# ---- design 1 ----
===== src/rtl/bt_uart_tx_fifo.sv =====
// Buffered 8N1 UART transmitter feeding the RN4871 RXD pin.
// Bytes are queued in a small FIFO and sent back-to-back, LSB first,
// each bit held for CLKS_PER_BIT clocks. All outputs are registered.
module bt_uart_tx_fifo #(
    parameter int CLKS_PER_BIT = 217,
    parameter int FIFO_DEPTH   = 16
) (
    input  logic                          i_Clk,
    input  logic                          i_Rst_L,
    input  logic                          i_TX_DV,
    input  logic [7:0]                    i_TX_Byte,
    output logic                          o_TX_Ready,
    output logic [$clog2(FIFO_DEPTH):0]   o_FIFO_Count,
    output logic                          o_Overflow,
    output logic                          o_TX_Active,
    output logic                          o_TX_Serial,
    output logic                          o_TX_Done
);

    localparam int AW = $clog2(FIFO_DEPTH);
    localparam int CW = AW + 1;
    localparam int BW = $clog2(CLKS_PER_BIT);

    localparam logic [BW-1:0] BAUD_LAST = BW'(CLKS_PER_BIT - 1);
    localparam logic [CW-1:0] DEPTH_C   = CW'(FIFO_DEPTH);

    typedef enum logic [1:0] {
        IDLE,
        START,
        DATA,
        STOP
    } state_t;

    logic [7:0]    mem [FIFO_DEPTH];
    logic [AW-1:0] wr_ptr;
    logic [AW-1:0] rd_ptr;
    logic [CW-1:0] count;
    logic [CW-1:0] count_n;
    logic          push;
    logic          pop;

    state_t        state;
    state_t        state_n;
    logic [BW-1:0] baud;
    logic [BW-1:0] baud_n;
    logic [2:0]    idx;
    logic [2:0]    idx_n;
    logic [7:0]    shift;
    logic [7:0]    shift_n;
    logic          line;
    logic          done_n;

    // A write is judged against the pre-edge count only, so a pop in the
    // same cycle never makes room for a write attempted while full.
    assign push         = i_TX_DV && (count < DEPTH_C);
    assign o_FIFO_Count = count;

    // Occupancy after this edge's push/pop
    always_comb begin
        count_n = count;
        if (push && !pop) begin
            count_n = count + 1'b1;
        end else if (!push && pop) begin
            count_n = count - 1'b1;
        end
    end

    // FIFO storage: written at the tail on every accepted byte
    always_ff @(posedge i_Clk) begin
        if (push) begin
            mem[wr_ptr] <= i_TX_Byte;
        end
    end

    // FIFO pointers, occupancy, ready and sticky overflow flag
    always_ff @(posedge i_Clk or negedge i_Rst_L) begin
        if (!i_Rst_L) begin
            wr_ptr     <= '0;
            rd_ptr     <= '0;
            count      <= '0;
            o_TX_Ready <= 1'b1;
            o_Overflow <= 1'b0;
        end else begin
            if (push) begin
                wr_ptr <= wr_ptr + 1'b1;
            end
            if (pop) begin
                rd_ptr <= rd_ptr + 1'b1;
            end
            count      <= count_n;
            o_TX_Ready <= (count_n < DEPTH_C);
            if (i_TX_DV && !(count < DEPTH_C)) begin
                o_Overflow <= 1'b1;
            end
        end
    end

    // Transmit state machine registers
    always_ff @(posedge i_Clk or negedge i_Rst_L) begin
        if (!i_Rst_L) begin
            state <= IDLE;
            baud  <= '0;
            idx   <= '0;
            shift <= '0;
        end else begin
            state <= state_n;
            baud  <= baud_n;
            idx   <= idx_n;
            shift <= shift_n;
        end
    end

    // Next-state, bit timing, FIFO pop and line level
    always_comb begin
        state_n = state;
        baud_n  = baud;
        idx_n   = idx;
        shift_n = shift;
        pop     = 1'b0;
        line    = 1'b1;
        done_n  = 1'b0;
        unique case (state)
            IDLE: begin
                line   = 1'b1;
                baud_n = '0;
                idx_n  = '0;
                if (count != '0) begin
                    pop     = 1'b1;
                    shift_n = mem[rd_ptr];
                    state_n = START;
                end
            end
            START: begin
                line = 1'b0;
                if (baud == BAUD_LAST) begin
                    baud_n  = '0;
                    idx_n   = '0;
                    state_n = DATA;
                end else begin
                    baud_n = baud + 1'b1;
                end
            end
            DATA: begin
                line = shift[idx];
                if (baud == BAUD_LAST) begin
                    baud_n = '0;
                    if (idx == 3'd7) begin
                        state_n = STOP;
                    end else begin
                        idx_n = idx + 3'd1;
                    end
                end else begin
                    baud_n = baud + 1'b1;
                end
            end
            STOP: begin
                line = 1'b1;
                if (baud == BAUD_LAST) begin
                    baud_n = '0;
                    done_n = 1'b1;
                    // Chain straight into the next start bit when more is queued
                    if (count != '0) begin
                        pop     = 1'b1;
                        shift_n = mem[rd_ptr];
                        idx_n   = '0;
                        state_n = START;
                    end else begin
                        state_n = IDLE;
                    end
                end else begin
                    baud_n = baud + 1'b1;
                end
            end
        endcase
    end

    // Registered line outputs: one cycle behind the state register, so the
    // serial frame, active window and done pulse stay mutually aligned.
    always_ff @(posedge i_Clk or negedge i_Rst_L) begin
        if (!i_Rst_L) begin
            o_TX_Serial <= 1'b1;
            o_TX_Active <= 1'b0;
            o_TX_Done   <= 1'b0;
        end else begin
            o_TX_Serial <= line;
            o_TX_Active <= (state != IDLE);
            o_TX_Done   <= done_n;
        end
    end

endmodule


===== config.mk =====
export PLATFORM = sky130hd
export DESIGN_NAME = bt_uart_tx_fifo
export DESIGN_NICKNAME = d
export VERILOG_FILES = /design/src/rtl/bt_uart_tx_fifo.sv
export SDC_FILE = /design/constraint.sdc
export NUM_CORES = 1
export LEC_CHECK = 0
export ABC_AREA = 1
export CORE_MARGIN = 5
export CORE_UTILIZATION = 45
export DETAILED_ROUTE_END_ITERATION = 12
export GPL_TIMING_DRIVEN = 0
export REMOVE_ABC_BUFFERS = 1
export SYNTH_ARGS = -nofsm -noshare
export SYNTH_HDL_FRONTEND = slang
export SYNTH_SLANG_ARGS = --single-unit

===== constraint.sdc =====
create_clock -name i_Clk -period 2.9 [get_ports i_Clk]
set_clock_uncertainty 0.2 [all_clocks]
set_input_delay 0.725 -clock i_Clk [delete_from_list [all_inputs] [get_ports i_Clk]]
set_output_delay 0.725 -clock i_Clk [all_outputs]
set_load 0.03 [all_outputs]

**Design 1: clock routing**

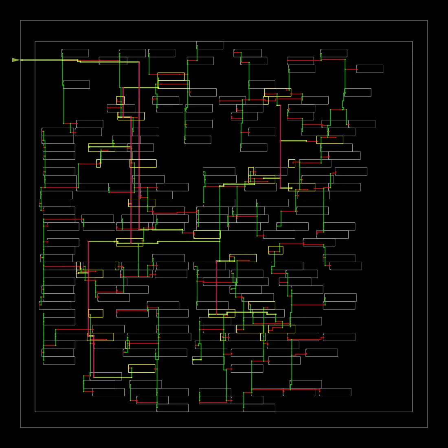
cts bufs inserted: 17
clock group power: 2.20 mW
Num Clock Sinks: 167
Flops: 167

**Design 1: gate families picked out**

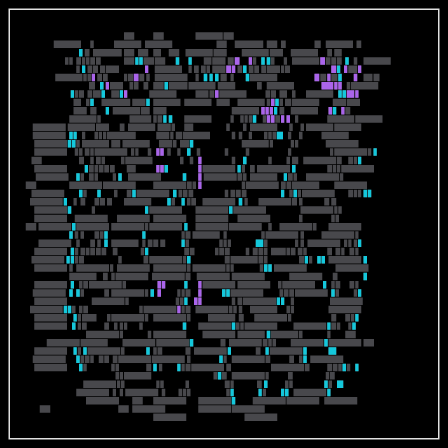
family	color	cells
inverters	cyan	136
NOR gates	purple	48
Comb/total area: 25.4%
highest-count logic cell in the final layout: nand2_1
Cell Count, Final, Fillers Out: 1,037

==> flow_summary.json <==
{
  "status": "completed",
  "grtUsageMet3_pct": 3.37,
  "endpoint_kind": "flop",
  "cp-endpoint": "shift[7]$_DFFE_PN0P_",
  "num-nonclk-inverters": 136,
  "m1WireLength_mm": 7.04,
  "die_h_um": 140,
  "async_flop_share_pct": 23.4,
  "hold_class": "input port to async pin",
  "dp_hpwl_mm": 9.87,
  "setup_slack_ns": 0.283,
  "syn_to_final_growth_pct": 12.3,
  "avgSynthCellArea_um2": 9.70,
  "max_stage_delay_ns": 0.94,
  "p_seq_mw": 2.88,
  "finish.net_count": 833,
  "power_frac_clock_pct": 39.2,
  "placementRows": 47,
  "drt_wl_total_mm": 16.0,
  "initial_core_util_pct": 46.0,
  "maxPowerGroup": "registers",
  "path_class": "flop to flop",
  "io_buffers": 20,
  "core_um2": 16600,
  "crit_start": "rd_ptr[1]$_DFFE_PN0P_",
  "wire_per_inst_um": 15.4,
  "routed.top_layer": "met4",
  "synthTopCellsByCount": "nand2_1, inv_1, edfxtp_1",
  "postCtsSetupBuffers": 0,
  "postSynthCellCount": 790,
  "grt_max_degree": 66,
  "fillerInstances": 1446,
  "ys_types": 36
}

# ---- design 2 ----
[config.mk]
export PLATFORM = sky130hd
export DESIGN_NAME = bc_input_port_flat
export DESIGN_NICKNAME = d
export VERILOG_FILES = /design/src/rtl/bc_input_port_if.sv /design/src/rtl/bc_input_port.sv /design/src/flat_wrapper.sv
export SDC_FILE = /design/constraint.sdc
export NUM_CORES = 1
export LEC_CHECK = 0
export CAP_MARGIN = 10
export CELL_PAD_IN_SITES_DETAIL_PLACEMENT = 0
export CELL_PAD_IN_SITES_GLOBAL_PLACEMENT = 2
export CORE_MARGIN = 1.5
export CORE_UTILIZATION = 35
export DETAILED_ROUTE_END_ITERATION = 12
export GPL_TIMING_DRIVEN = 0
export PLACE_DENSITY_LB_ADDON = 0.1
export SLEW_MARGIN = 20
export SYNTH_ARGS = -nofsm -noshare
export SYNTH_HDL_FRONTEND = slang
export SYNTH_SLANG_ARGS = --single-unit
[constraint.sdc]
create_clock -name clk -period 2.4 [get_ports clk]
set_clock_uncertainty 0.2 [all_clocks]
set_input_delay 0.24 -clock clk [delete_from_list [all_inputs] [get_ports clk]]
set_output_delay 0.24 -clock clk [all_outputs]
set_load 0.01 [all_outputs]
[src/rtl/bc_input_port_if.sv]
// Byte-stream handshake between the host and the Basic Computer input port.
interface bc_input_port_if #(
    parameter int unsigned DATA_W = 8
);
    logic              in_valid;
    logic [DATA_W-1:0] in_data;
    logic              in_ready;

    modport master (output in_valid, output in_data, input in_ready);
    modport slave  (input in_valid, input in_data, output in_ready);
endinterface

[src/rtl/bc_input_port.sv]
// Basic Computer input device: buffers host characters in a FIFO and presents
// them one at a time in INPR with FGI set until the controller executes INP.
module bc_input_port #(
    parameter int unsigned DEPTH  = 4,
    parameter int unsigned DATA_W = 8
) (
    input  logic                   clk,
    input  logic                   rst_n,
    bc_input_port_if.slave         host,
    input  logic                   inp_ack,
    input  logic                   flush,
    output logic                   FGI,
    output logic [DATA_W-1:0]      INPR,
    output logic [$clog2(DEPTH):0] fifo_count,
    output logic                   ack_err
);
    localparam int unsigned PW = $clog2(DEPTH);
    localparam logic [PW:0] FullCount = DEPTH[PW:0];

    logic [DATA_W-1:0] mem [DEPTH];
    logic [PW-1:0]     wr_ptr;
    logic [PW-1:0]     rd_ptr;
    logic              push;
    logic              pop;

    // Ready depends only on stored count, so a same-cycle pop never opens a full FIFO.
    assign host.in_ready = (fifo_count != FullCount);
    assign push          = host.in_valid && host.in_ready;
    assign pop           = (fifo_count != '0) && (!FGI || inp_ack);

    always_ff @(posedge clk) begin
        if (!rst_n) begin
            wr_ptr     <= '0;
            rd_ptr     <= '0;
            fifo_count <= '0;
            FGI        <= 1'b0;
            INPR       <= '0;
            ack_err    <= 1'b0;
        end else if (flush) begin
            wr_ptr     <= '0;
            rd_ptr     <= '0;
            fifo_count <= '0;
            FGI        <= 1'b0;
        end else begin
            if (push) begin
                mem[wr_ptr] <= host.in_data;
                wr_ptr      <= wr_ptr + 1'b1;
            end
            if (pop) begin
                INPR   <= mem[rd_ptr];
                FGI    <= 1'b1;
                rd_ptr <= rd_ptr + 1'b1;
            end else if (inp_ack && FGI) begin
                FGI <= 1'b0;
            end
            if (inp_ack && !FGI) begin
                ack_err <= 1'b1;
            end
            if (push && !pop) begin
                fifo_count <= fifo_count + 1'b1;
            end else if (!push && pop) begin
                fifo_count <= fifo_count - 1'b1;
            end
        end
    end
endmodule

[src/flat_wrapper.sv]
// flat-port wrapper written by rule: the top's interface ports become plain ports
module bc_input_port_flat 
#(
    parameter int unsigned DEPTH  = 4,
    parameter int unsigned DATA_W = 8
)
  (clk, rst_n, inp_ack, flush, FGI, INPR, fifo_count, ack_err, host_in_valid, host_in_data, host_in_ready);
  bc_input_port_if #(.DATA_W(DATA_W)) host_i ();
  input  logic clk;
  input  logic rst_n;
  input  logic inp_ack;
  input  logic flush;
  output logic FGI;
  output logic [DATA_W-1:0] INPR;
  output logic [$clog2(DEPTH):0] fifo_count;
  output logic ack_err;
  input wire logic [$bits(host_i.in_valid)-1:0] host_in_valid;
  input wire logic [$bits(host_i.in_data)-1:0] host_in_data;
  output wire logic [$bits(host_i.in_ready)-1:0] host_in_ready;
  assign host_i.in_valid = host_in_valid;
  assign host_i.in_data = host_in_data;
  assign host_in_ready = host_i.in_ready;
  bc_input_port #(.DEPTH(DEPTH), .DATA_W(DATA_W)) u_core (.clk(clk), .rst_n(rst_n), .host(host_i), .inp_ack(inp_ack), .flush(flush), .FGI(FGI), .INPR(INPR), .fifo_count(fifo_count), .ack_err(ack_err));
endmodule
**Design 2: gate families picked out**

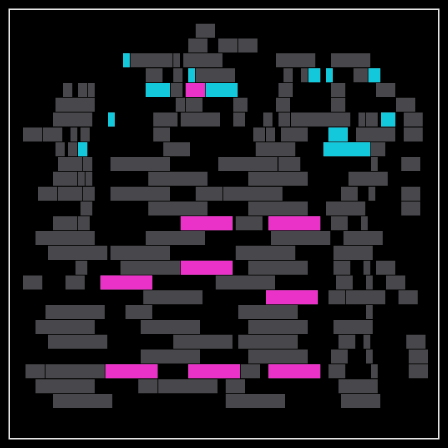
family	color	cells
multiplexers	magenta	9
NOR gates	cyan	12
highest-count logic cell in the final layout: edfxtp_1
Cell Count, Final, Fillers Out: 236
Comb/total area: 25.8%

==> flow_summary.json <==
{
  "layout-drive-gt1-share_pct": 12.2,
  "async_flop_share_pct": 0,
  "avgSynthCellArea_um2": 15.8,
  "crit_chain": "nor2b_1 -> buf_4 -> or2_2 -> ha_1 -> inv_1 -> fa_1 -> xor2_1 -> or3_1 -> a21oi_1",
  "hold_end": "u_core.INPR[1]$_SDFFE_PN0P_",
  "preCtsSetupSlack_ns": -0.184,
  "mux_area_share_pct": 11.0,
  "ys_sh_adder_pct": 4.13,
  "via_per_inst": 4.75,
  "status": "completed",
  "io_buffers": 26,
  "maxPowerGroup": "registers",
  "grt_max_degree": 17,
  "dr_wl_met2_mm": 1.57,
  "cp.arrival_ns": 2.29,
  "synthesis.area_um2": 2000
}
**Design 2: clock routing**

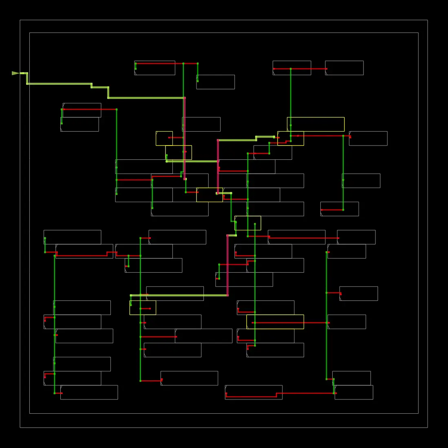
clock buffers: 5
Flops: 49
clk latency late pin: 0.30 ns


# ---- design 3 ----
**Design 3: routed metal per tile**

13 x 13 tiles, from white (low) to dark blue (high), scaled to the fullest tile. Values are wire area over tile area, all layers added.
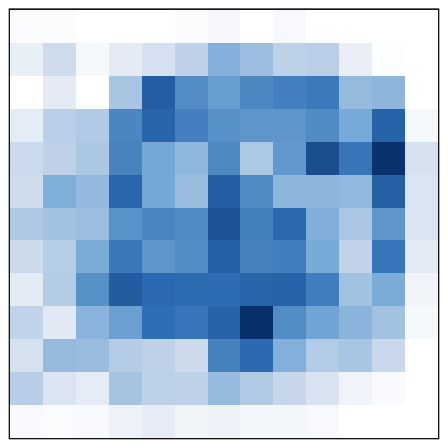
**Design 3: clock routing**

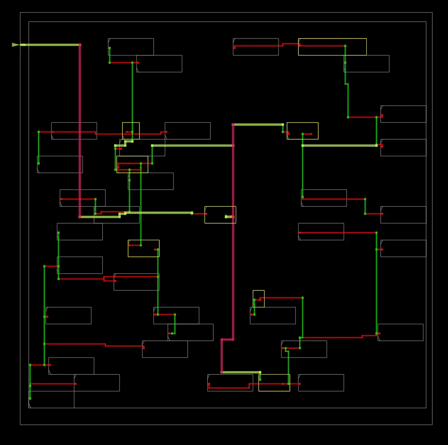
**src/rtl/lcd_ctrl.sv**
```systemverilog
// rtl/lcd_ctrl.sv - HD44780 4-bit-mode LCD controller: power-up/init sequencer plus byte write port
//
// Ports:
//   clk, reset          system clock, synchronous active-high reset
//   in_valid/in_ready   byte handshake; in_rs (0=command, 1=char) and in_data latched on transfer
//   reinit              single-cycle request to rerun the init sequence (no power-up wait)
//   init_done           high once init is complete, low during any (re)init
//   en, rs, data        LCD E, RS and D7..D4 (all registered)
module lcd_ctrl #(
  parameter int TICKS_PER_MS = 1,
  parameter int POWERUP_MS   = 40,
  parameter bit TWO_LINE     = 1'b1,
  parameter bit CURSOR_ON    = 1'b0,
  parameter bit BLINK_ON     = 1'b0,
  parameter int LONG_WAIT_MS = 2
) (
  input  logic       clk,
  input  logic       reset,
  input  logic       in_valid,
  output logic       in_ready,
  input  logic       in_rs,
  input  logic [7:0] in_data,
  input  logic       reinit,
  output logic       init_done,
  output logic       en,
  output logic       rs,
  output logic [3:0] data
);

  localparam int PW      = (TICKS_PER_MS > 1) ? $clog2(TICKS_PER_MS) : 1;
  localparam int CM0     = (POWERUP_MS > LONG_WAIT_MS) ? POWERUP_MS : LONG_WAIT_MS;
  localparam int CNT_MAX = (CM0 > 5) ? CM0 : 5;
  localparam int CW      = $clog2(CNT_MAX + 1);
  localparam int PU_LAST = (POWERUP_MS > 0) ? POWERUP_MS - 1 : 0;
  localparam int LW_LAST = (LONG_WAIT_MS > 0) ? LONG_WAIT_MS - 1 : 0;

  localparam logic [7:0] FUNC_SET  = TWO_LINE ? 8'h28 : 8'h20;
  localparam logic [7:0] DISP_CTRL = {4'h0, 2'b11, CURSOR_ON, BLINK_ON};

  typedef enum logic [2:0] {
    ST_POWERUP, ST_INIT, ST_IDLE, ST_WRITE_HI, ST_WRITE_LO, ST_POSTWAIT
  } state_t;

  // Strobe phases: en-high tick, en-low hold tick, optional post-wait ticks.
  typedef enum logic [1:0] {PH_EN, PH_HOLD, PH_WAIT} phase_t;

  state_t          state, state_n;
  phase_t          phase, phase_n;
  logic [PW-1:0]   presc, presc_n;
  logic [CW-1:0]   cnt, cnt_n;
  logic [3:0]      step, step_n;
  logic [7:0]      byte_q, byte_n;
  logic            pend, pend_n;
  logic            en_n, rs_n, in_ready_n, init_done_n;
  logic [3:0]      data_n;
  logic            tick, is_long, start_init, finish;
  int              post;

  // Init steps 0..3 are the bare wake-up nibbles; 4..11 are the four init bytes, high nibble first.
  function automatic logic [3:0] init_nibble(input logic [3:0] s);
    logic [3:0] n;
    case (s)
      4'd0, 4'd1, 4'd2: n = 4'h3;
      4'd3:             n = 4'h2;
      4'd4:             n = FUNC_SET[7:4];
      4'd5:             n = FUNC_SET[3:0];
      4'd6:             n = DISP_CTRL[7:4];
      4'd7:             n = DISP_CTRL[3:0];
      4'd8:             n = 4'h0;
      4'd9:             n = 4'h1;
      4'd10:            n = 4'h0;
      default:          n = 4'h6;
    endcase
    return n;
  endfunction

  function automatic int init_post(input logic [3:0] s);
    int p;
    case (s)
      4'd0, 4'd1: p = 5;
      4'd2:       p = 1;
      4'd9:       p = LONG_WAIT_MS;   // after the clear command
      default:    p = 0;
    endcase
    return p;
  endfunction

  assign tick    = (presc == PW'(TICKS_PER_MS - 1));
  assign is_long = (LONG_WAIT_MS > 0) && !rs &&
                   (byte_q == 8'h01 || byte_q == 8'h02 || byte_q == 8'h03);
  assign post    = init_post(step);

  always_ff @(posedge clk) begin
    if (reset) begin
      state     <= ST_POWERUP;
      phase     <= PH_EN;
      presc     <= '0;
      cnt       <= '0;
      step      <= '0;
      byte_q    <= '0;
      pend      <= 1'b0;
      en        <= 1'b0;
      rs        <= 1'b0;
      data      <= 4'h0;
      in_ready  <= 1'b0;
      init_done <= 1'b0;
    end else begin
      state     <= state_n;
      phase     <= phase_n;
      presc     <= presc_n;
      cnt       <= cnt_n;
      step      <= step_n;
      byte_q    <= byte_n;
      pend      <= pend_n;
      en        <= en_n;
      rs        <= rs_n;
      data      <= data_n;
      in_ready  <= in_ready_n;
      init_done <= init_done_n;
    end
  end

  always_comb begin
    state_n     = state;
    phase_n     = phase;
    presc_n     = tick ? '0 : presc + PW'(1);
    cnt_n       = cnt;
    step_n      = step;
    byte_n      = byte_q;
    pend_n      = pend;
    en_n        = en;
    rs_n        = rs;
    data_n      = data;
    in_ready_n  = in_ready;
    init_done_n = init_done;
    start_init  = 1'b0;
    finish      = 1'b0;

    case (state)
      ST_POWERUP: begin
        if (tick) begin
          if (cnt == CW'(PU_LAST)) start_init = 1'b1;
          else                     cnt_n = cnt + CW'(1);
        end
      end
      ST_INIT: begin
        if (tick) begin
          if (phase == PH_EN) begin
            phase_n = PH_HOLD;
            en_n    = 1'b0;
          end else if ((phase == PH_HOLD && post == 0) ||
                       (phase == PH_WAIT && cnt == CW'(post - 1))) begin
            cnt_n = '0;
            if (step == 4'd11) begin
              state_n     = ST_IDLE;
              in_ready_n  = 1'b1;
              init_done_n = 1'b1;
            end else begin
              step_n  = step + 4'd1;
              phase_n = PH_EN;
              en_n    = 1'b1;
              data_n  = init_nibble(step + 4'd1);
            end
          end else if (phase == PH_HOLD) begin
            phase_n = PH_WAIT;
            cnt_n   = '0;
          end else begin
            cnt_n = cnt + CW'(1);
          end
        end
      end
      ST_IDLE: begin
        // The prescaler restarts here so the first strobe is always a full tick wide.
        if (reinit) begin
          start_init = 1'b1;
          presc_n    = '0;
        end else if (in_valid) begin
          byte_n     = in_data;
          rs_n       = in_rs;
          data_n     = in_data[7:4];
          en_n       = 1'b1;
          in_ready_n = 1'b0;
          phase_n    = PH_EN;
          state_n    = ST_WRITE_HI;
          presc_n    = '0;
        end
      end
      ST_WRITE_HI: begin
        if (tick) begin
          if (phase == PH_EN) begin
            phase_n = PH_HOLD;
            en_n    = 1'b0;
          end else begin
            state_n = ST_WRITE_LO;
            phase_n = PH_EN;
            en_n    = 1'b1;
            data_n  = byte_q[3:0];
          end
        end
      end
      ST_WRITE_LO: begin
        if (tick) begin
          if (phase == PH_EN) begin
            phase_n = PH_HOLD;
            en_n    = 1'b0;
          end else if (is_long) begin
            state_n = ST_POSTWAIT;
            cnt_n   = '0;
          end else begin
            finish = 1'b1;
          end
        end
      end
      ST_POSTWAIT: begin
        if (tick) begin
          if (cnt == CW'(LW_LAST)) finish = 1'b1;
          else                     cnt_n = cnt + CW'(1);
        end
      end
      default: state_n = ST_POWERUP;
    endcase

    // A reinit during a write is remembered and replaces the return to IDLE,
    // so no byte can slip in between.
    if ((state == ST_WRITE_HI || state == ST_WRITE_LO || state == ST_POSTWAIT) && reinit)
      pend_n = 1'b1;

    if (finish) begin
      if (pend_n) begin
        start_init = 1'b1;
      end else begin
        state_n    = ST_IDLE;
        in_ready_n = 1'b1;
      end
    end

    if (start_init) begin
      state_n     = ST_INIT;
      step_n      = 4'd0;
      phase_n     = PH_EN;
      cnt_n       = '0;
      en_n        = 1'b1;
      rs_n        = 1'b0;
      data_n      = init_nibble(4'd0);
      in_ready_n  = 1'b0;
      init_done_n = 1'b0;
      pend_n      = 1'b0;
    end
  end

endmodule

```
**config.mk**
```make
export PLATFORM = sky130hd
export DESIGN_NAME = lcd_ctrl
export DESIGN_NICKNAME = d
export VERILOG_FILES = /design/src/rtl/lcd_ctrl.sv
export SDC_FILE = /design/constraint.sdc
export NUM_CORES = 1
export LEC_CHECK = 0
export CORE_UTILIZATION = 50
export CTS_BUF_LIST = sky130_fd_sc_hd__clkbuf_4 sky130_fd_sc_hd__clkbuf_8 sky130_fd_sc_hd__clkbuf_16
export CTS_CLUSTER_DIAMETER = 50
export DETAILED_ROUTE_END_ITERATION = 7
export PLACE_DENSITY = 0.73
export SYNTH_ARGS = -nofsm -noshare
export SYNTH_HDL_FRONTEND = slang
export SYNTH_SLANG_ARGS = --single-unit
```
**constraint.sdc**
```tcl
create_clock -name clk -period 4.5 [get_ports clk]
set_input_delay 0.9 -clock clk [delete_from_list [all_inputs] [get_ports clk]]
set_output_delay 0.9 -clock clk [all_outputs]
set_load 0.01 [all_outputs]
```
==> flow_summary.json <==
{
  "yosys.area.top_type": "dfxtp_1",
  "ys_types": 50,
  "lay_top_count": "dfxtp_1",
  "maxPowerGroup": "registers",
  "largest_register_ff_count": 8,
  "routed.top_layer": "met4",
  "seq_cell_count": 32,
  "clock_area_share_pct": 4.63,
  "cts_buffer_depth": 2,
  "placementRows": 23,
  "die_h_um": 66.8,
  "rrSetupSlack_ns": 1.27,
  "dr_wl_met2_mm": 2.34,
  "hold_class": "flop to flop",
  "cts_resized": 0,
  "clock-root-buffer": "clkbuf_8",
  "tns_ns": 0,
  "finish.net_count": 303,
  "cts_hold_buf": 0,
  "crit_slowest_cell": "dfxtp_1",
  "wl_met3_um": 261,
  "io_pins": 21,
  "status": "completed",
  "preCtsSetupSlack_ns": 1.24,
  "use_met2_pct": 41.4,
  "io_buffers": 20,
  "rsz0062_at_grt": "no",
  "comb_cells": 211,
  "wire_per_inst_um": 15.0,
  "synth-compound-area-share_pct": 20.0,
  "hold_violations": 0,
  "drt_pre_antenna_iters": 4,
  "drc_errors": 0,
  "edf_count": 0,
  "grt.overflow.total": 0,
  "cp.arrival_ns": 3.44,
  "r2r_cells": 12,
  "startpoint_type": "flop",
  "grt.busiest_layer": "met2",
  "gp_congestion": 0.846,
  "top_regs": "byte_q x8, cnt x6",
  "bufAreaShareNonClock_pct": 8.32,
  "internal-power_uw": 515,
  "r2r_start": "step[0]$_SDFFE_PP0P_",
  "tightest_slew_ns": 0.943,
  "hold_end": "byte_q[6]$_SDFFE_PP0P_",
  "ant_nets": 0,
  "stdcell_count": 331,
  "synth_flops": 32,
  "antennaDiodeCount": 0,
  "crit_chain": "inv_1 -> ha_1 -> nor3_1 -> or2_2 -> ha_1 -> ha_1 -> xor2_1 -> nand4_1 -> a221o_1 -> a32o_1 -> or3_1 -> a21oi_1",
  "ys_sh_adder_pct": 6.44,
  "core_um2": 4030,
  "fin_crit_sh_pct": 71.7,
  "p_total_uw": 702,
  "grt_max_degree": 24,
  "die_w_um": 66.8,
  "seq_area_um2": 641,
  "setup_slack_ns": 1.27,
  "yosysSeqAreaShare_pct": 30.5,
  "yosysMostFrequentCell": "dfxtp_1"
}
## Picture notes: 'routed metal per tile' of design 3
densest ninth of the die	center
tiles over half the peak	34%
fullest tile	0.47
nearly empty tiles	12%
mean over tiles	0.18
Tot GR Track Use: 24.6%
vias post-DR: 1,949

## Picture notes: 'clock routing' of design 3
Clock Skew: 0.00509 ns
clock group power: 286 uW
clk latency late pin: 0.29 ns
Num Clock Sinks: 32


# ---- design 4 ----
**Design 4: clock routing**

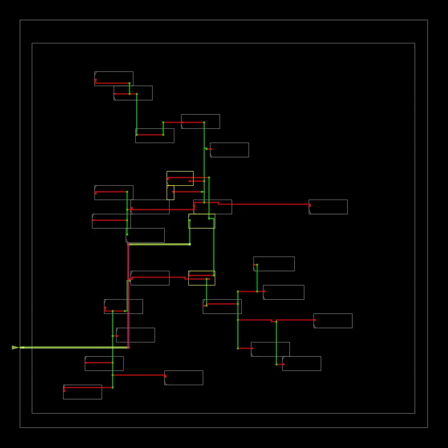
**Design 4: gate families picked out**

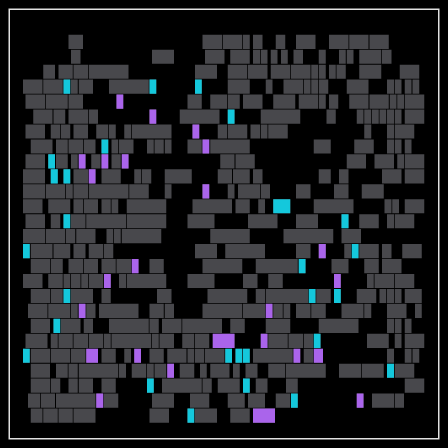
**Design 4: pin placement**

The bar under the picture is 20 um long. Pins as bars across the die edge, other pins in gray.
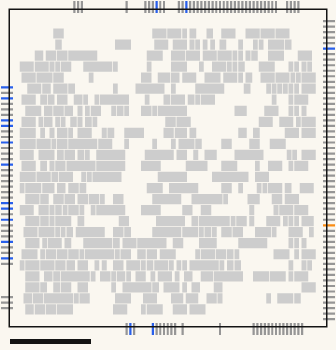
===== config.mk =====
export PLATFORM = sky130hd
export DESIGN_NAME = dmem_arbiter
export DESIGN_NICKNAME = d
export VERILOG_FILES = /design/src/rtl/dmem_arbiter.sv
export SDC_FILE = /design/constraint.sdc
export NUM_CORES = 1
export LEC_CHECK = 0
export ABC_AREA = 1
export CAP_MARGIN = 5
export CORE_MARGIN = 2
export CORE_UTILIZATION = 31
export DETAILED_ROUTE_END_ITERATION = 12
export HOLD_SLACK_MARGIN = 0.06
export PLACE_DENSITY = 0.83
export SYNTH_ARGS = -nofsm -noshare
export SYNTH_HDL_FRONTEND = slang
export SYNTH_SLANG_ARGS = --single-unit

===== constraint.sdc =====
create_clock -name clock -period 2.2 [get_ports clock]
set_input_delay 0.44 -clock clock [delete_from_list [all_inputs] [get_ports clock]]
set_output_delay 0.44 -clock clock [all_outputs]
set_load 0.02 [all_outputs]

===== src/rtl/dmem_arbiter.sv =====
// rtl/dmem_arbiter.sv - data RAM arbiter between processor core and host port
//
// Shares one single-port synchronous RAM (1-cycle read latency) between the
// core Dmem interface and a host port (program loader / debug readback).
// One access is granted per cycle; read data is returned to its owner one
// cycle after the grant. The host can lock the RAM for exclusive bursts.
//
// Optional build macro: DMEM_ARB_RR_EN
//   undefined : core has fixed priority, host forced through after
//               STARVE_LIMIT consecutive lost cycles
//   defined   : contention resolved round-robin, STARVE_LIMIT ignored
//
// Ports:
//   clock, reset              clock and synchronous active-low reset
//   core_req/we/addr/wdata    core access request (held until granted)
//   core_gnt, core_stall      core grant (comb) and stall
//   core_rdata, core_rvalid   core read return
//   host_req/we/addr/wdata    host access request (held until granted)
//   host_lock                 host asks for exclusive ownership
//   host_gnt                  host grant (comb)
//   host_rdata, host_rvalid   host read return
//   host_locked               exclusive ownership held by host
//   mem_addr/wdata/wren, mem_q  RAM side
module dmem_arbiter #(
  parameter int ADDR_W       = 16,
  parameter int DATA_W       = 16,
  parameter int STARVE_LIMIT = 4
) (
  input  logic              clock,
  input  logic              reset,
  input  logic              core_req,
  input  logic              core_we,
  input  logic [ADDR_W-1:0] core_addr,
  input  logic [DATA_W-1:0] core_wdata,
  output logic              core_gnt,
  output logic              core_stall,
  output logic [DATA_W-1:0] core_rdata,
  output logic              core_rvalid,
  input  logic              host_req,
  input  logic              host_we,
  input  logic [ADDR_W-1:0] host_addr,
  input  logic [DATA_W-1:0] host_wdata,
  input  logic              host_lock,
  output logic              host_gnt,
  output logic [DATA_W-1:0] host_rdata,
  output logic              host_rvalid,
  output logic              host_locked,
  output logic [ADDR_W-1:0] mem_addr,
  output logic [DATA_W-1:0] mem_wdata,
  output logic              mem_wren,
  input  logic [DATA_W-1:0] mem_q
);

  typedef enum logic {ST_ARB, ST_LOCKED} state_e;

  state_e            state_q, state_d;
  logic [ADDR_W-1:0] addr_q, addr_d;
  logic              core_rvalid_q, core_rvalid_d;
  logic              host_rvalid_q, host_rvalid_d;
  logic              contended;

`ifdef DMEM_ARB_RR_EN
  // 1 when the host won the most recent contended cycle
  logic              last_host_q, last_host_d;
`else
  localparam logic [3:0] STARVE_MAX = 4'(STARVE_LIMIT);
  logic [3:0]        starve_q, starve_d;
`endif

  assign contended = core_req && host_req;

  always_comb begin
    state_d  = state_q;
    core_gnt = 1'b0;
    host_gnt = 1'b0;
`ifdef DMEM_ARB_RR_EN
    last_host_d = last_host_q;
`endif
    // Grants are forced low while reset is held
    if (reset) begin
      case (state_q)
        ST_ARB: begin
          if (contended) begin
`ifdef DMEM_ARB_RR_EN
            host_gnt    = !last_host_q;
            last_host_d = host_gnt;
`else
            host_gnt = (starve_q == STARVE_MAX);
`endif
            core_gnt = !host_gnt;
          end else begin
            core_gnt = core_req;
            host_gnt = host_req;
          end
          if (host_lock && host_gnt) state_d = ST_LOCKED;
        end
        ST_LOCKED: begin
          host_gnt = host_req;
          if (!host_lock) state_d = ST_ARB;
        end
        default: state_d = ST_ARB;
      endcase
    end

`ifndef DMEM_ARB_RR_EN
    if (host_req && !host_gnt)
      starve_d = (starve_q == STARVE_MAX) ? starve_q : starve_q + 4'd1;
    else
      starve_d = 4'd0;
`endif

    // Idle cycles keep the last granted address on the RAM bus
    if (core_gnt)      mem_addr = core_addr;
    else if (host_gnt) mem_addr = host_addr;
    else               mem_addr = addr_q;
    addr_d        = mem_addr;
    mem_wdata     = host_gnt ? host_wdata : core_wdata;
    mem_wren      = (core_gnt && core_we) || (host_gnt && host_we);
    core_rvalid_d = core_gnt && !core_we;
    host_rvalid_d = host_gnt && !host_we;
  end

  always_ff @(posedge clock) begin
    if (!reset) begin
      state_q       <= ST_ARB;
      addr_q        <= '0;
      core_rvalid_q <= 1'b0;
      host_rvalid_q <= 1'b0;
`ifdef DMEM_ARB_RR_EN
      last_host_q   <= 1'b0;
`else
      starve_q      <= 4'd0;
`endif
    end else begin
      state_q       <= state_d;
      addr_q        <= addr_d;
      core_rvalid_q <= core_rvalid_d;
      host_rvalid_q <= host_rvalid_d;
`ifdef DMEM_ARB_RR_EN
      last_host_q   <= last_host_d;
`else
      starve_q      <= starve_d;
`endif
    end
  end

  // A read granted just before reset asserts must not surface as rvalid
  assign core_rvalid = core_rvalid_q && reset;
  assign host_rvalid = host_rvalid_q && reset;
  assign core_rdata  = mem_q;
  assign host_rdata  = mem_q;
  assign core_stall  = core_req && !core_gnt;
  assign host_locked = (state_q == ST_LOCKED);

endmodule


==> flow_summary.json <==
{
  "crit_start": "starve_q[1]$_SDFFE_PN0P_",
  "core_um2": 5170,
  "mux_area_share_pct": 0,
  "r2r_start": "starve_q[0]$_SDFFE_PN0P_",
  "max_stage_delay_ns": 0.34,
  "top_regs": "addr_q x16, starve_q x4",
  "io_pins": 158,
  "rrSetupSlack_ns": 0.06,
  "grt.busiest_layer": "met2",
  "synthTopCellsByCount": "nand2_1, buf_4, nand3_1",
  "seq_area_um2": 463,
  "switching_share_pct": 32.0,
  "ant_nets": 0,
  "p_seq_uw": 452,
  "p_seq_share_pct": 30.6,
  "p_clk_uw": 270,
  "tightest_slew_ns": 0.220,
  "buffers": 175,
  "status": "completed",
  "seq_cell_count": 23,
  "synthesis.area_um2": 1690,
  "globalRouteMet1Util_pct": 21.0,
  "seq_share_pct": 14.2,
  "clock_area_share_pct": 1.38,
  "yosys_warnings": 0,
  "rsz0062_at_grt": "yes",
  "hold_class": "flop to flop",
  "drt_pre_antenna_iters": 4,
  "p_per_area_nw_per_um2": 452,
  "synth_flops": 23,
  "cp_data_required_time_ns": 1.76,
  "warning_count": 29,
  "drv_slew": 0,
  "dp_hpwl_mm": 4.25,
  "cp-endpoint": "mem_addr[13]",
  "setup_slack_ns": 0.0491,
  "cts_resized": 157,
  "final_core_util_pct": 63.1,
  "dr_wl_met2_mm": 3.45,
  "cts.clk_slew.worst_paths_ns": 0.09,
  "top_area_share_pct": 27.2,
  "synth_stat.cells": 266,
  "relSlewSlack_pct": 85.3,
  "ir_drop_v": 0.000261,
  "comb_cells": 173,
  "finalCriticalPeriod_ns": 2.15,
  "finish.net_count": 493,
  "cp.depth": 9,
  "fmax_mhz": 465,
  "endpoint_kind": "output pin",
  "cp.arrival_ns": 1.71,
  "clk_latency_ns": 0.26,
  "synth_nets": 355,
  "layout-drive-gt1-share_pct": 34.7,
  "netSwitchingPower_uw": 473,
  "p_total_mw": 1.48,
  "xor_share_pct": 0.518,
  "drt_iter0_drc": 61
}
Notes on 'clock routing' of design 4 above:
Clock Skew: 0.00406 ns
clock buffers: 4
cts bufs inserted: 3

Notes on 'gate families picked out' of design 4 above:
family	color	cells
inverters	cyan	28
NOR gates	purple	25
highest-count logic cell in the final layout: nand2_1
Cell Count, Final, Fillers Out: 473
Comb/total area: 27.4%

Notes on 'pin placement' of design 4 above:
port	color	pins	direction	edge
core_addr	blue	16	input	11 west, 2 south, 2 north, 1 east
host_gnt	orange	1	output	east
die y size: 77.9 um
die width: 77.9 um
I/O Buffers: 109


# ---- design 5 ----
**Design 5: routed metal per tile**

10 x 14 tiles, from white (low) to dark blue (high), scaled to the fullest tile. Values are wire area over tile area, all layers added.
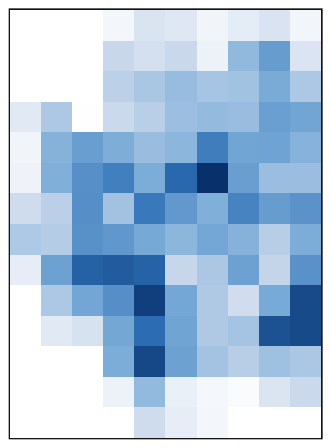
**Design 5: clock routing**

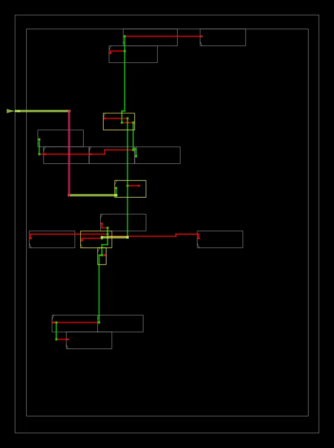
**Design 5: layout detail**

The bar under the picture is 5 um long. Region (15, 37) to (35, 57) um. Cells in gray, sequential cells in the stronger gray; small squares are vias.
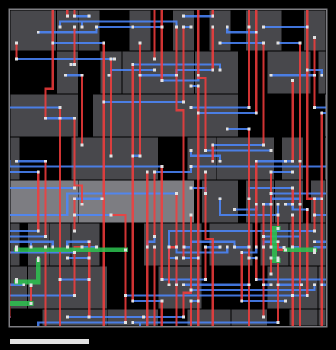
## src/rtl/mano_control_sequencer.sv

```systemverilog
// mano_control_sequencer
//   Timing and control unit for the basic-computer datapath. It runs the
//   sequence counter T0..T6 and latches the opcode decode (D0..D7) and the
//   indirect bit I at the T2 edge. Each cycle it drives the common-bus select
//   and the register, memory and ALU strobes. These cover fetch, indirect,
//   memory-reference and register-reference instructions.
//
//   Ports
//     clk, rst          rising-edge clock, synchronous active-high reset
//     ir[15:0]          IR contents: [15]=I, [14:12]=opcode, [11:0]=addr/B-field
//     ac_zero, ac_sign  AC==0, AC[15]
//     e_flag, dr_zero   E register, DR==0
//     mem_ready         memory access completes this cycle (wait-state build)
//     start             leave the HALT state
//     t[2:0]            current timing state
//     bus_sel[2:0]      0 none, 1 AR, 2 PC, 3 DR, 4 AC, 5 IR, 6 TR, 7 MEM
//     *_ld/_inc/_clr    datapath register strobes; e_cmp complements E
//     mem_rd, mem_wr    read/write of M[AR]
//     alu_op[2:0]       0 NOP, 1 AND, 2 ADD, 3 XFER(DR), 4 CMA, 5 CIR, 6 CIL
//     halted            HLT executed; sequencer idle
//
//   Build option
//     MANO_MEM_WAIT_EN  when defined, a memory cycle with mem_ready=0 stalls.
//                       t holds and mem_rd/mem_wr/bus_sel stay up. Every other
//                       strobe is suppressed until the mem_ready=1 cycle. When
//                       undefined, mem_ready is ignored.

module mano_control_sequencer (
  input  logic        clk,
  input  logic        rst,
  input  logic [15:0] ir,
  input  logic        ac_zero,
  input  logic        ac_sign,
  input  logic        e_flag,
  input  logic        dr_zero,
  input  logic        mem_ready,
  input  logic        start,
  output logic [2:0]  t,
  output logic [2:0]  bus_sel,
  output logic        ar_ld,
  output logic        ar_inc,
  output logic        pc_ld,
  output logic        pc_inc,
  output logic        dr_ld,
  output logic        dr_inc,
  output logic        ac_ld,
  output logic        ac_clr,
  output logic        ac_inc,
  output logic        ir_ld,
  output logic        e_clr,
  output logic        e_cmp,
  output logic        mem_rd,
  output logic        mem_wr,
  output logic [2:0]  alu_op,
  output logic        halted
);

  localparam logic [2:0] BUS_NONE = 3'd0, BUS_AR = 3'd1, BUS_PC = 3'd2, BUS_DR = 3'd3,
                         BUS_AC = 3'd4, BUS_IR = 3'd5, BUS_MEM = 3'd7;
  localparam logic [2:0] ALU_NOP = 3'd0, ALU_AND = 3'd1, ALU_ADD = 3'd2, ALU_XFER = 3'd3,
                         ALU_CMA = 3'd4, ALU_CIR = 3'd5, ALU_CIL = 3'd6;

  typedef enum logic [2:0] {T0, T1, T2, T3, T4, T5, T6} t_state_e;

  t_state_e   t_reg;
  logic [7:0] d_reg;
  logic       i_reg;
  logic       halted_reg;

  logic [7:0]  d_dec;
  logic [11:0] rr_sel;
  genvar gi;

  // One-hot opcode decode, captured into d_reg at the T2 edge.
  generate
    for (gi = 0; gi < 8; gi++) begin : g_d_dec
      assign d_dec[gi] = (ir[14:12] == 3'(gi));
    end
  endgenerate

  // Register-reference priority: only the highest set B-bit is kept.
  assign rr_sel[11] = ir[11];
  generate
    for (gi = 0; gi < 11; gi++) begin : g_rr_pri
      assign rr_sel[gi] = ir[gi] & ~(|ir[11:gi+1]);
    end
  endgenerate

  logic       rr_exec;
  logic       hlt_exec;
  logic       last_state;
  logic [2:0] raw_bus, raw_alu;
  logic raw_ar_ld, raw_ar_inc, raw_pc_ld, raw_pc_inc, raw_dr_ld, raw_dr_inc;
  logic raw_ac_ld, raw_ac_clr, raw_ac_inc, raw_ir_ld, raw_e_clr, raw_e_cmp;
  logic raw_mem_rd, raw_mem_wr;

  assign rr_exec  = (t_reg == T3) && d_reg[7] && !i_reg;
  assign hlt_exec = rr_exec && rr_sel[0];

  always_comb begin
    raw_bus = BUS_NONE;  raw_alu = ALU_NOP;
    raw_ar_ld = 1'b0;  raw_ar_inc = 1'b0; raw_pc_ld = 1'b0;  raw_pc_inc = 1'b0;
    raw_dr_ld = 1'b0;  raw_dr_inc = 1'b0; raw_ac_ld = 1'b0;  raw_ac_clr = 1'b0;
    raw_ac_inc = 1'b0; raw_ir_ld = 1'b0;  raw_e_clr = 1'b0;  raw_e_cmp = 1'b0;
    raw_mem_rd = 1'b0; raw_mem_wr = 1'b0;
    case (t_reg)
      T0: begin raw_bus = BUS_PC; raw_ar_ld = 1'b1; end
      T1: begin raw_bus = BUS_MEM; raw_mem_rd = 1'b1; raw_ir_ld = 1'b1; raw_pc_inc = 1'b1; end
      T2: begin raw_bus = BUS_IR; raw_ar_ld = 1'b1; end
      T3: begin
        if (!d_reg[7] && i_reg) begin
          // Indirect: AR <- M[AR]
          raw_bus = BUS_MEM; raw_mem_rd = 1'b1; raw_ar_ld = 1'b1;
        end else if (rr_exec) begin
          if (rr_sel[11]) raw_ac_clr = 1'b1;
          if (rr_sel[10]) raw_e_clr  = 1'b1;
          if (rr_sel[9])  begin raw_alu = ALU_CMA; raw_ac_ld = 1'b1; end
          if (rr_sel[8])  raw_e_cmp  = 1'b1;
          if (rr_sel[7])  begin raw_alu = ALU_CIR; raw_ac_ld = 1'b1; end
          if (rr_sel[6])  begin raw_alu = ALU_CIL; raw_ac_ld = 1'b1; end
          if (rr_sel[5])  raw_ac_inc = 1'b1;
          if (rr_sel[4])  raw_pc_inc = !ac_sign;
          if (rr_sel[3])  raw_pc_inc = ac_sign;
          if (rr_sel[2])  raw_pc_inc = ac_zero;
          if (rr_sel[1])  raw_pc_inc = !e_flag;
        end
      end
      T4: begin
        if (d_reg[0] || d_reg[1] || d_reg[2] || d_reg[6]) begin
          raw_bus = BUS_MEM; raw_mem_rd = 1'b1; raw_dr_ld = 1'b1;
        end
        if (d_reg[3]) begin raw_bus = BUS_AC; raw_mem_wr = 1'b1; end
        if (d_reg[4]) begin raw_bus = BUS_AR; raw_pc_ld = 1'b1; end
        if (d_reg[5]) begin raw_bus = BUS_PC; raw_mem_wr = 1'b1; raw_ar_inc = 1'b1; end
      end
      T5: begin
        if (d_reg[0]) begin raw_alu = ALU_AND;  raw_ac_ld = 1'b1; end
        if (d_reg[1]) begin raw_alu = ALU_ADD;  raw_ac_ld = 1'b1; end
        if (d_reg[2]) begin raw_alu = ALU_XFER; raw_ac_ld = 1'b1; end
        if (d_reg[5]) begin raw_bus = BUS_AR; raw_pc_ld = 1'b1; end
        if (d_reg[6]) raw_dr_inc = 1'b1;
      end
      T6: begin
        if (d_reg[6]) begin raw_bus = BUS_DR; raw_mem_wr = 1'b1; raw_pc_inc = dr_zero; end
      end
      default: ;
    endcase
  end

  // Final cycle of each instruction class; T6 always wraps so t can never pass 6.
  always_comb begin
    last_state = 1'b0;
    case (t_reg)
      T3:      last_state = d_reg[7];
      T4:      last_state = d_reg[3] | d_reg[4];
      T5:      last_state = d_reg[0] | d_reg[1] | d_reg[2] | d_reg[5];
      T6:      last_state = 1'b1;
      default: last_state = 1'b0;
    endcase
  end

  logic stall;
`ifdef MANO_MEM_WAIT_EN
  assign stall = (raw_mem_rd | raw_mem_wr) & ~mem_ready;
`else
  logic unused_mem_ready;
  assign unused_mem_ready = mem_ready;
  assign stall = 1'b0;
`endif

  always_ff @(posedge clk) begin
    if (rst) begin
      t_reg      <= T0;
      d_reg      <= 8'h00;
      i_reg      <= 1'b0;
      halted_reg <= 1'b0;
    end else if (halted_reg) begin
      t_reg <= T0;
      if (start) halted_reg <= 1'b0;
    end else if (!stall) begin
      if (t_reg == T2) begin
        d_reg <= d_dec;
        i_reg <= ir[15];
      end
      if (hlt_exec) halted_reg <= 1'b1;
      t_reg <= last_state ? T0 : t_state_e'(t_reg + 3'd1);
    end
  end

  // Reset or halt silences everything. A stall keeps only the memory handshake visible.
  logic kill, hold_kill;
  assign kill      = rst | halted_reg;
  assign hold_kill = kill | stall;

  assign t       = t_reg;
  assign halted  = halted_reg;
  assign bus_sel = kill ? BUS_NONE : raw_bus;
  assign mem_rd  = raw_mem_rd & ~kill;
  assign mem_wr  = raw_mem_wr & ~kill;
  assign alu_op  = hold_kill ? ALU_NOP : raw_alu;
  assign ar_ld   = raw_ar_ld  & ~hold_kill;
  assign ar_inc  = raw_ar_inc & ~hold_kill;
  assign pc_ld   = raw_pc_ld  & ~hold_kill;
  assign pc_inc  = raw_pc_inc & ~hold_kill;
  assign dr_ld   = raw_dr_ld  & ~hold_kill;
  assign dr_inc  = raw_dr_inc & ~hold_kill;
  assign ac_ld   = raw_ac_ld  & ~hold_kill;
  assign ac_clr  = raw_ac_clr & ~hold_kill;
  assign ac_inc  = raw_ac_inc & ~hold_kill;
  assign ir_ld   = raw_ir_ld  & ~hold_kill;
  assign e_clr   = raw_e_clr  & ~hold_kill;
  assign e_cmp   = raw_e_cmp  & ~hold_kill;

endmodule
```

## config.mk

```make
export PLATFORM = sky130hd
export DESIGN_NAME = mano_control_sequencer
export DESIGN_NICKNAME = d
export VERILOG_FILES = /design/src/rtl/mano_control_sequencer.sv
export SDC_FILE = /design/constraint.sdc
export NUM_CORES = 1
export LEC_CHECK = 0
export CORE_ASPECT_RATIO = 1.4
export CORE_MARGIN = 1.5
export CORE_UTILIZATION = 35
export DETAILED_ROUTE_END_ITERATION = 16
export PLACE_DENSITY = 0.7
export SETUP_SLACK_MARGIN = 0.02
export SLEW_MARGIN = 20
export SYNTH_ARGS = -nofsm -noshare
export SYNTH_HDL_FRONTEND = slang
export SYNTH_SLANG_ARGS = --single-unit
```

## constraint.sdc

```tcl
create_clock -name clk -period 2.7 [get_ports clk]
set_input_delay 0.405 -clock clk [delete_from_list [all_inputs] [get_ports clk]]
set_output_delay 0.405 -clock clk [all_outputs]
set_load 0.005 [all_outputs]
```

==> flow_summary.json <==
{
  "status": "completed",
  "cts_hold_buf": 0,
  "grt.overflow.total": 0,
  "mux_area_share_pct": 0,
  "crit_start": "t[0]$_SDFF_PP0_",
  "clock-root-buffer": "clkbuf_8",
  "warning_count": 31,
  "rsz0062_at_grt": "no",
  "r2r_start": "t[0]$_SDFF_PP0_",
  "simple_gate_share_pct": 39.5,
  "comb_cells": 121,
  "largest_register_ff_count": 8,
  "top_area_share_pct": 25.0,
  "placed_cell_area_um2": 1590,
  "switching_share_pct": 28.9,
  "cp.arrival_ns": 2.16,
  "clk_latency_ns": 0.24,
  "synth_stat.cells": 145,
  "min_from": "t[0]$_SDFF_PP0_",
  "fin_crit_sh_pct": 94.9,
  "synth_nets": 174,
  "cp_data_required_time_ns": 2.30,
  "yosysSeqAreaShare_pct": 25.0,
  "grt.busiest_layer": "met2",
  "cp-endpoint": "ac_clr",
  "m1WireLength_mm": 1.34,
  "hold_violations": 0,
  "seq_share_pct": 15.2,
  "drt_pre_antenna_iters": 4,
  "comb_area_um2": 782,
  "crit_chain": "ha_4 -> ha_4 -> nand3b_1 -> buf_4 -> nor2_2 -> buf_4 -> and2_1 -> clkdlybuf4s50_1",
  "gp_congestion": 0.794,
  "track_usage_pct": 21.1,
  "crit_slowest_cell": "clkdlybuf4s50_1",
  "cp.depth": 8,
  "maxPowerGroup": "registers",
  "xor_share_pct": 0,
  "maxCapViolCount": 0,
  "p_seq_share_pct": 36.5,
  "io_pins": 48,
  "drv_slew": 0,
  "holdPathStages": 1,
  "ant_nets": 0,
  "crit_buf_inv": 3,
  "clock_area_share_pct": 2.58,
  "synth_flops": 13,
  "cts_resized": 6,
  "p_seq_uw": 211,
  "drt_iter0_drc": 24,
  "drc_errors": 0,
  "setup_viol": 0,
  "syn_to_final_growth_pct": 67.5,
  "die_h_um": 67.5,
  "finalCriticalPeriod_ns": 2.56,
  "rrSetupSlack_ns": 0.97,
  "netSwitchingPower_uw": 167,
  "place.detailed.instances": 233,
  "async_flop_share_pct": 0,
  "postSynthCellCount": 145,
  "grt_max_degree": 15
}
About 'routed metal per tile' of design 5:
mean over tiles	0.17
nearly empty tiles	18%
densest ninth of the die	center
fullest tile	0.50
tiles over half the peak	29%
final WL: 3.45 mm
drt wl/cell: 14.3 um

About 'clock routing' of design 5:
clock group power: 171 uW
cts bufs inserted: 3
Num Clock Sinks: 13
Flops: 13
clock buffers: 4

About 'layout detail' of design 5:
layer	color
met1	blue
met3	green
met2	red
cells with their middle in the window	35
most frequent	a21oi_1 (5), nand2_1 (4), nor2_1 (3)
netlist names of flops here include	d_reg (2)
sequential cells in the window	2


# ---- design 6 ----
**Design 6: clock routing**

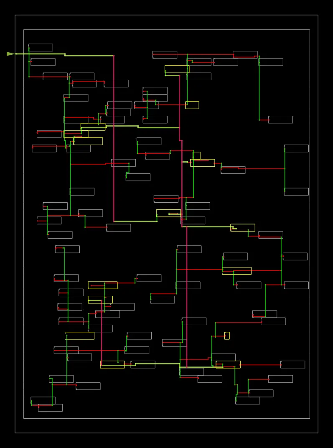
**Design 6: layout detail**

The bar under the picture is 5 um long. Region (47, 100) to (67, 120) um. Cells in gray, sequential cells in the stronger gray; small squares are vias.
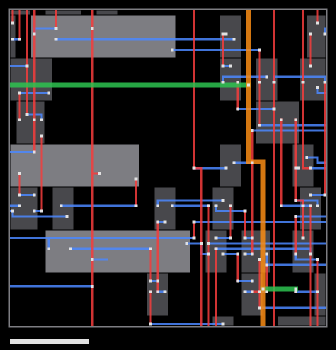
==> src/rtl/control_commit_ctrl_pkg.sv <==
// Shared widths and FSM encoding for the control-instruction commit sequencer.
//   ROB_IDX_W : ROB index width
//   PREG_W    : physical register index width
//   control_commit_state_t : sequencer states
package control_commit_ctrl_pkg;

  localparam int ROB_IDX_W = 5;
  localparam int PREG_W    = 6;

  typedef enum logic [1:0] {
    IDLE     = 2'd0,
    BCAST    = 2'd1,
    WAIT_ROB = 2'd2,
    REDIRECT = 2'd3
  } control_commit_state_t;

endpackage

==> src/rtl/control_commit_ctrl_if.sv <==
// Bundle of control-queue head, CDB, ROB-head and redirect signals around the
// commit sequencer.
//   master : the sequencer (consumes queue/ROB state, drives CDB/redirect)
//   slave  : the surrounding pipeline (queue, CDB arbiter, ROB, fetch)
interface control_commit_ctrl_if
  import control_commit_ctrl_pkg::*;
#(
  parameter int STALL_CNT_W = 32
);
  // control queue head
  logic                   q_empty;
  logic                   q_head_valid;
  logic                   q_head_pc_valid;
  logic                   q_head_br_en;
  logic [31:0]            q_head_pc_new;
  logic [PREG_W-1:0]      q_head_pd;
  logic [ROB_IDX_W-1:0]   q_head_rob_idx;
  logic                   q_dequeue;
  // CDB
  logic                   cdb_req;
  logic                   cdb_gnt;
  logic [PREG_W-1:0]      cdb_pd;
  logic [ROB_IDX_W-1:0]   cdb_rob_idx;
  // ROB
  logic                   rob_head_valid;
  logic [ROB_IDX_W-1:0]   rob_head_idx;
  logic                   rob_flush;
  // front-end redirect
  logic                   redirect_valid;
  logic [31:0]            redirect_pc;
  logic                   flush_req;
  logic [STALL_CNT_W-1:0] stall_cycles;

  modport master (
    input  q_empty, q_head_valid, q_head_pc_valid, q_head_br_en, q_head_pc_new,
           q_head_pd, q_head_rob_idx, cdb_gnt, rob_head_valid, rob_head_idx,
           rob_flush,
    output q_dequeue, cdb_req, cdb_pd, cdb_rob_idx, redirect_valid,
           redirect_pc, flush_req, stall_cycles
  );

  modport slave (
    output q_empty, q_head_valid, q_head_pc_valid, q_head_br_en, q_head_pc_new,
           q_head_pd, q_head_rob_idx, cdb_gnt, rob_head_valid, rob_head_idx,
           rob_flush,
    input  q_dequeue, cdb_req, cdb_pd, cdb_rob_idx, redirect_valid,
           redirect_pc, flush_req, stall_cycles
  );

endinterface

==> src/rtl/control_commit_ctrl.sv <==
// Commit sequencer for the in-order control-instruction queue.
// Waits for the queue head's target to resolve, captures it, broadcasts its
// destination on the CDB (dequeueing in the grant cycle), and for taken
// control flow waits until the instruction is at the ROB head before issuing
// a one-cycle redirect + flush request.
//   clk, rst : clock, async active-low reset
//   bus      : control_commit_ctrl_if.master (queue head, CDB, ROB, redirect,
//              stall_cycles performance counter)
module control_commit_ctrl
  import control_commit_ctrl_pkg::*;
#(
  parameter int STALL_CNT_W = 32
) (
  input  logic                  clk,
  input  logic                  rst,
  control_commit_ctrl_if.master bus
);

  control_commit_state_t  state_q, state_d;
  logic [PREG_W-1:0]      pd_q, pd_d;
  logic [ROB_IDX_W-1:0]   rob_q, rob_d;
  logic                   br_q, br_d;
  logic [31:0]            pc_q, pc_d;
  logic [STALL_CNT_W-1:0] stall_q;

  logic                   dequeue, cdb_req, redirect_valid, flush_req;
  logic [PREG_W-1:0]      cdb_pd;
  logic [ROB_IDX_W-1:0]   cdb_rob_idx;
  logic [31:0]            redirect_pc;

  logic head_rdy, head_live, rob_match;
  assign head_rdy  = !bus.q_empty && bus.q_head_valid && bus.q_head_pc_valid;
  assign head_live = !bus.q_empty && bus.q_head_valid;
  assign rob_match = bus.rob_head_valid && (bus.rob_head_idx == rob_q);

  always_ff @(posedge clk or negedge rst) begin
    if (!rst) begin
      state_q <= IDLE;
      pd_q    <= '0;
      rob_q   <= '0;
      br_q    <= 1'b0;
      pc_q    <= '0;
    end else begin
      state_q <= state_d;
      pd_q    <= pd_d;
      rob_q   <= rob_d;
      br_q    <= br_d;
      pc_q    <= pc_d;
    end
  end

  always_comb begin
    state_d        = state_q;
    pd_d           = pd_q;
    rob_d          = rob_q;
    br_d           = br_q;
    pc_d           = pc_q;
    dequeue        = 1'b0;
    cdb_req        = 1'b0;
    cdb_pd         = '0;
    cdb_rob_idx    = '0;
    redirect_valid = 1'b0;
    redirect_pc    = '0;
    flush_req      = 1'b0;

    unique case (state_q)
      IDLE: begin
        if (head_rdy) begin
          pd_d    = bus.q_head_pd;
          rob_d   = bus.q_head_rob_idx;
          br_d    = bus.q_head_br_en;
          pc_d    = bus.q_head_pc_new;
          state_d = BCAST;
        end
      end
      BCAST: begin
        // A head that vanished under us is abandoned without requesting the
        // CDB, so nothing is broadcast for an entry we will not dequeue.
        if (!head_live) begin
          state_d = IDLE;
        end else begin
          cdb_req     = 1'b1;
          cdb_pd      = pd_q;
          cdb_rob_idx = rob_q;
          if (bus.cdb_gnt) begin
            dequeue = 1'b1;
            // Skip WAIT_ROB when the entry is already at the ROB head so a
            // taken branch redirects two cycles after its head became ready.
            if (!br_q)          state_d = IDLE;
            else if (rob_match) state_d = REDIRECT;
            else                state_d = WAIT_ROB;
          end
        end
      end
      WAIT_ROB: begin
        if (rob_match) state_d = REDIRECT;
      end
      REDIRECT: begin
        redirect_valid = 1'b1;
        redirect_pc    = pc_q;
        flush_req      = 1'b1;
        state_d        = IDLE;
      end
      default: state_d = IDLE;
    endcase

    // An older flush overrides everything, including a pending redirect.
    if (bus.rob_flush) begin
      state_d        = IDLE;
      pd_d           = '0;
      rob_d          = '0;
      br_d           = 1'b0;
      pc_d           = '0;
      dequeue        = 1'b0;
      cdb_req        = 1'b0;
      cdb_pd         = '0;
      cdb_rob_idx    = '0;
      redirect_valid = 1'b0;
      redirect_pc    = '0;
      flush_req      = 1'b0;
    end
  end

  // Saturating CDB-stall counter; survives rob_flush, only reset clears it.
  always_ff @(posedge clk or negedge rst) begin
    if (!rst)
      stall_q <= '0;
    else if (cdb_req && !bus.cdb_gnt && (stall_q != '1))
      stall_q <= stall_q + STALL_CNT_W'(1);
  end

  assign bus.q_dequeue      = dequeue;
  assign bus.cdb_req        = cdb_req;
  assign bus.cdb_pd         = cdb_pd;
  assign bus.cdb_rob_idx    = cdb_rob_idx;
  assign bus.redirect_valid = redirect_valid;
  assign bus.redirect_pc    = redirect_pc;
  assign bus.flush_req      = flush_req;
  assign bus.stall_cycles   = stall_q;

endmodule
==> src/flat_wrapper.sv <==
// flat-port wrapper written by rule: the top's interface ports become plain ports
module control_commit_ctrl_flat import control_commit_ctrl_pkg::*;
#(
  parameter int STALL_CNT_W = 32
)
  (clk, rst, bus_q_empty, bus_q_head_valid, bus_q_head_pc_valid, bus_q_head_br_en, bus_q_head_pc_new, bus_q_head_pd, bus_q_head_rob_idx, bus_cdb_gnt, bus_rob_head_valid, bus_rob_head_idx, bus_rob_flush, bus_q_dequeue, bus_cdb_req, bus_cdb_pd, bus_cdb_rob_idx, bus_redirect_valid, bus_redirect_pc, bus_flush_req, bus_stall_cycles);
  control_commit_ctrl_if #(.STALL_CNT_W(STALL_CNT_W)) bus_i ();
  input  logic clk;
  input  logic rst;
  input wire logic [$bits(bus_i.q_empty)-1:0] bus_q_empty;
  input wire logic [$bits(bus_i.q_head_valid)-1:0] bus_q_head_valid;
  input wire logic [$bits(bus_i.q_head_pc_valid)-1:0] bus_q_head_pc_valid;
  input wire logic [$bits(bus_i.q_head_br_en)-1:0] bus_q_head_br_en;
  input wire logic [$bits(bus_i.q_head_pc_new)-1:0] bus_q_head_pc_new;
  input wire logic [$bits(bus_i.q_head_pd)-1:0] bus_q_head_pd;
  input wire logic [$bits(bus_i.q_head_rob_idx)-1:0] bus_q_head_rob_idx;
  input wire logic [$bits(bus_i.cdb_gnt)-1:0] bus_cdb_gnt;
  input wire logic [$bits(bus_i.rob_head_valid)-1:0] bus_rob_head_valid;
  input wire logic [$bits(bus_i.rob_head_idx)-1:0] bus_rob_head_idx;
  input wire logic [$bits(bus_i.rob_flush)-1:0] bus_rob_flush;
  output wire logic [$bits(bus_i.q_dequeue)-1:0] bus_q_dequeue;
  output wire logic [$bits(bus_i.cdb_req)-1:0] bus_cdb_req;
  output wire logic [$bits(bus_i.cdb_pd)-1:0] bus_cdb_pd;
  output wire logic [$bits(bus_i.cdb_rob_idx)-1:0] bus_cdb_rob_idx;
  output wire logic [$bits(bus_i.redirect_valid)-1:0] bus_redirect_valid;
  output wire logic [$bits(bus_i.redirect_pc)-1:0] bus_redirect_pc;
  output wire logic [$bits(bus_i.flush_req)-1:0] bus_flush_req;
  output wire logic [$bits(bus_i.stall_cycles)-1:0] bus_stall_cycles;
  assign bus_i.q_empty = bus_q_empty;
  assign bus_i.q_head_valid = bus_q_head_valid;
  assign bus_i.q_head_pc_valid = bus_q_head_pc_valid;
  assign bus_i.q_head_br_en = bus_q_head_br_en;
  assign bus_i.q_head_pc_new = bus_q_head_pc_new;
  assign bus_i.q_head_pd = bus_q_head_pd;
  assign bus_i.q_head_rob_idx = bus_q_head_rob_idx;
  assign bus_i.cdb_gnt = bus_cdb_gnt;
  assign bus_i.rob_head_valid = bus_rob_head_valid;
  assign bus_i.rob_head_idx = bus_rob_head_idx;
  assign bus_i.rob_flush = bus_rob_flush;
  assign bus_q_dequeue = bus_i.q_dequeue;
  assign bus_cdb_req = bus_i.cdb_req;
  assign bus_cdb_pd = bus_i.cdb_pd;
  assign bus_cdb_rob_idx = bus_i.cdb_rob_idx;
  assign bus_redirect_valid = bus_i.redirect_valid;
  assign bus_redirect_pc = bus_i.redirect_pc;
  assign bus_flush_req = bus_i.flush_req;
  assign bus_stall_cycles = bus_i.stall_cycles;
  control_commit_ctrl #(.STALL_CNT_W(STALL_CNT_W)) u_core (.clk(clk), .rst(rst), .bus(bus_i));
endmodule
==> config.mk <==
export PLATFORM = sky130hd
export DESIGN_NAME = control_commit_ctrl_flat
export DESIGN_NICKNAME = d
export VERILOG_FILES = /design/src/rtl/control_commit_ctrl_pkg.sv /design/src/rtl/control_commit_ctrl_if.sv /design/src/rtl/control_commit_ctrl.sv /design/src/flat_wrapper.sv
export SDC_FILE = /design/constraint.sdc
export NUM_CORES = 1
export LEC_CHECK = 0
export ABC_AREA = 1
export CELL_PAD_IN_SITES_DETAIL_PLACEMENT = 1
export CELL_PAD_IN_SITES_GLOBAL_PLACEMENT = 2
export CORE_ASPECT_RATIO = 1.4
export CORE_MARGIN = 3
export CORE_UTILIZATION = 27
export DETAILED_ROUTE_END_ITERATION = 16
export GPL_TIMING_DRIVEN = 0
export HOLD_SLACK_MARGIN = 0.05
export PLACE_DENSITY_LB_ADDON = 0.1
export SYNTH_ARGS = -nofsm -noshare
export SYNTH_HDL_FRONTEND = slang
export SYNTH_SLANG_ARGS = --single-unit
export TNS_END_PERCENT = 30
==> constraint.sdc <==
create_clock -name clk -period 3 [get_ports clk]
set_clock_uncertainty 0.15 [all_clocks]
set_input_delay 0.3 -clock clk [delete_from_list [all_inputs] [get_ports clk]]
set_output_delay 0.3 -clock clk [all_outputs]
set_load 0.1 [all_outputs]
==> flow_summary.json <==
{
  "synth-compound-area-share_pct": 5.69,
  "drc_errors": 0,
  "comb_area_um2": 2160,
  "buffers": 161,
  "preCtsSetupSlack_ns": -0.433,
  "synthesis.area_um2": 4440,
  "fin_hold_ws_ns": 0.219,
  "cts_hold_buf": 1,
  "max_stage_delay_ns": 0.58,
  "initial_core_util_pct": 28.0,
  "simple_gate_share_pct": 37.6,
  "grt_pass1_wl_mm": 25.0,
  "place.detailed.instances": 953,
  "drv_slew": 0,
  "final_core_util_pct": 41.4,
  "switching_share_pct": 26.1,
  "die_w_um": 114,
  "p_total_mw": 2.95,
  "cp.depth": 6,
  "r2r_start": "u_core.bus.stall_cycles[0]$_DFFE_PN0P_",
  "placementRows": 54,
  "core_um2": 15900,
  "top_logic_kind": "simple AND/OR/NAND/NOR gates",
  "cts.clk_slew.worst_paths_ns": 0.07,
  "rsz0062_at_grt": "no",
  "final_cell_area_um2": 6570,
  "cts.sinks": 78,
  "status": "completed",
  "maxCapViolCount": 0,
  "antenna_found_initial": 0,
  "seq_area_um2": 1950,
  "p_clk_mw": 1.39,
  "ys_types": 29,
  "die_area_um2": 18100,
  "drt_pre_antenna_iters": 4,
  "clk_latency_ns": 0.35,
  "largest_class": "multi-input combinational cells",
  "ir_drop_v": 0.000387,
  "comb_cells": 445,
  "via_count": 4484,
  "internal-power_mw": 2.18,
  "stdcell_count": 970,
  "setup_slack_ns": 0.177,
  "yosysMostFrequentCell": "nand2_1",
  "cts_buffer_depth": 2,
  "yosys-top-cells-area": "dfrtp_1, nand2_1, nor2_1, nand3_1, inv_1",
  "h-tree-depth": 3,
  "bufAreaShareNonClock_pct": 23.8,
  "well_tap_count": 196,
  "path_class": "input port to output pin"
}
Notes on 'clock routing' of design 6 above:
Flops: 78
cts bufs inserted: 9

Notes on 'layout detail' of design 6 above:
layer	color
met3	green
met1	blue
met4	orange
met2	red
sequential cells in the window	3
most frequent	nand2_1 (9), inv_1 (4)
cells with their middle in the window	23
netlist names of flops here include	u_core.bus.stall_cycles (2), u_core.pd_q (1)


# ---- design 7 ----
**Design 7: routed metal per tile**

33 x 33 tiles, from white (low) to dark blue (high), scaled to the fullest tile. Values are wire area over tile area, all layers added.
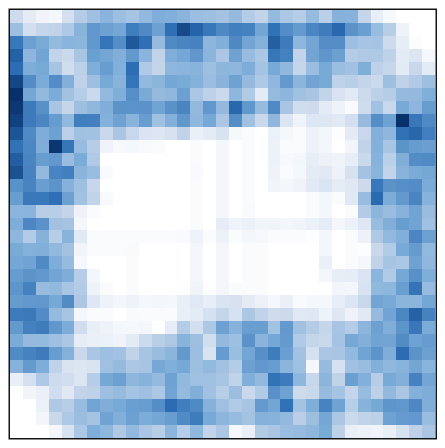
**Design 7: layout detail**

The bar under the picture is 5 um long. Region (154, 221) to (174, 241) um. Cells in gray, sequential cells in the stronger gray; small squares are vias.
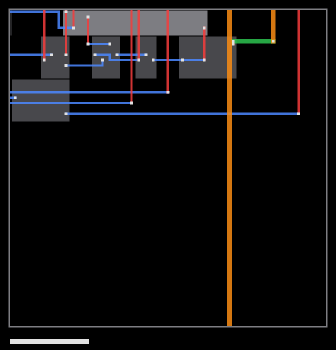
<file path="config.mk">
export PLATFORM = sky130hd
export DESIGN_NAME = vrf_wb_arbiter
export DESIGN_NICKNAME = d
export VERILOG_FILES = /design/src/rtl/vrf_wb_arbiter.sv
export SDC_FILE = /design/constraint.sdc
export NUM_CORES = 1
export LEC_CHECK = 0
export CAP_MARGIN = 20
export CELL_PAD_IN_SITES_DETAIL_PLACEMENT = 1
export CELL_PAD_IN_SITES_GLOBAL_PLACEMENT = 1
export CORE_AREA = 2 2 326 328
export CTS_CLUSTER_DIAMETER = 100
export DETAILED_ROUTE_END_ITERATION = 16
export DIE_AREA = 0 0 328 330
export PLACE_DENSITY = 0.59
export SYNTH_ARGS = -nofsm -noshare
export SYNTH_HDL_FRONTEND = slang
export SYNTH_SLANG_ARGS = --single-unit
</file>
<file path="constraint.sdc">
create_clock -name clk -period 10.9 [get_ports clk]
set_input_delay 2.725 -clock clk [delete_from_list [all_inputs] [get_ports clk]]
set_output_delay 2.725 -clock clk [all_outputs]
set_load 0.02 [all_outputs]
</file>
<file path="src/rtl/vrf_wb_arbiter.sv">
// vrf_wb_arbiter: round-robin write-back arbiter for the two VRF write ports,
// plus an optional busy[] scoreboard for RAW/WAW stalls at vector issue.
// Optional feature macro: VRF_WB_SCOREBOARD_EN (defined -> scoreboard built,
// undefined -> iss_ok tied high and iss_* ignored).
module vrf_wb_arbiter #(
  parameter int NREQ        = 4,
  parameter int XLEN_VEC    = 128,
  parameter int RFIDX_WIDTH = 5,
  parameter int RFREG_NUM   = 2**RFIDX_WIDTH
) (
  input  logic                          clk,
  input  logic                          rst_n,
  input  logic [NREQ-1:0]               req_valid,
  output logic [NREQ-1:0]               req_ready,
  input  logic [NREQ*RFIDX_WIDTH-1:0]   req_addr,
  input  logic [NREQ*XLEN_VEC-1:0]      req_data,
  output logic [1:0]                    vwe,
  output logic [RFIDX_WIDTH-1:0]        va5,
  output logic [RFIDX_WIDTH-1:0]        va6,
  output logic [XLEN_VEC-1:0]           vwd1,
  output logic [XLEN_VEC-1:0]           vwd2,
  input  logic                          iss_valid,
  input  logic [RFIDX_WIDTH-1:0]        iss_rd,
  input  logic [RFIDX_WIDTH-1:0]        iss_rs1,
  input  logic [RFIDX_WIDTH-1:0]        iss_rs2,
  output logic                          iss_ok
);

  localparam int PW = (NREQ > 1) ? $clog2(NREQ) : 1;

  logic [RFIDX_WIDTH-1:0] addr_a [NREQ];
  logic [XLEN_VEC-1:0]    data_a [NREQ];

  logic [PW-1:0]          rr_ptr_q, rr_ptr_d;
  logic                   g0_vld, g1_vld;
  logic [PW-1:0]          g0_idx, g1_idx;
  logic [RFIDX_WIDTH-1:0] g0_addr, g1_addr;

  logic [1:0]             vwe_q, vwe_d;
  logic [RFIDX_WIDTH-1:0] va5_q, va5_d, va6_q, va6_d;
  logic [XLEN_VEC-1:0]    vwd1_q, vwd1_d, vwd2_q, vwd2_d;

  // Unpack the flat requester buses into per-requester arrays
  always_comb begin
    for (int i = 0; i < NREQ; i++) begin
      addr_a[i] = req_addr[i*RFIDX_WIDTH +: RFIDX_WIDTH];
      data_a[i] = req_data[i*XLEN_VEC +: XLEN_VEC];
    end
  end

  // Scan requesters from rr_ptr: first valid -> port 0, next non-conflicting -> port 1
  always_comb begin
    int               j;
    logic [PW-1:0]    jx;
    req_ready = '0;
    g0_vld    = 1'b0;
    g1_vld    = 1'b0;
    g0_idx    = '0;
    g1_idx    = '0;
    g0_addr   = '0;
    g1_addr   = '0;
    j         = 0;
    jx        = '0;
    for (int k = 0; k < NREQ; k++) begin
      j = int'(rr_ptr_q) + k;
      if (j >= NREQ) j = j - NREQ;
      jx = PW'(j);
      if (req_valid[jx]) begin
        if (!g0_vld) begin
          g0_vld        = 1'b1;
          g0_idx        = jx;
          g0_addr       = addr_a[jx];
          req_ready[jx] = 1'b1;
        end else if (!g1_vld &&
                     !((addr_a[jx] != '0) && (addr_a[jx] == g0_addr))) begin
          // Two writes to the same real register in one cycle would race in
          // the VRF, so the second one waits; register 0 writes are dropped
          // anyway and need no such protection.
          g1_vld        = 1'b1;
          g1_idx        = jx;
          g1_addr       = addr_a[jx];
          req_ready[jx] = 1'b1;
        end
      end
    end
  end

  // Next round-robin pointer and next write-port contents
  always_comb begin
    int nxt;
    if (g1_vld)      nxt = int'(g1_idx) + 1;
    else if (g0_vld) nxt = int'(g0_idx) + 1;
    else             nxt = int'(rr_ptr_q);
    if (nxt >= NREQ) nxt = 0;
    rr_ptr_d = PW'(nxt);

    // Register-0 writes complete the handshake but never reach the VRF
    vwe_d  = {g1_vld && (g1_addr != '0), g0_vld && (g0_addr != '0)};
    va5_d  = g0_vld ? g0_addr         : va5_q;
    vwd1_d = g0_vld ? data_a[g0_idx]  : vwd1_q;
    va6_d  = g1_vld ? g1_addr         : va6_q;
    vwd2_d = g1_vld ? data_a[g1_idx]  : vwd2_q;
  end

  // Pointer and VRF write-port registers; reset drops any in-flight write
  always_ff @(posedge clk or negedge rst_n) begin
    if (!rst_n) begin
      rr_ptr_q <= '0;
      vwe_q    <= '0;
      va5_q    <= '0;
      va6_q    <= '0;
      vwd1_q   <= '0;
      vwd2_q   <= '0;
    end else begin
      rr_ptr_q <= rr_ptr_d;
      vwe_q    <= vwe_d;
      va5_q    <= va5_d;
      va6_q    <= va6_d;
      vwd1_q   <= vwd1_d;
      vwd2_q   <= vwd2_d;
    end
  end

  assign vwe  = vwe_q;
  assign va5  = va5_q;
  assign va6  = va6_q;
  assign vwd1 = vwd1_q;
  assign vwd2 = vwd2_q;

`ifdef VRF_WB_SCOREBOARD_EN
  logic [RFREG_NUM-1:0] busy_q, busy_d;

  assign iss_ok = !busy_q[iss_rs1] && !busy_q[iss_rs2] && !busy_q[iss_rd];

  // Clear on committed write-back, then set on issue so a same-cycle set wins
  always_comb begin
    busy_d = busy_q;
    if (vwe_q[0]) busy_d[va5_q] = 1'b0;
    if (vwe_q[1]) busy_d[va6_q] = 1'b0;
    if (iss_valid && iss_ok && (iss_rd != '0)) busy_d[iss_rd] = 1'b1;
    busy_d[0] = 1'b0;
  end

  // Scoreboard state
  always_ff @(posedge clk or negedge rst_n) begin
    if (!rst_n) busy_q <= '0;
    else        busy_q <= busy_d;
  end
`else
  // Without the scoreboard the issue stage is never stalled from here
  logic unused_iss;
  assign unused_iss = ^{iss_valid, iss_rd, iss_rs1, iss_rs2, (RFREG_NUM > 0)};
  assign iss_ok     = 1'b1;
`endif

endmodule
</file>
==> flow_summary.json <==
{
  "r2r_start": "rr_ptr_q[0]$_DFF_PN0_",
  "tightest_slew_ns": 1.07,
  "clk_latency_ns": 0.62,
  "cp.depth": 11,
  "finish.net_count": 3783,
  "m1WireLength_mm": 47.2,
  "comb_cells": 2041,
  "final_cell_mix": "clkdlybuf4s50_1, nand2_1, dfrtp_1",
  "fmax_mhz": 101,
  "numCtsBuffers": 41,
  "yosysSeqAreaShare_pct": 32.5,
  "lay_top_count": "clkdlybuf4s50_1",
  "r2r_cells": 15,
  "globalRouteMet1Util_pct": 24.6,
  "endpoint_kind": "output pin",
  "cts_tree": "done",
  "postSynthCellCount": 2582,
  "seq_cell_count": 270,
  "drt_wl_total_mm": 112,
  "placementRows": 119,
  "cts_buffer_depth": 3,
  "ant_nets": 0,
  "fin_hold_ws_ns": 0.475,
  "final_cell_area_um2": 31300,
  "crit_fanout": 30,
  "warning_count": 60,
  "final_core_util_pct": 29.9,
  "setup_slack_ns": 1.01,
  "status": "completed",
  "crit_slowest_cell": "mux4_2",
  "cts_resized": 0,
  "wl_met3_mm": 8.57,
  "fin_crit_sh_pct": 90.7,
  "comb_share_pct": 40.9,
  "initial_core_util_pct": 19.9,
  "top_area_share_pct": 32.5,
  "finalClockSkew_ns": 0.0224,
  "seq_area_um2": 6760,
  "placed_cell_area_um2": 29900,
  "grtUsageMet3_pct": 6.34,
  "clock-root-buffer": "clkbuf_16",
  "wire_per_inst_um": 24.1
}
About 'routed metal per tile' of design 7:
mean over tiles	0.17
tiles over half the peak	24%
nearly empty tiles	13%
densest ninth of the die	north-west
emptiest ninth of the die	center
fullest tile	0.54
vias post-DR: 22,300
Tot GR Track Use: 19.9%

About 'layout detail' of design 7:
layer	color
met3	green
met4	orange
met1	blue
met2	red
sequential cells in the window	1
netlist names of flops here include	vwd1 (1)
most frequent	o21ai_0 (2), clkdlybuf4s50_1 (2)
cells with their middle in the window	6


# ---- design 8 ----
**Design 8: layout detail**

The bar under the picture is 5 um long. Region (53, 78) to (73, 98) um. Cells in gray, sequential cells in the stronger gray; small squares are vias.
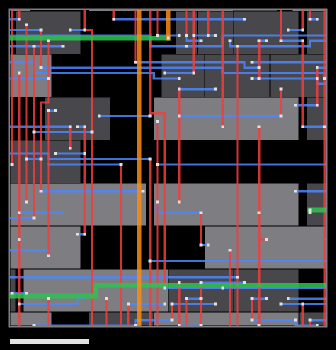
**Design 8: clock routing**

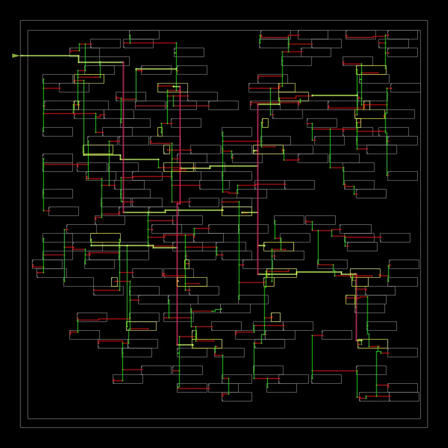
**Design 8: pin placement**

The bar under the picture is 50 um long. Pins as bars across the die edge, other pins in gray.
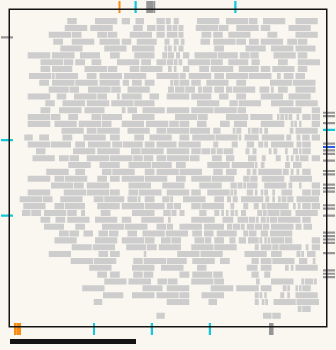
File: config.mk
export PLATFORM = sky130hd
export DESIGN_NAME = strip_index_unit
export DESIGN_NICKNAME = d
export VERILOG_FILES = /design/src/rtl/strip_index_unit.sv
export SDC_FILE = /design/constraint.sdc
export NUM_CORES = 1
export LEC_CHECK = 0
export CAP_MARGIN = 10
export CORE_MARGIN = 2
export CORE_UTILIZATION = 55
export DETAILED_ROUTE_END_ITERATION = 10
export PLACE_DENSITY = 0.77
export SLEW_MARGIN = 20
export SYNTH_ARGS = -nofsm -noshare
export SYNTH_HDL_FRONTEND = slang
export SYNTH_SLANG_ARGS = --single-unit
File: constraint.sdc
create_clock -name clk -period 11.2 [get_ports clk]
set_input_delay 2.8 -clock clk [delete_from_list [all_inputs] [get_ports clk]]
set_output_delay 2.8 -clock clk [all_outputs]
set_load 0.02 [all_outputs]
File: src/rtl/strip_index_unit.sv
// First-fit strip allocator: keeps a 16-entry occupancy/strike table fed by the
// write-to-index pipeline and scans it one strip per cycle for a placement request.
module strip_index_unit #(
   parameter logic [7:0] STRIP_WIDTH  = 8'd200,
   parameter logic [3:0] STRIKE_LIMIT = 4'd8
) (
   input  logic       clk,
   input  logic       rst,
   input  logic [3:0] strip_ID_in,
   input  logic [7:0] occupied_width_in,
   input  logic [3:0] strike_in,
   input  logic       req_valid,
   input  logic [7:0] req_width,
   output logic       req_ready,
   output logic       idx_valid,
   input  logic       idx_ready,
   output logic       idx_found,
   output logic [3:0] idx_strip_ID,
   output logic [7:0] idx_free_width
);

   typedef enum logic [1:0] {IDLE, SCAN, RESP} state_t;

   state_t     state_reg;
   logic [3:0] ptr_reg;
   logic [7:0] width_reg;
   logic       found_reg;
   logic [3:0] strip_reg;
   logic [7:0] free_reg;

   logic [7:0] occ_reg    [16];
   logic [3:0] strike_reg [16];

   // The table is rewritten every cycle; holding the same record is harmless.
   generate
      for (genvar gi = 0; gi < 16; gi++) begin : g_table
         always_ff @(posedge clk or posedge rst) begin
            if (rst) begin
               occ_reg[gi]    <= 8'd0;
               strike_reg[gi] <= 4'd0;
            end else if (strip_ID_in == 4'(gi)) begin
               occ_reg[gi]    <= occupied_width_in;
               strike_reg[gi] <= strike_in;
            end
         end
      end
   endgenerate

   logic [7:0] cur_occ;
   logic [7:0] cur_free;
   logic       cur_elig;

   always_comb begin
      cur_occ  = occ_reg[ptr_reg];
      cur_free = (cur_occ < STRIP_WIDTH) ? (STRIP_WIDTH - cur_occ) : 8'd0;
      cur_elig = (strike_reg[ptr_reg] < STRIKE_LIMIT) && (cur_free >= width_reg);
   end

   always_ff @(posedge clk or posedge rst) begin
      if (rst) begin
         state_reg <= IDLE;
         ptr_reg   <= 4'd0;
         width_reg <= 8'd0;
         found_reg <= 1'b0;
         strip_reg <= 4'd0;
         free_reg  <= 8'd0;
      end else begin
         case (state_reg)
            IDLE: begin
               if (req_valid) begin
                  width_reg <= req_width;
                  ptr_reg   <= 4'd0;
                  state_reg <= SCAN;
               end
            end
            SCAN: begin
               if (cur_elig) begin
                  found_reg <= 1'b1;
                  strip_reg <= ptr_reg;
                  free_reg  <= cur_free;
                  state_reg <= RESP;
               end else if (ptr_reg == 4'd15) begin
                  found_reg <= 1'b0;
                  strip_reg <= 4'd0;
                  free_reg  <= 8'd0;
                  state_reg <= RESP;
               end else begin
                  ptr_reg <= ptr_reg + 4'd1;
               end
            end
            RESP: begin
               if (idx_ready) state_reg <= IDLE;
            end
            default: state_reg <= IDLE;
         endcase
      end
   end

   assign req_ready      = (state_reg == IDLE) && !rst;
   assign idx_valid      = (state_reg == RESP);
   assign idx_found      = found_reg;
   assign idx_strip_ID   = strip_reg;
   assign idx_free_width = free_reg;

endmodule

==> flow_summary.json <==
{
  "async_flop_share_pct": 100,
  "final_cell_area_um2": 9150,
  "seq_share_pct": 46.8,
  "yosysSeqAreaShare_pct": 52.7,
  "gp_congestion": 0.809,
  "comb_area_um2": 3580,
  "grt_max_degree": 88,
  "cts.sinks": 171,
  "yosys_area_um2": 8110,
  "cp_data_required_time_ns": 8.40,
  "cp.depth": 3,
  "setup_slack_ns": 4.32,
  "crit_fanout": 2,
  "yosysMostFrequentCell": "dfrtp_1",
  "dr_wl_met2_mm": 8.53,
  "initial_core_util_pct": 56.0,
  "final_cell_mix": "dfrtp_1, mux2_2, clkdlybuf4s50_1",
  "fillerInstances": 1058,
  "tns_ns": 0,
  "final_core_util_pct": 63.2,
  "comb_cells": 349,
  "antenna_found_initial": 0,
  "synthTopCellsByCount": "dfrtp_1, mux2_2, mux4_2",
  "routed.top_layer": "met4",
  "buffers": 50,
  "core_um2": 14500,
  "drt_pre_antenna_iters": 4,
  "grt.busiest_layer": "met2",
  "status": "completed",
  "clock-root-buffer": "clkbuf_16",
  "yosys.area.top_type": "dfrtp_1",
  "fin_crit_sh_pct": 61.4,
  "clk_latency_ns": 0.43,
  "track_usage_pct": 23.8,
  "via_count": 4827
}
Notes on 'layout detail' of design 8 above:
layer	color
met4	orange
met1	blue
met3	green
met2	red
sequential cells in the window	5
cells with their middle in the window	16
most frequent	mux2_2 (7), dfrtp_1 (5)
netlist names of flops here include	occ_reg (5)

Notes on 'clock routing' of design 8 above:
Clock Skew: 0.00546 ns
cts bufs inserted: 17
clock buffers: 24
clock group power: 523 uW

Notes on 'pin placement' of design 8 above:
port	color	pins	direction	edge
strike_in	orange	4	input	3 south, 1 north
idx_valid	blue	1	output	east
occupied_width_in	cyan	8	input	3 south, 2 west, 2 north, 1 east
all pins by edge	25 east, 8 south, 7 north, 3 west
die y size: 125 um
I/O Buffers: 39
die width: 125 um


# ---- design 9 ----
**Design 9: layout detail**

The bar under the picture is 5 um long. Region (41, 61) to (61, 81) um. Cells in gray, sequential cells in the stronger gray; small squares are vias.
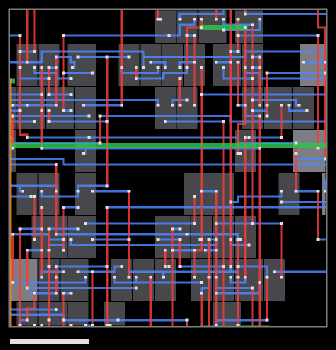
**Design 9: pin placement**

The bar under the picture is 20 um long. Pins as bars across the die edge, other pins in gray.
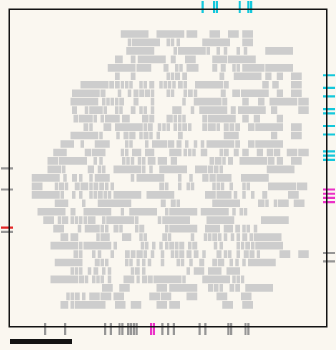
===== src/rtl/hp_class_gen_if.sv =====
// Stream of 16-bit half-precision encodings with valid/ready handshake.
// The generator drives the master side; the consumer drives the slave side.
interface hp_class_gen_if;
  logic [15:0] f;
  logic        f_valid;
  logic        f_ready;

  modport master (output f, output f_valid, input f_ready);
  modport slave  (input f, input f_valid, output f_ready);
endinterface


===== src/rtl/hp_class_gen.sv =====
// Ascending sweep of binary16 encodings filtered by class; first candidate 0x0000 reaches f two cycles after start.
// Under backpressure the scan pointer and f hold, so no candidate is skipped; one candidate per advancing cycle.
module hp_class_gen #(
  parameter bit POS_ONLY = 1'b0
) (
  input  logic           clk,
  input  logic           rst_n,
  input  logic           start,
  input  logic           abort,
  input  logic [5:0]     class_mask,
  hp_class_gen_if.master fo,
  output logic           busy,
  output logic           done,
  output logic [16:0]    count
);

  typedef enum logic [1:0] {S_IDLE, S_SCAN, S_DRAIN, S_DONE} state_t;

  localparam logic [16:0] LAST    = POS_ONLY ? 17'h07FFF : 17'h0FFFF;
  localparam logic [16:0] CNT_MAX = 17'h10000;

  // Class vector bit order: {snan, qnan, infinity, zero, subnormal, normal}
  function automatic logic [5:0] f_class(input logic [15:0] x);
    logic [4:0] e;
    logic [9:0] m;
    logic [5:0] c;
    e = x[14:10];
    m = x[9:0];
    if (e == 5'd31) begin
      if (m == 10'd0)  c = 6'b001000;
      else if (m[9])   c = 6'b010000;
      else             c = 6'b100000;
    end else if (e == 5'd0) begin
      c = (m == 10'd0) ? 6'b000100 : 6'b000010;
    end else begin
      c = 6'b000001;
    end
    return c;
  endfunction

  state_t      r_state;
  logic [16:0] r_scan;
  logic [5:0]  r_mask;
  logic [15:0] r_f;
  logic        r_f_valid;
  logic        r_busy;
  logic        r_done;
  logic [16:0] r_count;

  logic w_hs;
  logic w_adv;
  logic w_match;
  logic w_last;

  assign w_hs    = r_f_valid & fo.f_ready;
  assign w_adv   = ~r_f_valid | fo.f_ready;
  assign w_match = |(f_class(r_scan[15:0]) & r_mask);
  assign w_last  = (r_scan == LAST);

  always_ff @(posedge clk or negedge rst_n) begin
    if (!rst_n) begin
      r_state   <= S_IDLE;
      r_scan    <= '0;
      r_mask    <= '0;
      r_f       <= '0;
      r_f_valid <= 1'b0;
      r_busy    <= 1'b0;
      r_done    <= 1'b0;
      r_count   <= '0;
    end else begin
      r_done <= 1'b0;
      if (w_hs && (r_count != CNT_MAX)) begin
        r_count <= r_count + 17'd1;
      end

      case (r_state)
        S_IDLE: begin
          if (start && !abort) begin
            r_mask  <= class_mask;
            r_count <= '0;
            r_scan  <= '0;
            r_busy  <= 1'b1;
            r_state <= (class_mask == 6'd0) ? S_DONE : S_SCAN;
          end
        end

        S_SCAN: begin
          if (abort) begin
            r_f_valid <= 1'b0;
            r_busy    <= 1'b0;
            r_state   <= S_IDLE;
          end else if (w_adv) begin
            if (w_match) begin
              r_f       <= r_scan[15:0];
              r_f_valid <= 1'b1;
            end else begin
              r_f_valid <= 1'b0;
            end
            r_scan <= r_scan + 17'd1;
            if (w_last) begin
              r_state <= S_DRAIN;
            end
          end
        end

        // The last matching encoding may still be waiting for its handshake.
        S_DRAIN: begin
          if (abort) begin
            r_f_valid <= 1'b0;
            r_busy    <= 1'b0;
            r_state   <= S_IDLE;
          end else if (w_adv) begin
            r_f_valid <= 1'b0;
            r_state   <= S_DONE;
          end
        end

        S_DONE: begin
          r_done  <= 1'b1;
          r_busy  <= 1'b0;
          r_state <= S_IDLE;
        end

        default: begin
          r_state <= S_IDLE;
        end
      endcase
    end
  end

  assign fo.f       = r_f;
  assign fo.f_valid = r_f_valid;
  assign busy       = r_busy;
  assign done       = r_done;
  assign count      = r_count;

endmodule


===== src/flat_wrapper.sv =====
// flat-port wrapper written by rule: the top's interface ports become plain ports
module hp_class_gen_flat 
#(
  parameter bit POS_ONLY = 1'b0
)
  (clk, rst_n, start, abort, class_mask, busy, done, count, fo_f, fo_f_valid, fo_f_ready);
  hp_class_gen_if fo_i ();
  input  logic clk;
  input  logic rst_n;
  input  logic start;
  input  logic abort;
  input  logic [5:0] class_mask;
  output logic busy;
  output logic done;
  output logic [16:0] count;
  output wire logic [$bits(fo_i.f)-1:0] fo_f;
  output wire logic [$bits(fo_i.f_valid)-1:0] fo_f_valid;
  input wire logic [$bits(fo_i.f_ready)-1:0] fo_f_ready;
  assign fo_f = fo_i.f;
  assign fo_f_valid = fo_i.f_valid;
  assign fo_i.f_ready = fo_f_ready;
  hp_class_gen #(.POS_ONLY(POS_ONLY)) u_core (.clk(clk), .rst_n(rst_n), .start(start), .abort(abort), .class_mask(class_mask), .fo(fo_i), .busy(busy), .done(done), .count(count));
endmodule

===== config.mk =====
export PLATFORM = sky130hd
export DESIGN_NAME = hp_class_gen_flat
export DESIGN_NICKNAME = d
export VERILOG_FILES = /design/src/rtl/hp_class_gen_if.sv /design/src/rtl/hp_class_gen.sv /design/src/flat_wrapper.sv
export SDC_FILE = /design/constraint.sdc
export NUM_CORES = 1
export LEC_CHECK = 0
export ABC_AREA = 1
export CAP_MARGIN = 20
export CORE_MARGIN = 5
export CORE_UTILIZATION = 40
export CTS_CLUSTER_DIAMETER = 100
export DETAILED_ROUTE_END_ITERATION = 7
export GPL_TIMING_DRIVEN = 0
export PLACE_DENSITY = 0.63
export SLEW_MARGIN = 20
export SYNTH_ARGS = -nofsm -noshare
export SYNTH_HDL_FRONTEND = slang
export SYNTH_SLANG_ARGS = --single-unit

===== constraint.sdc =====
create_clock -name clk -period 5.15 [get_ports clk]
set_input_delay 0.7725 -clock clk [delete_from_list [all_inputs] [get_ports clk]]
set_output_delay 0.7725 -clock clk [all_outputs]
set_load 0.05 [all_outputs]

==> flow_summary.json <==
{
  "status": "completed",
  "hold_class": "input port to async pin",
  "wl_met3_um": 347,
  "synth_stat.cells": 443,
  "netSwitchingPower_uw": 867,
  "h-tree-depth": 3,
  "ant_nets": 0,
  "gp_congestion": 0.898,
  "stdcell_count": 610,
  "initial_core_util_pct": 41.0,
  "grt_max_degree": 53,
  "clock_area_share_pct": 4.77,
  "startpoint_type": "flop",
  "fmax_mhz": 415,
  "p_seq_share_pct": 33.8,
  "r2r_cells": 12,
  "clk_latency_ns": 0.34,
  "ys_sh_adder_pct": 3.36,
  "final_cell_mix": "nand2_1, dfrtp_1, inv_1",
  "fin_hold_ws_ns": 0.264,
  "total_leakage_power_nw": 1.98
}
## Picture notes: 'layout detail' of design 9
layer	color
met2	red
met1	blue
met3	green
met4	orange
sequential cells in the window	0
most frequent	nand2_1 (12), nor2_1 (11), inv_1 (10)
cells with their middle in the window	48

## Picture notes: 'pin placement' of design 9
port	color	pins	direction	edge
class_mask	magenta	6	input	4 east, 2 south
fo_f	cyan	16	output	10 east, 6 north
start	red	1	input	west
all pins by edge	21 south, 16 east, 6 north, 4 west
I/O Buffers: 46
die width: 102 um



==> gallery <==
Gate families picked out.
(a)
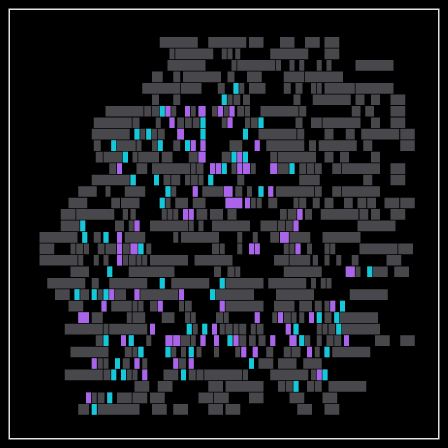
(b)
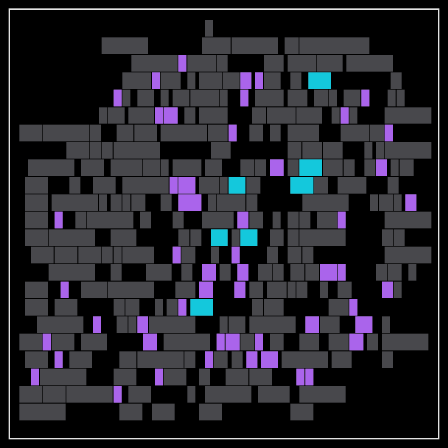
(c)
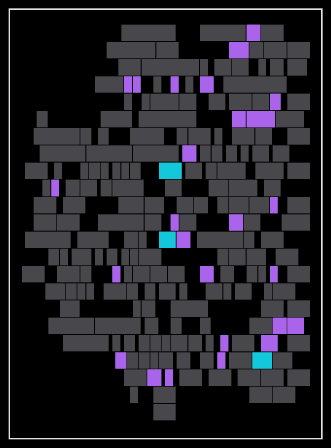
(d)
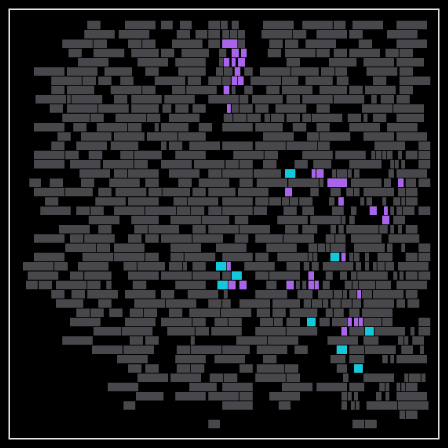
(e)
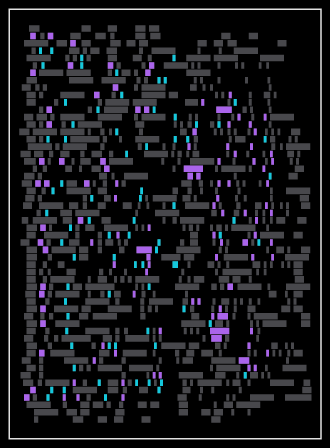
(e) is design 6.
(c) is design 5.
(d) is design 8.
(b) is design 3.
(a) is design 9.
The one with the fewest cells is (c).

Key to (c):
family	color	cells
NOR gates	purple	26
AND-OR and OR-AND gates	cyan	3


==> screenshots <==
Routed metal per tile.
Plate I
23 x 32 tiles, from white (low) to dark blue (high), scaled to the fullest tile. Values are wire area over tile area, all layers added.
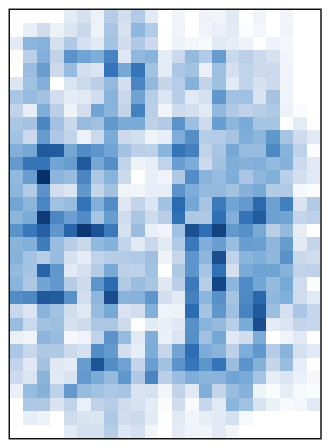
Plate II
16 x 16 tiles, from white (low) to dark blue (high), scaled to the fullest tile. Values are wire area over tile area, all layers added.
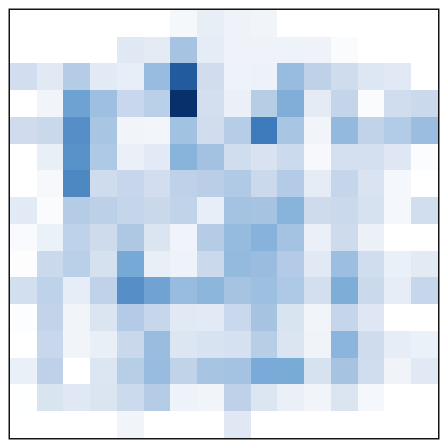
Plate III
16 x 16 tiles, from white (low) to dark blue (high), scaled to the fullest tile. Values are wire area over tile area, all layers added.
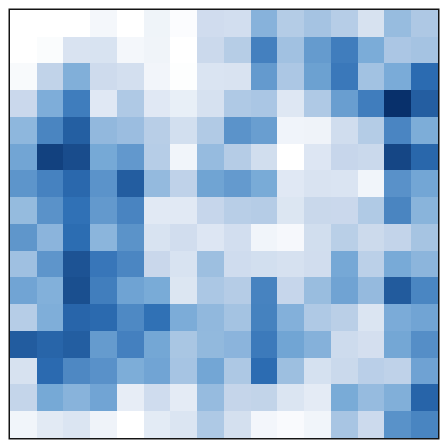
Plate IV
20 x 20 tiles, from white (low) to dark blue (high), scaled to the fullest tile. Values are wire area over tile area, all layers added.
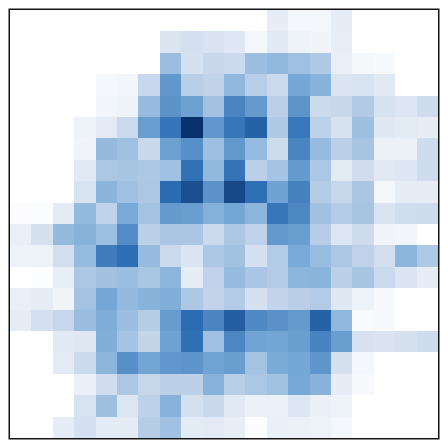
Plate V
25 x 25 tiles, from white (low) to dark blue (high), scaled to the fullest tile. Values are wire area over tile area, all layers added.
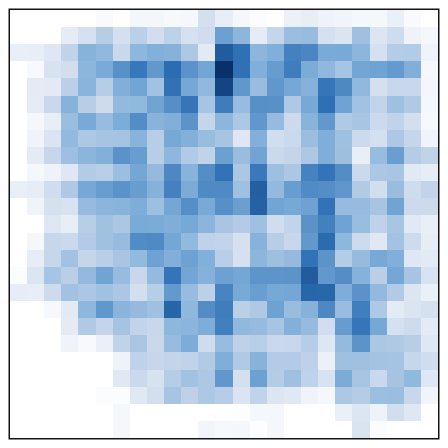
Plate VI
28 x 28 tiles, from white (low) to dark blue (high), scaled to the fullest tile. Values are wire area over tile area, all layers added.
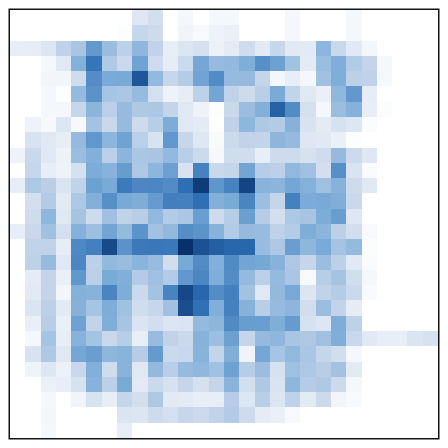
Plate III comes from design 4.
Plate V comes from design 8.
Plate IV comes from design 9.
Plate VI comes from design 1.
Plate I comes from design 6.
Plate II comes from design 2.

Key to Plate V:
nearly empty tiles	14%
tiles over half the peak	20%
mean over tiles	0.17
fullest tile	0.56

Power figures rest on the tool's default switching activity, not on a simulated workload.
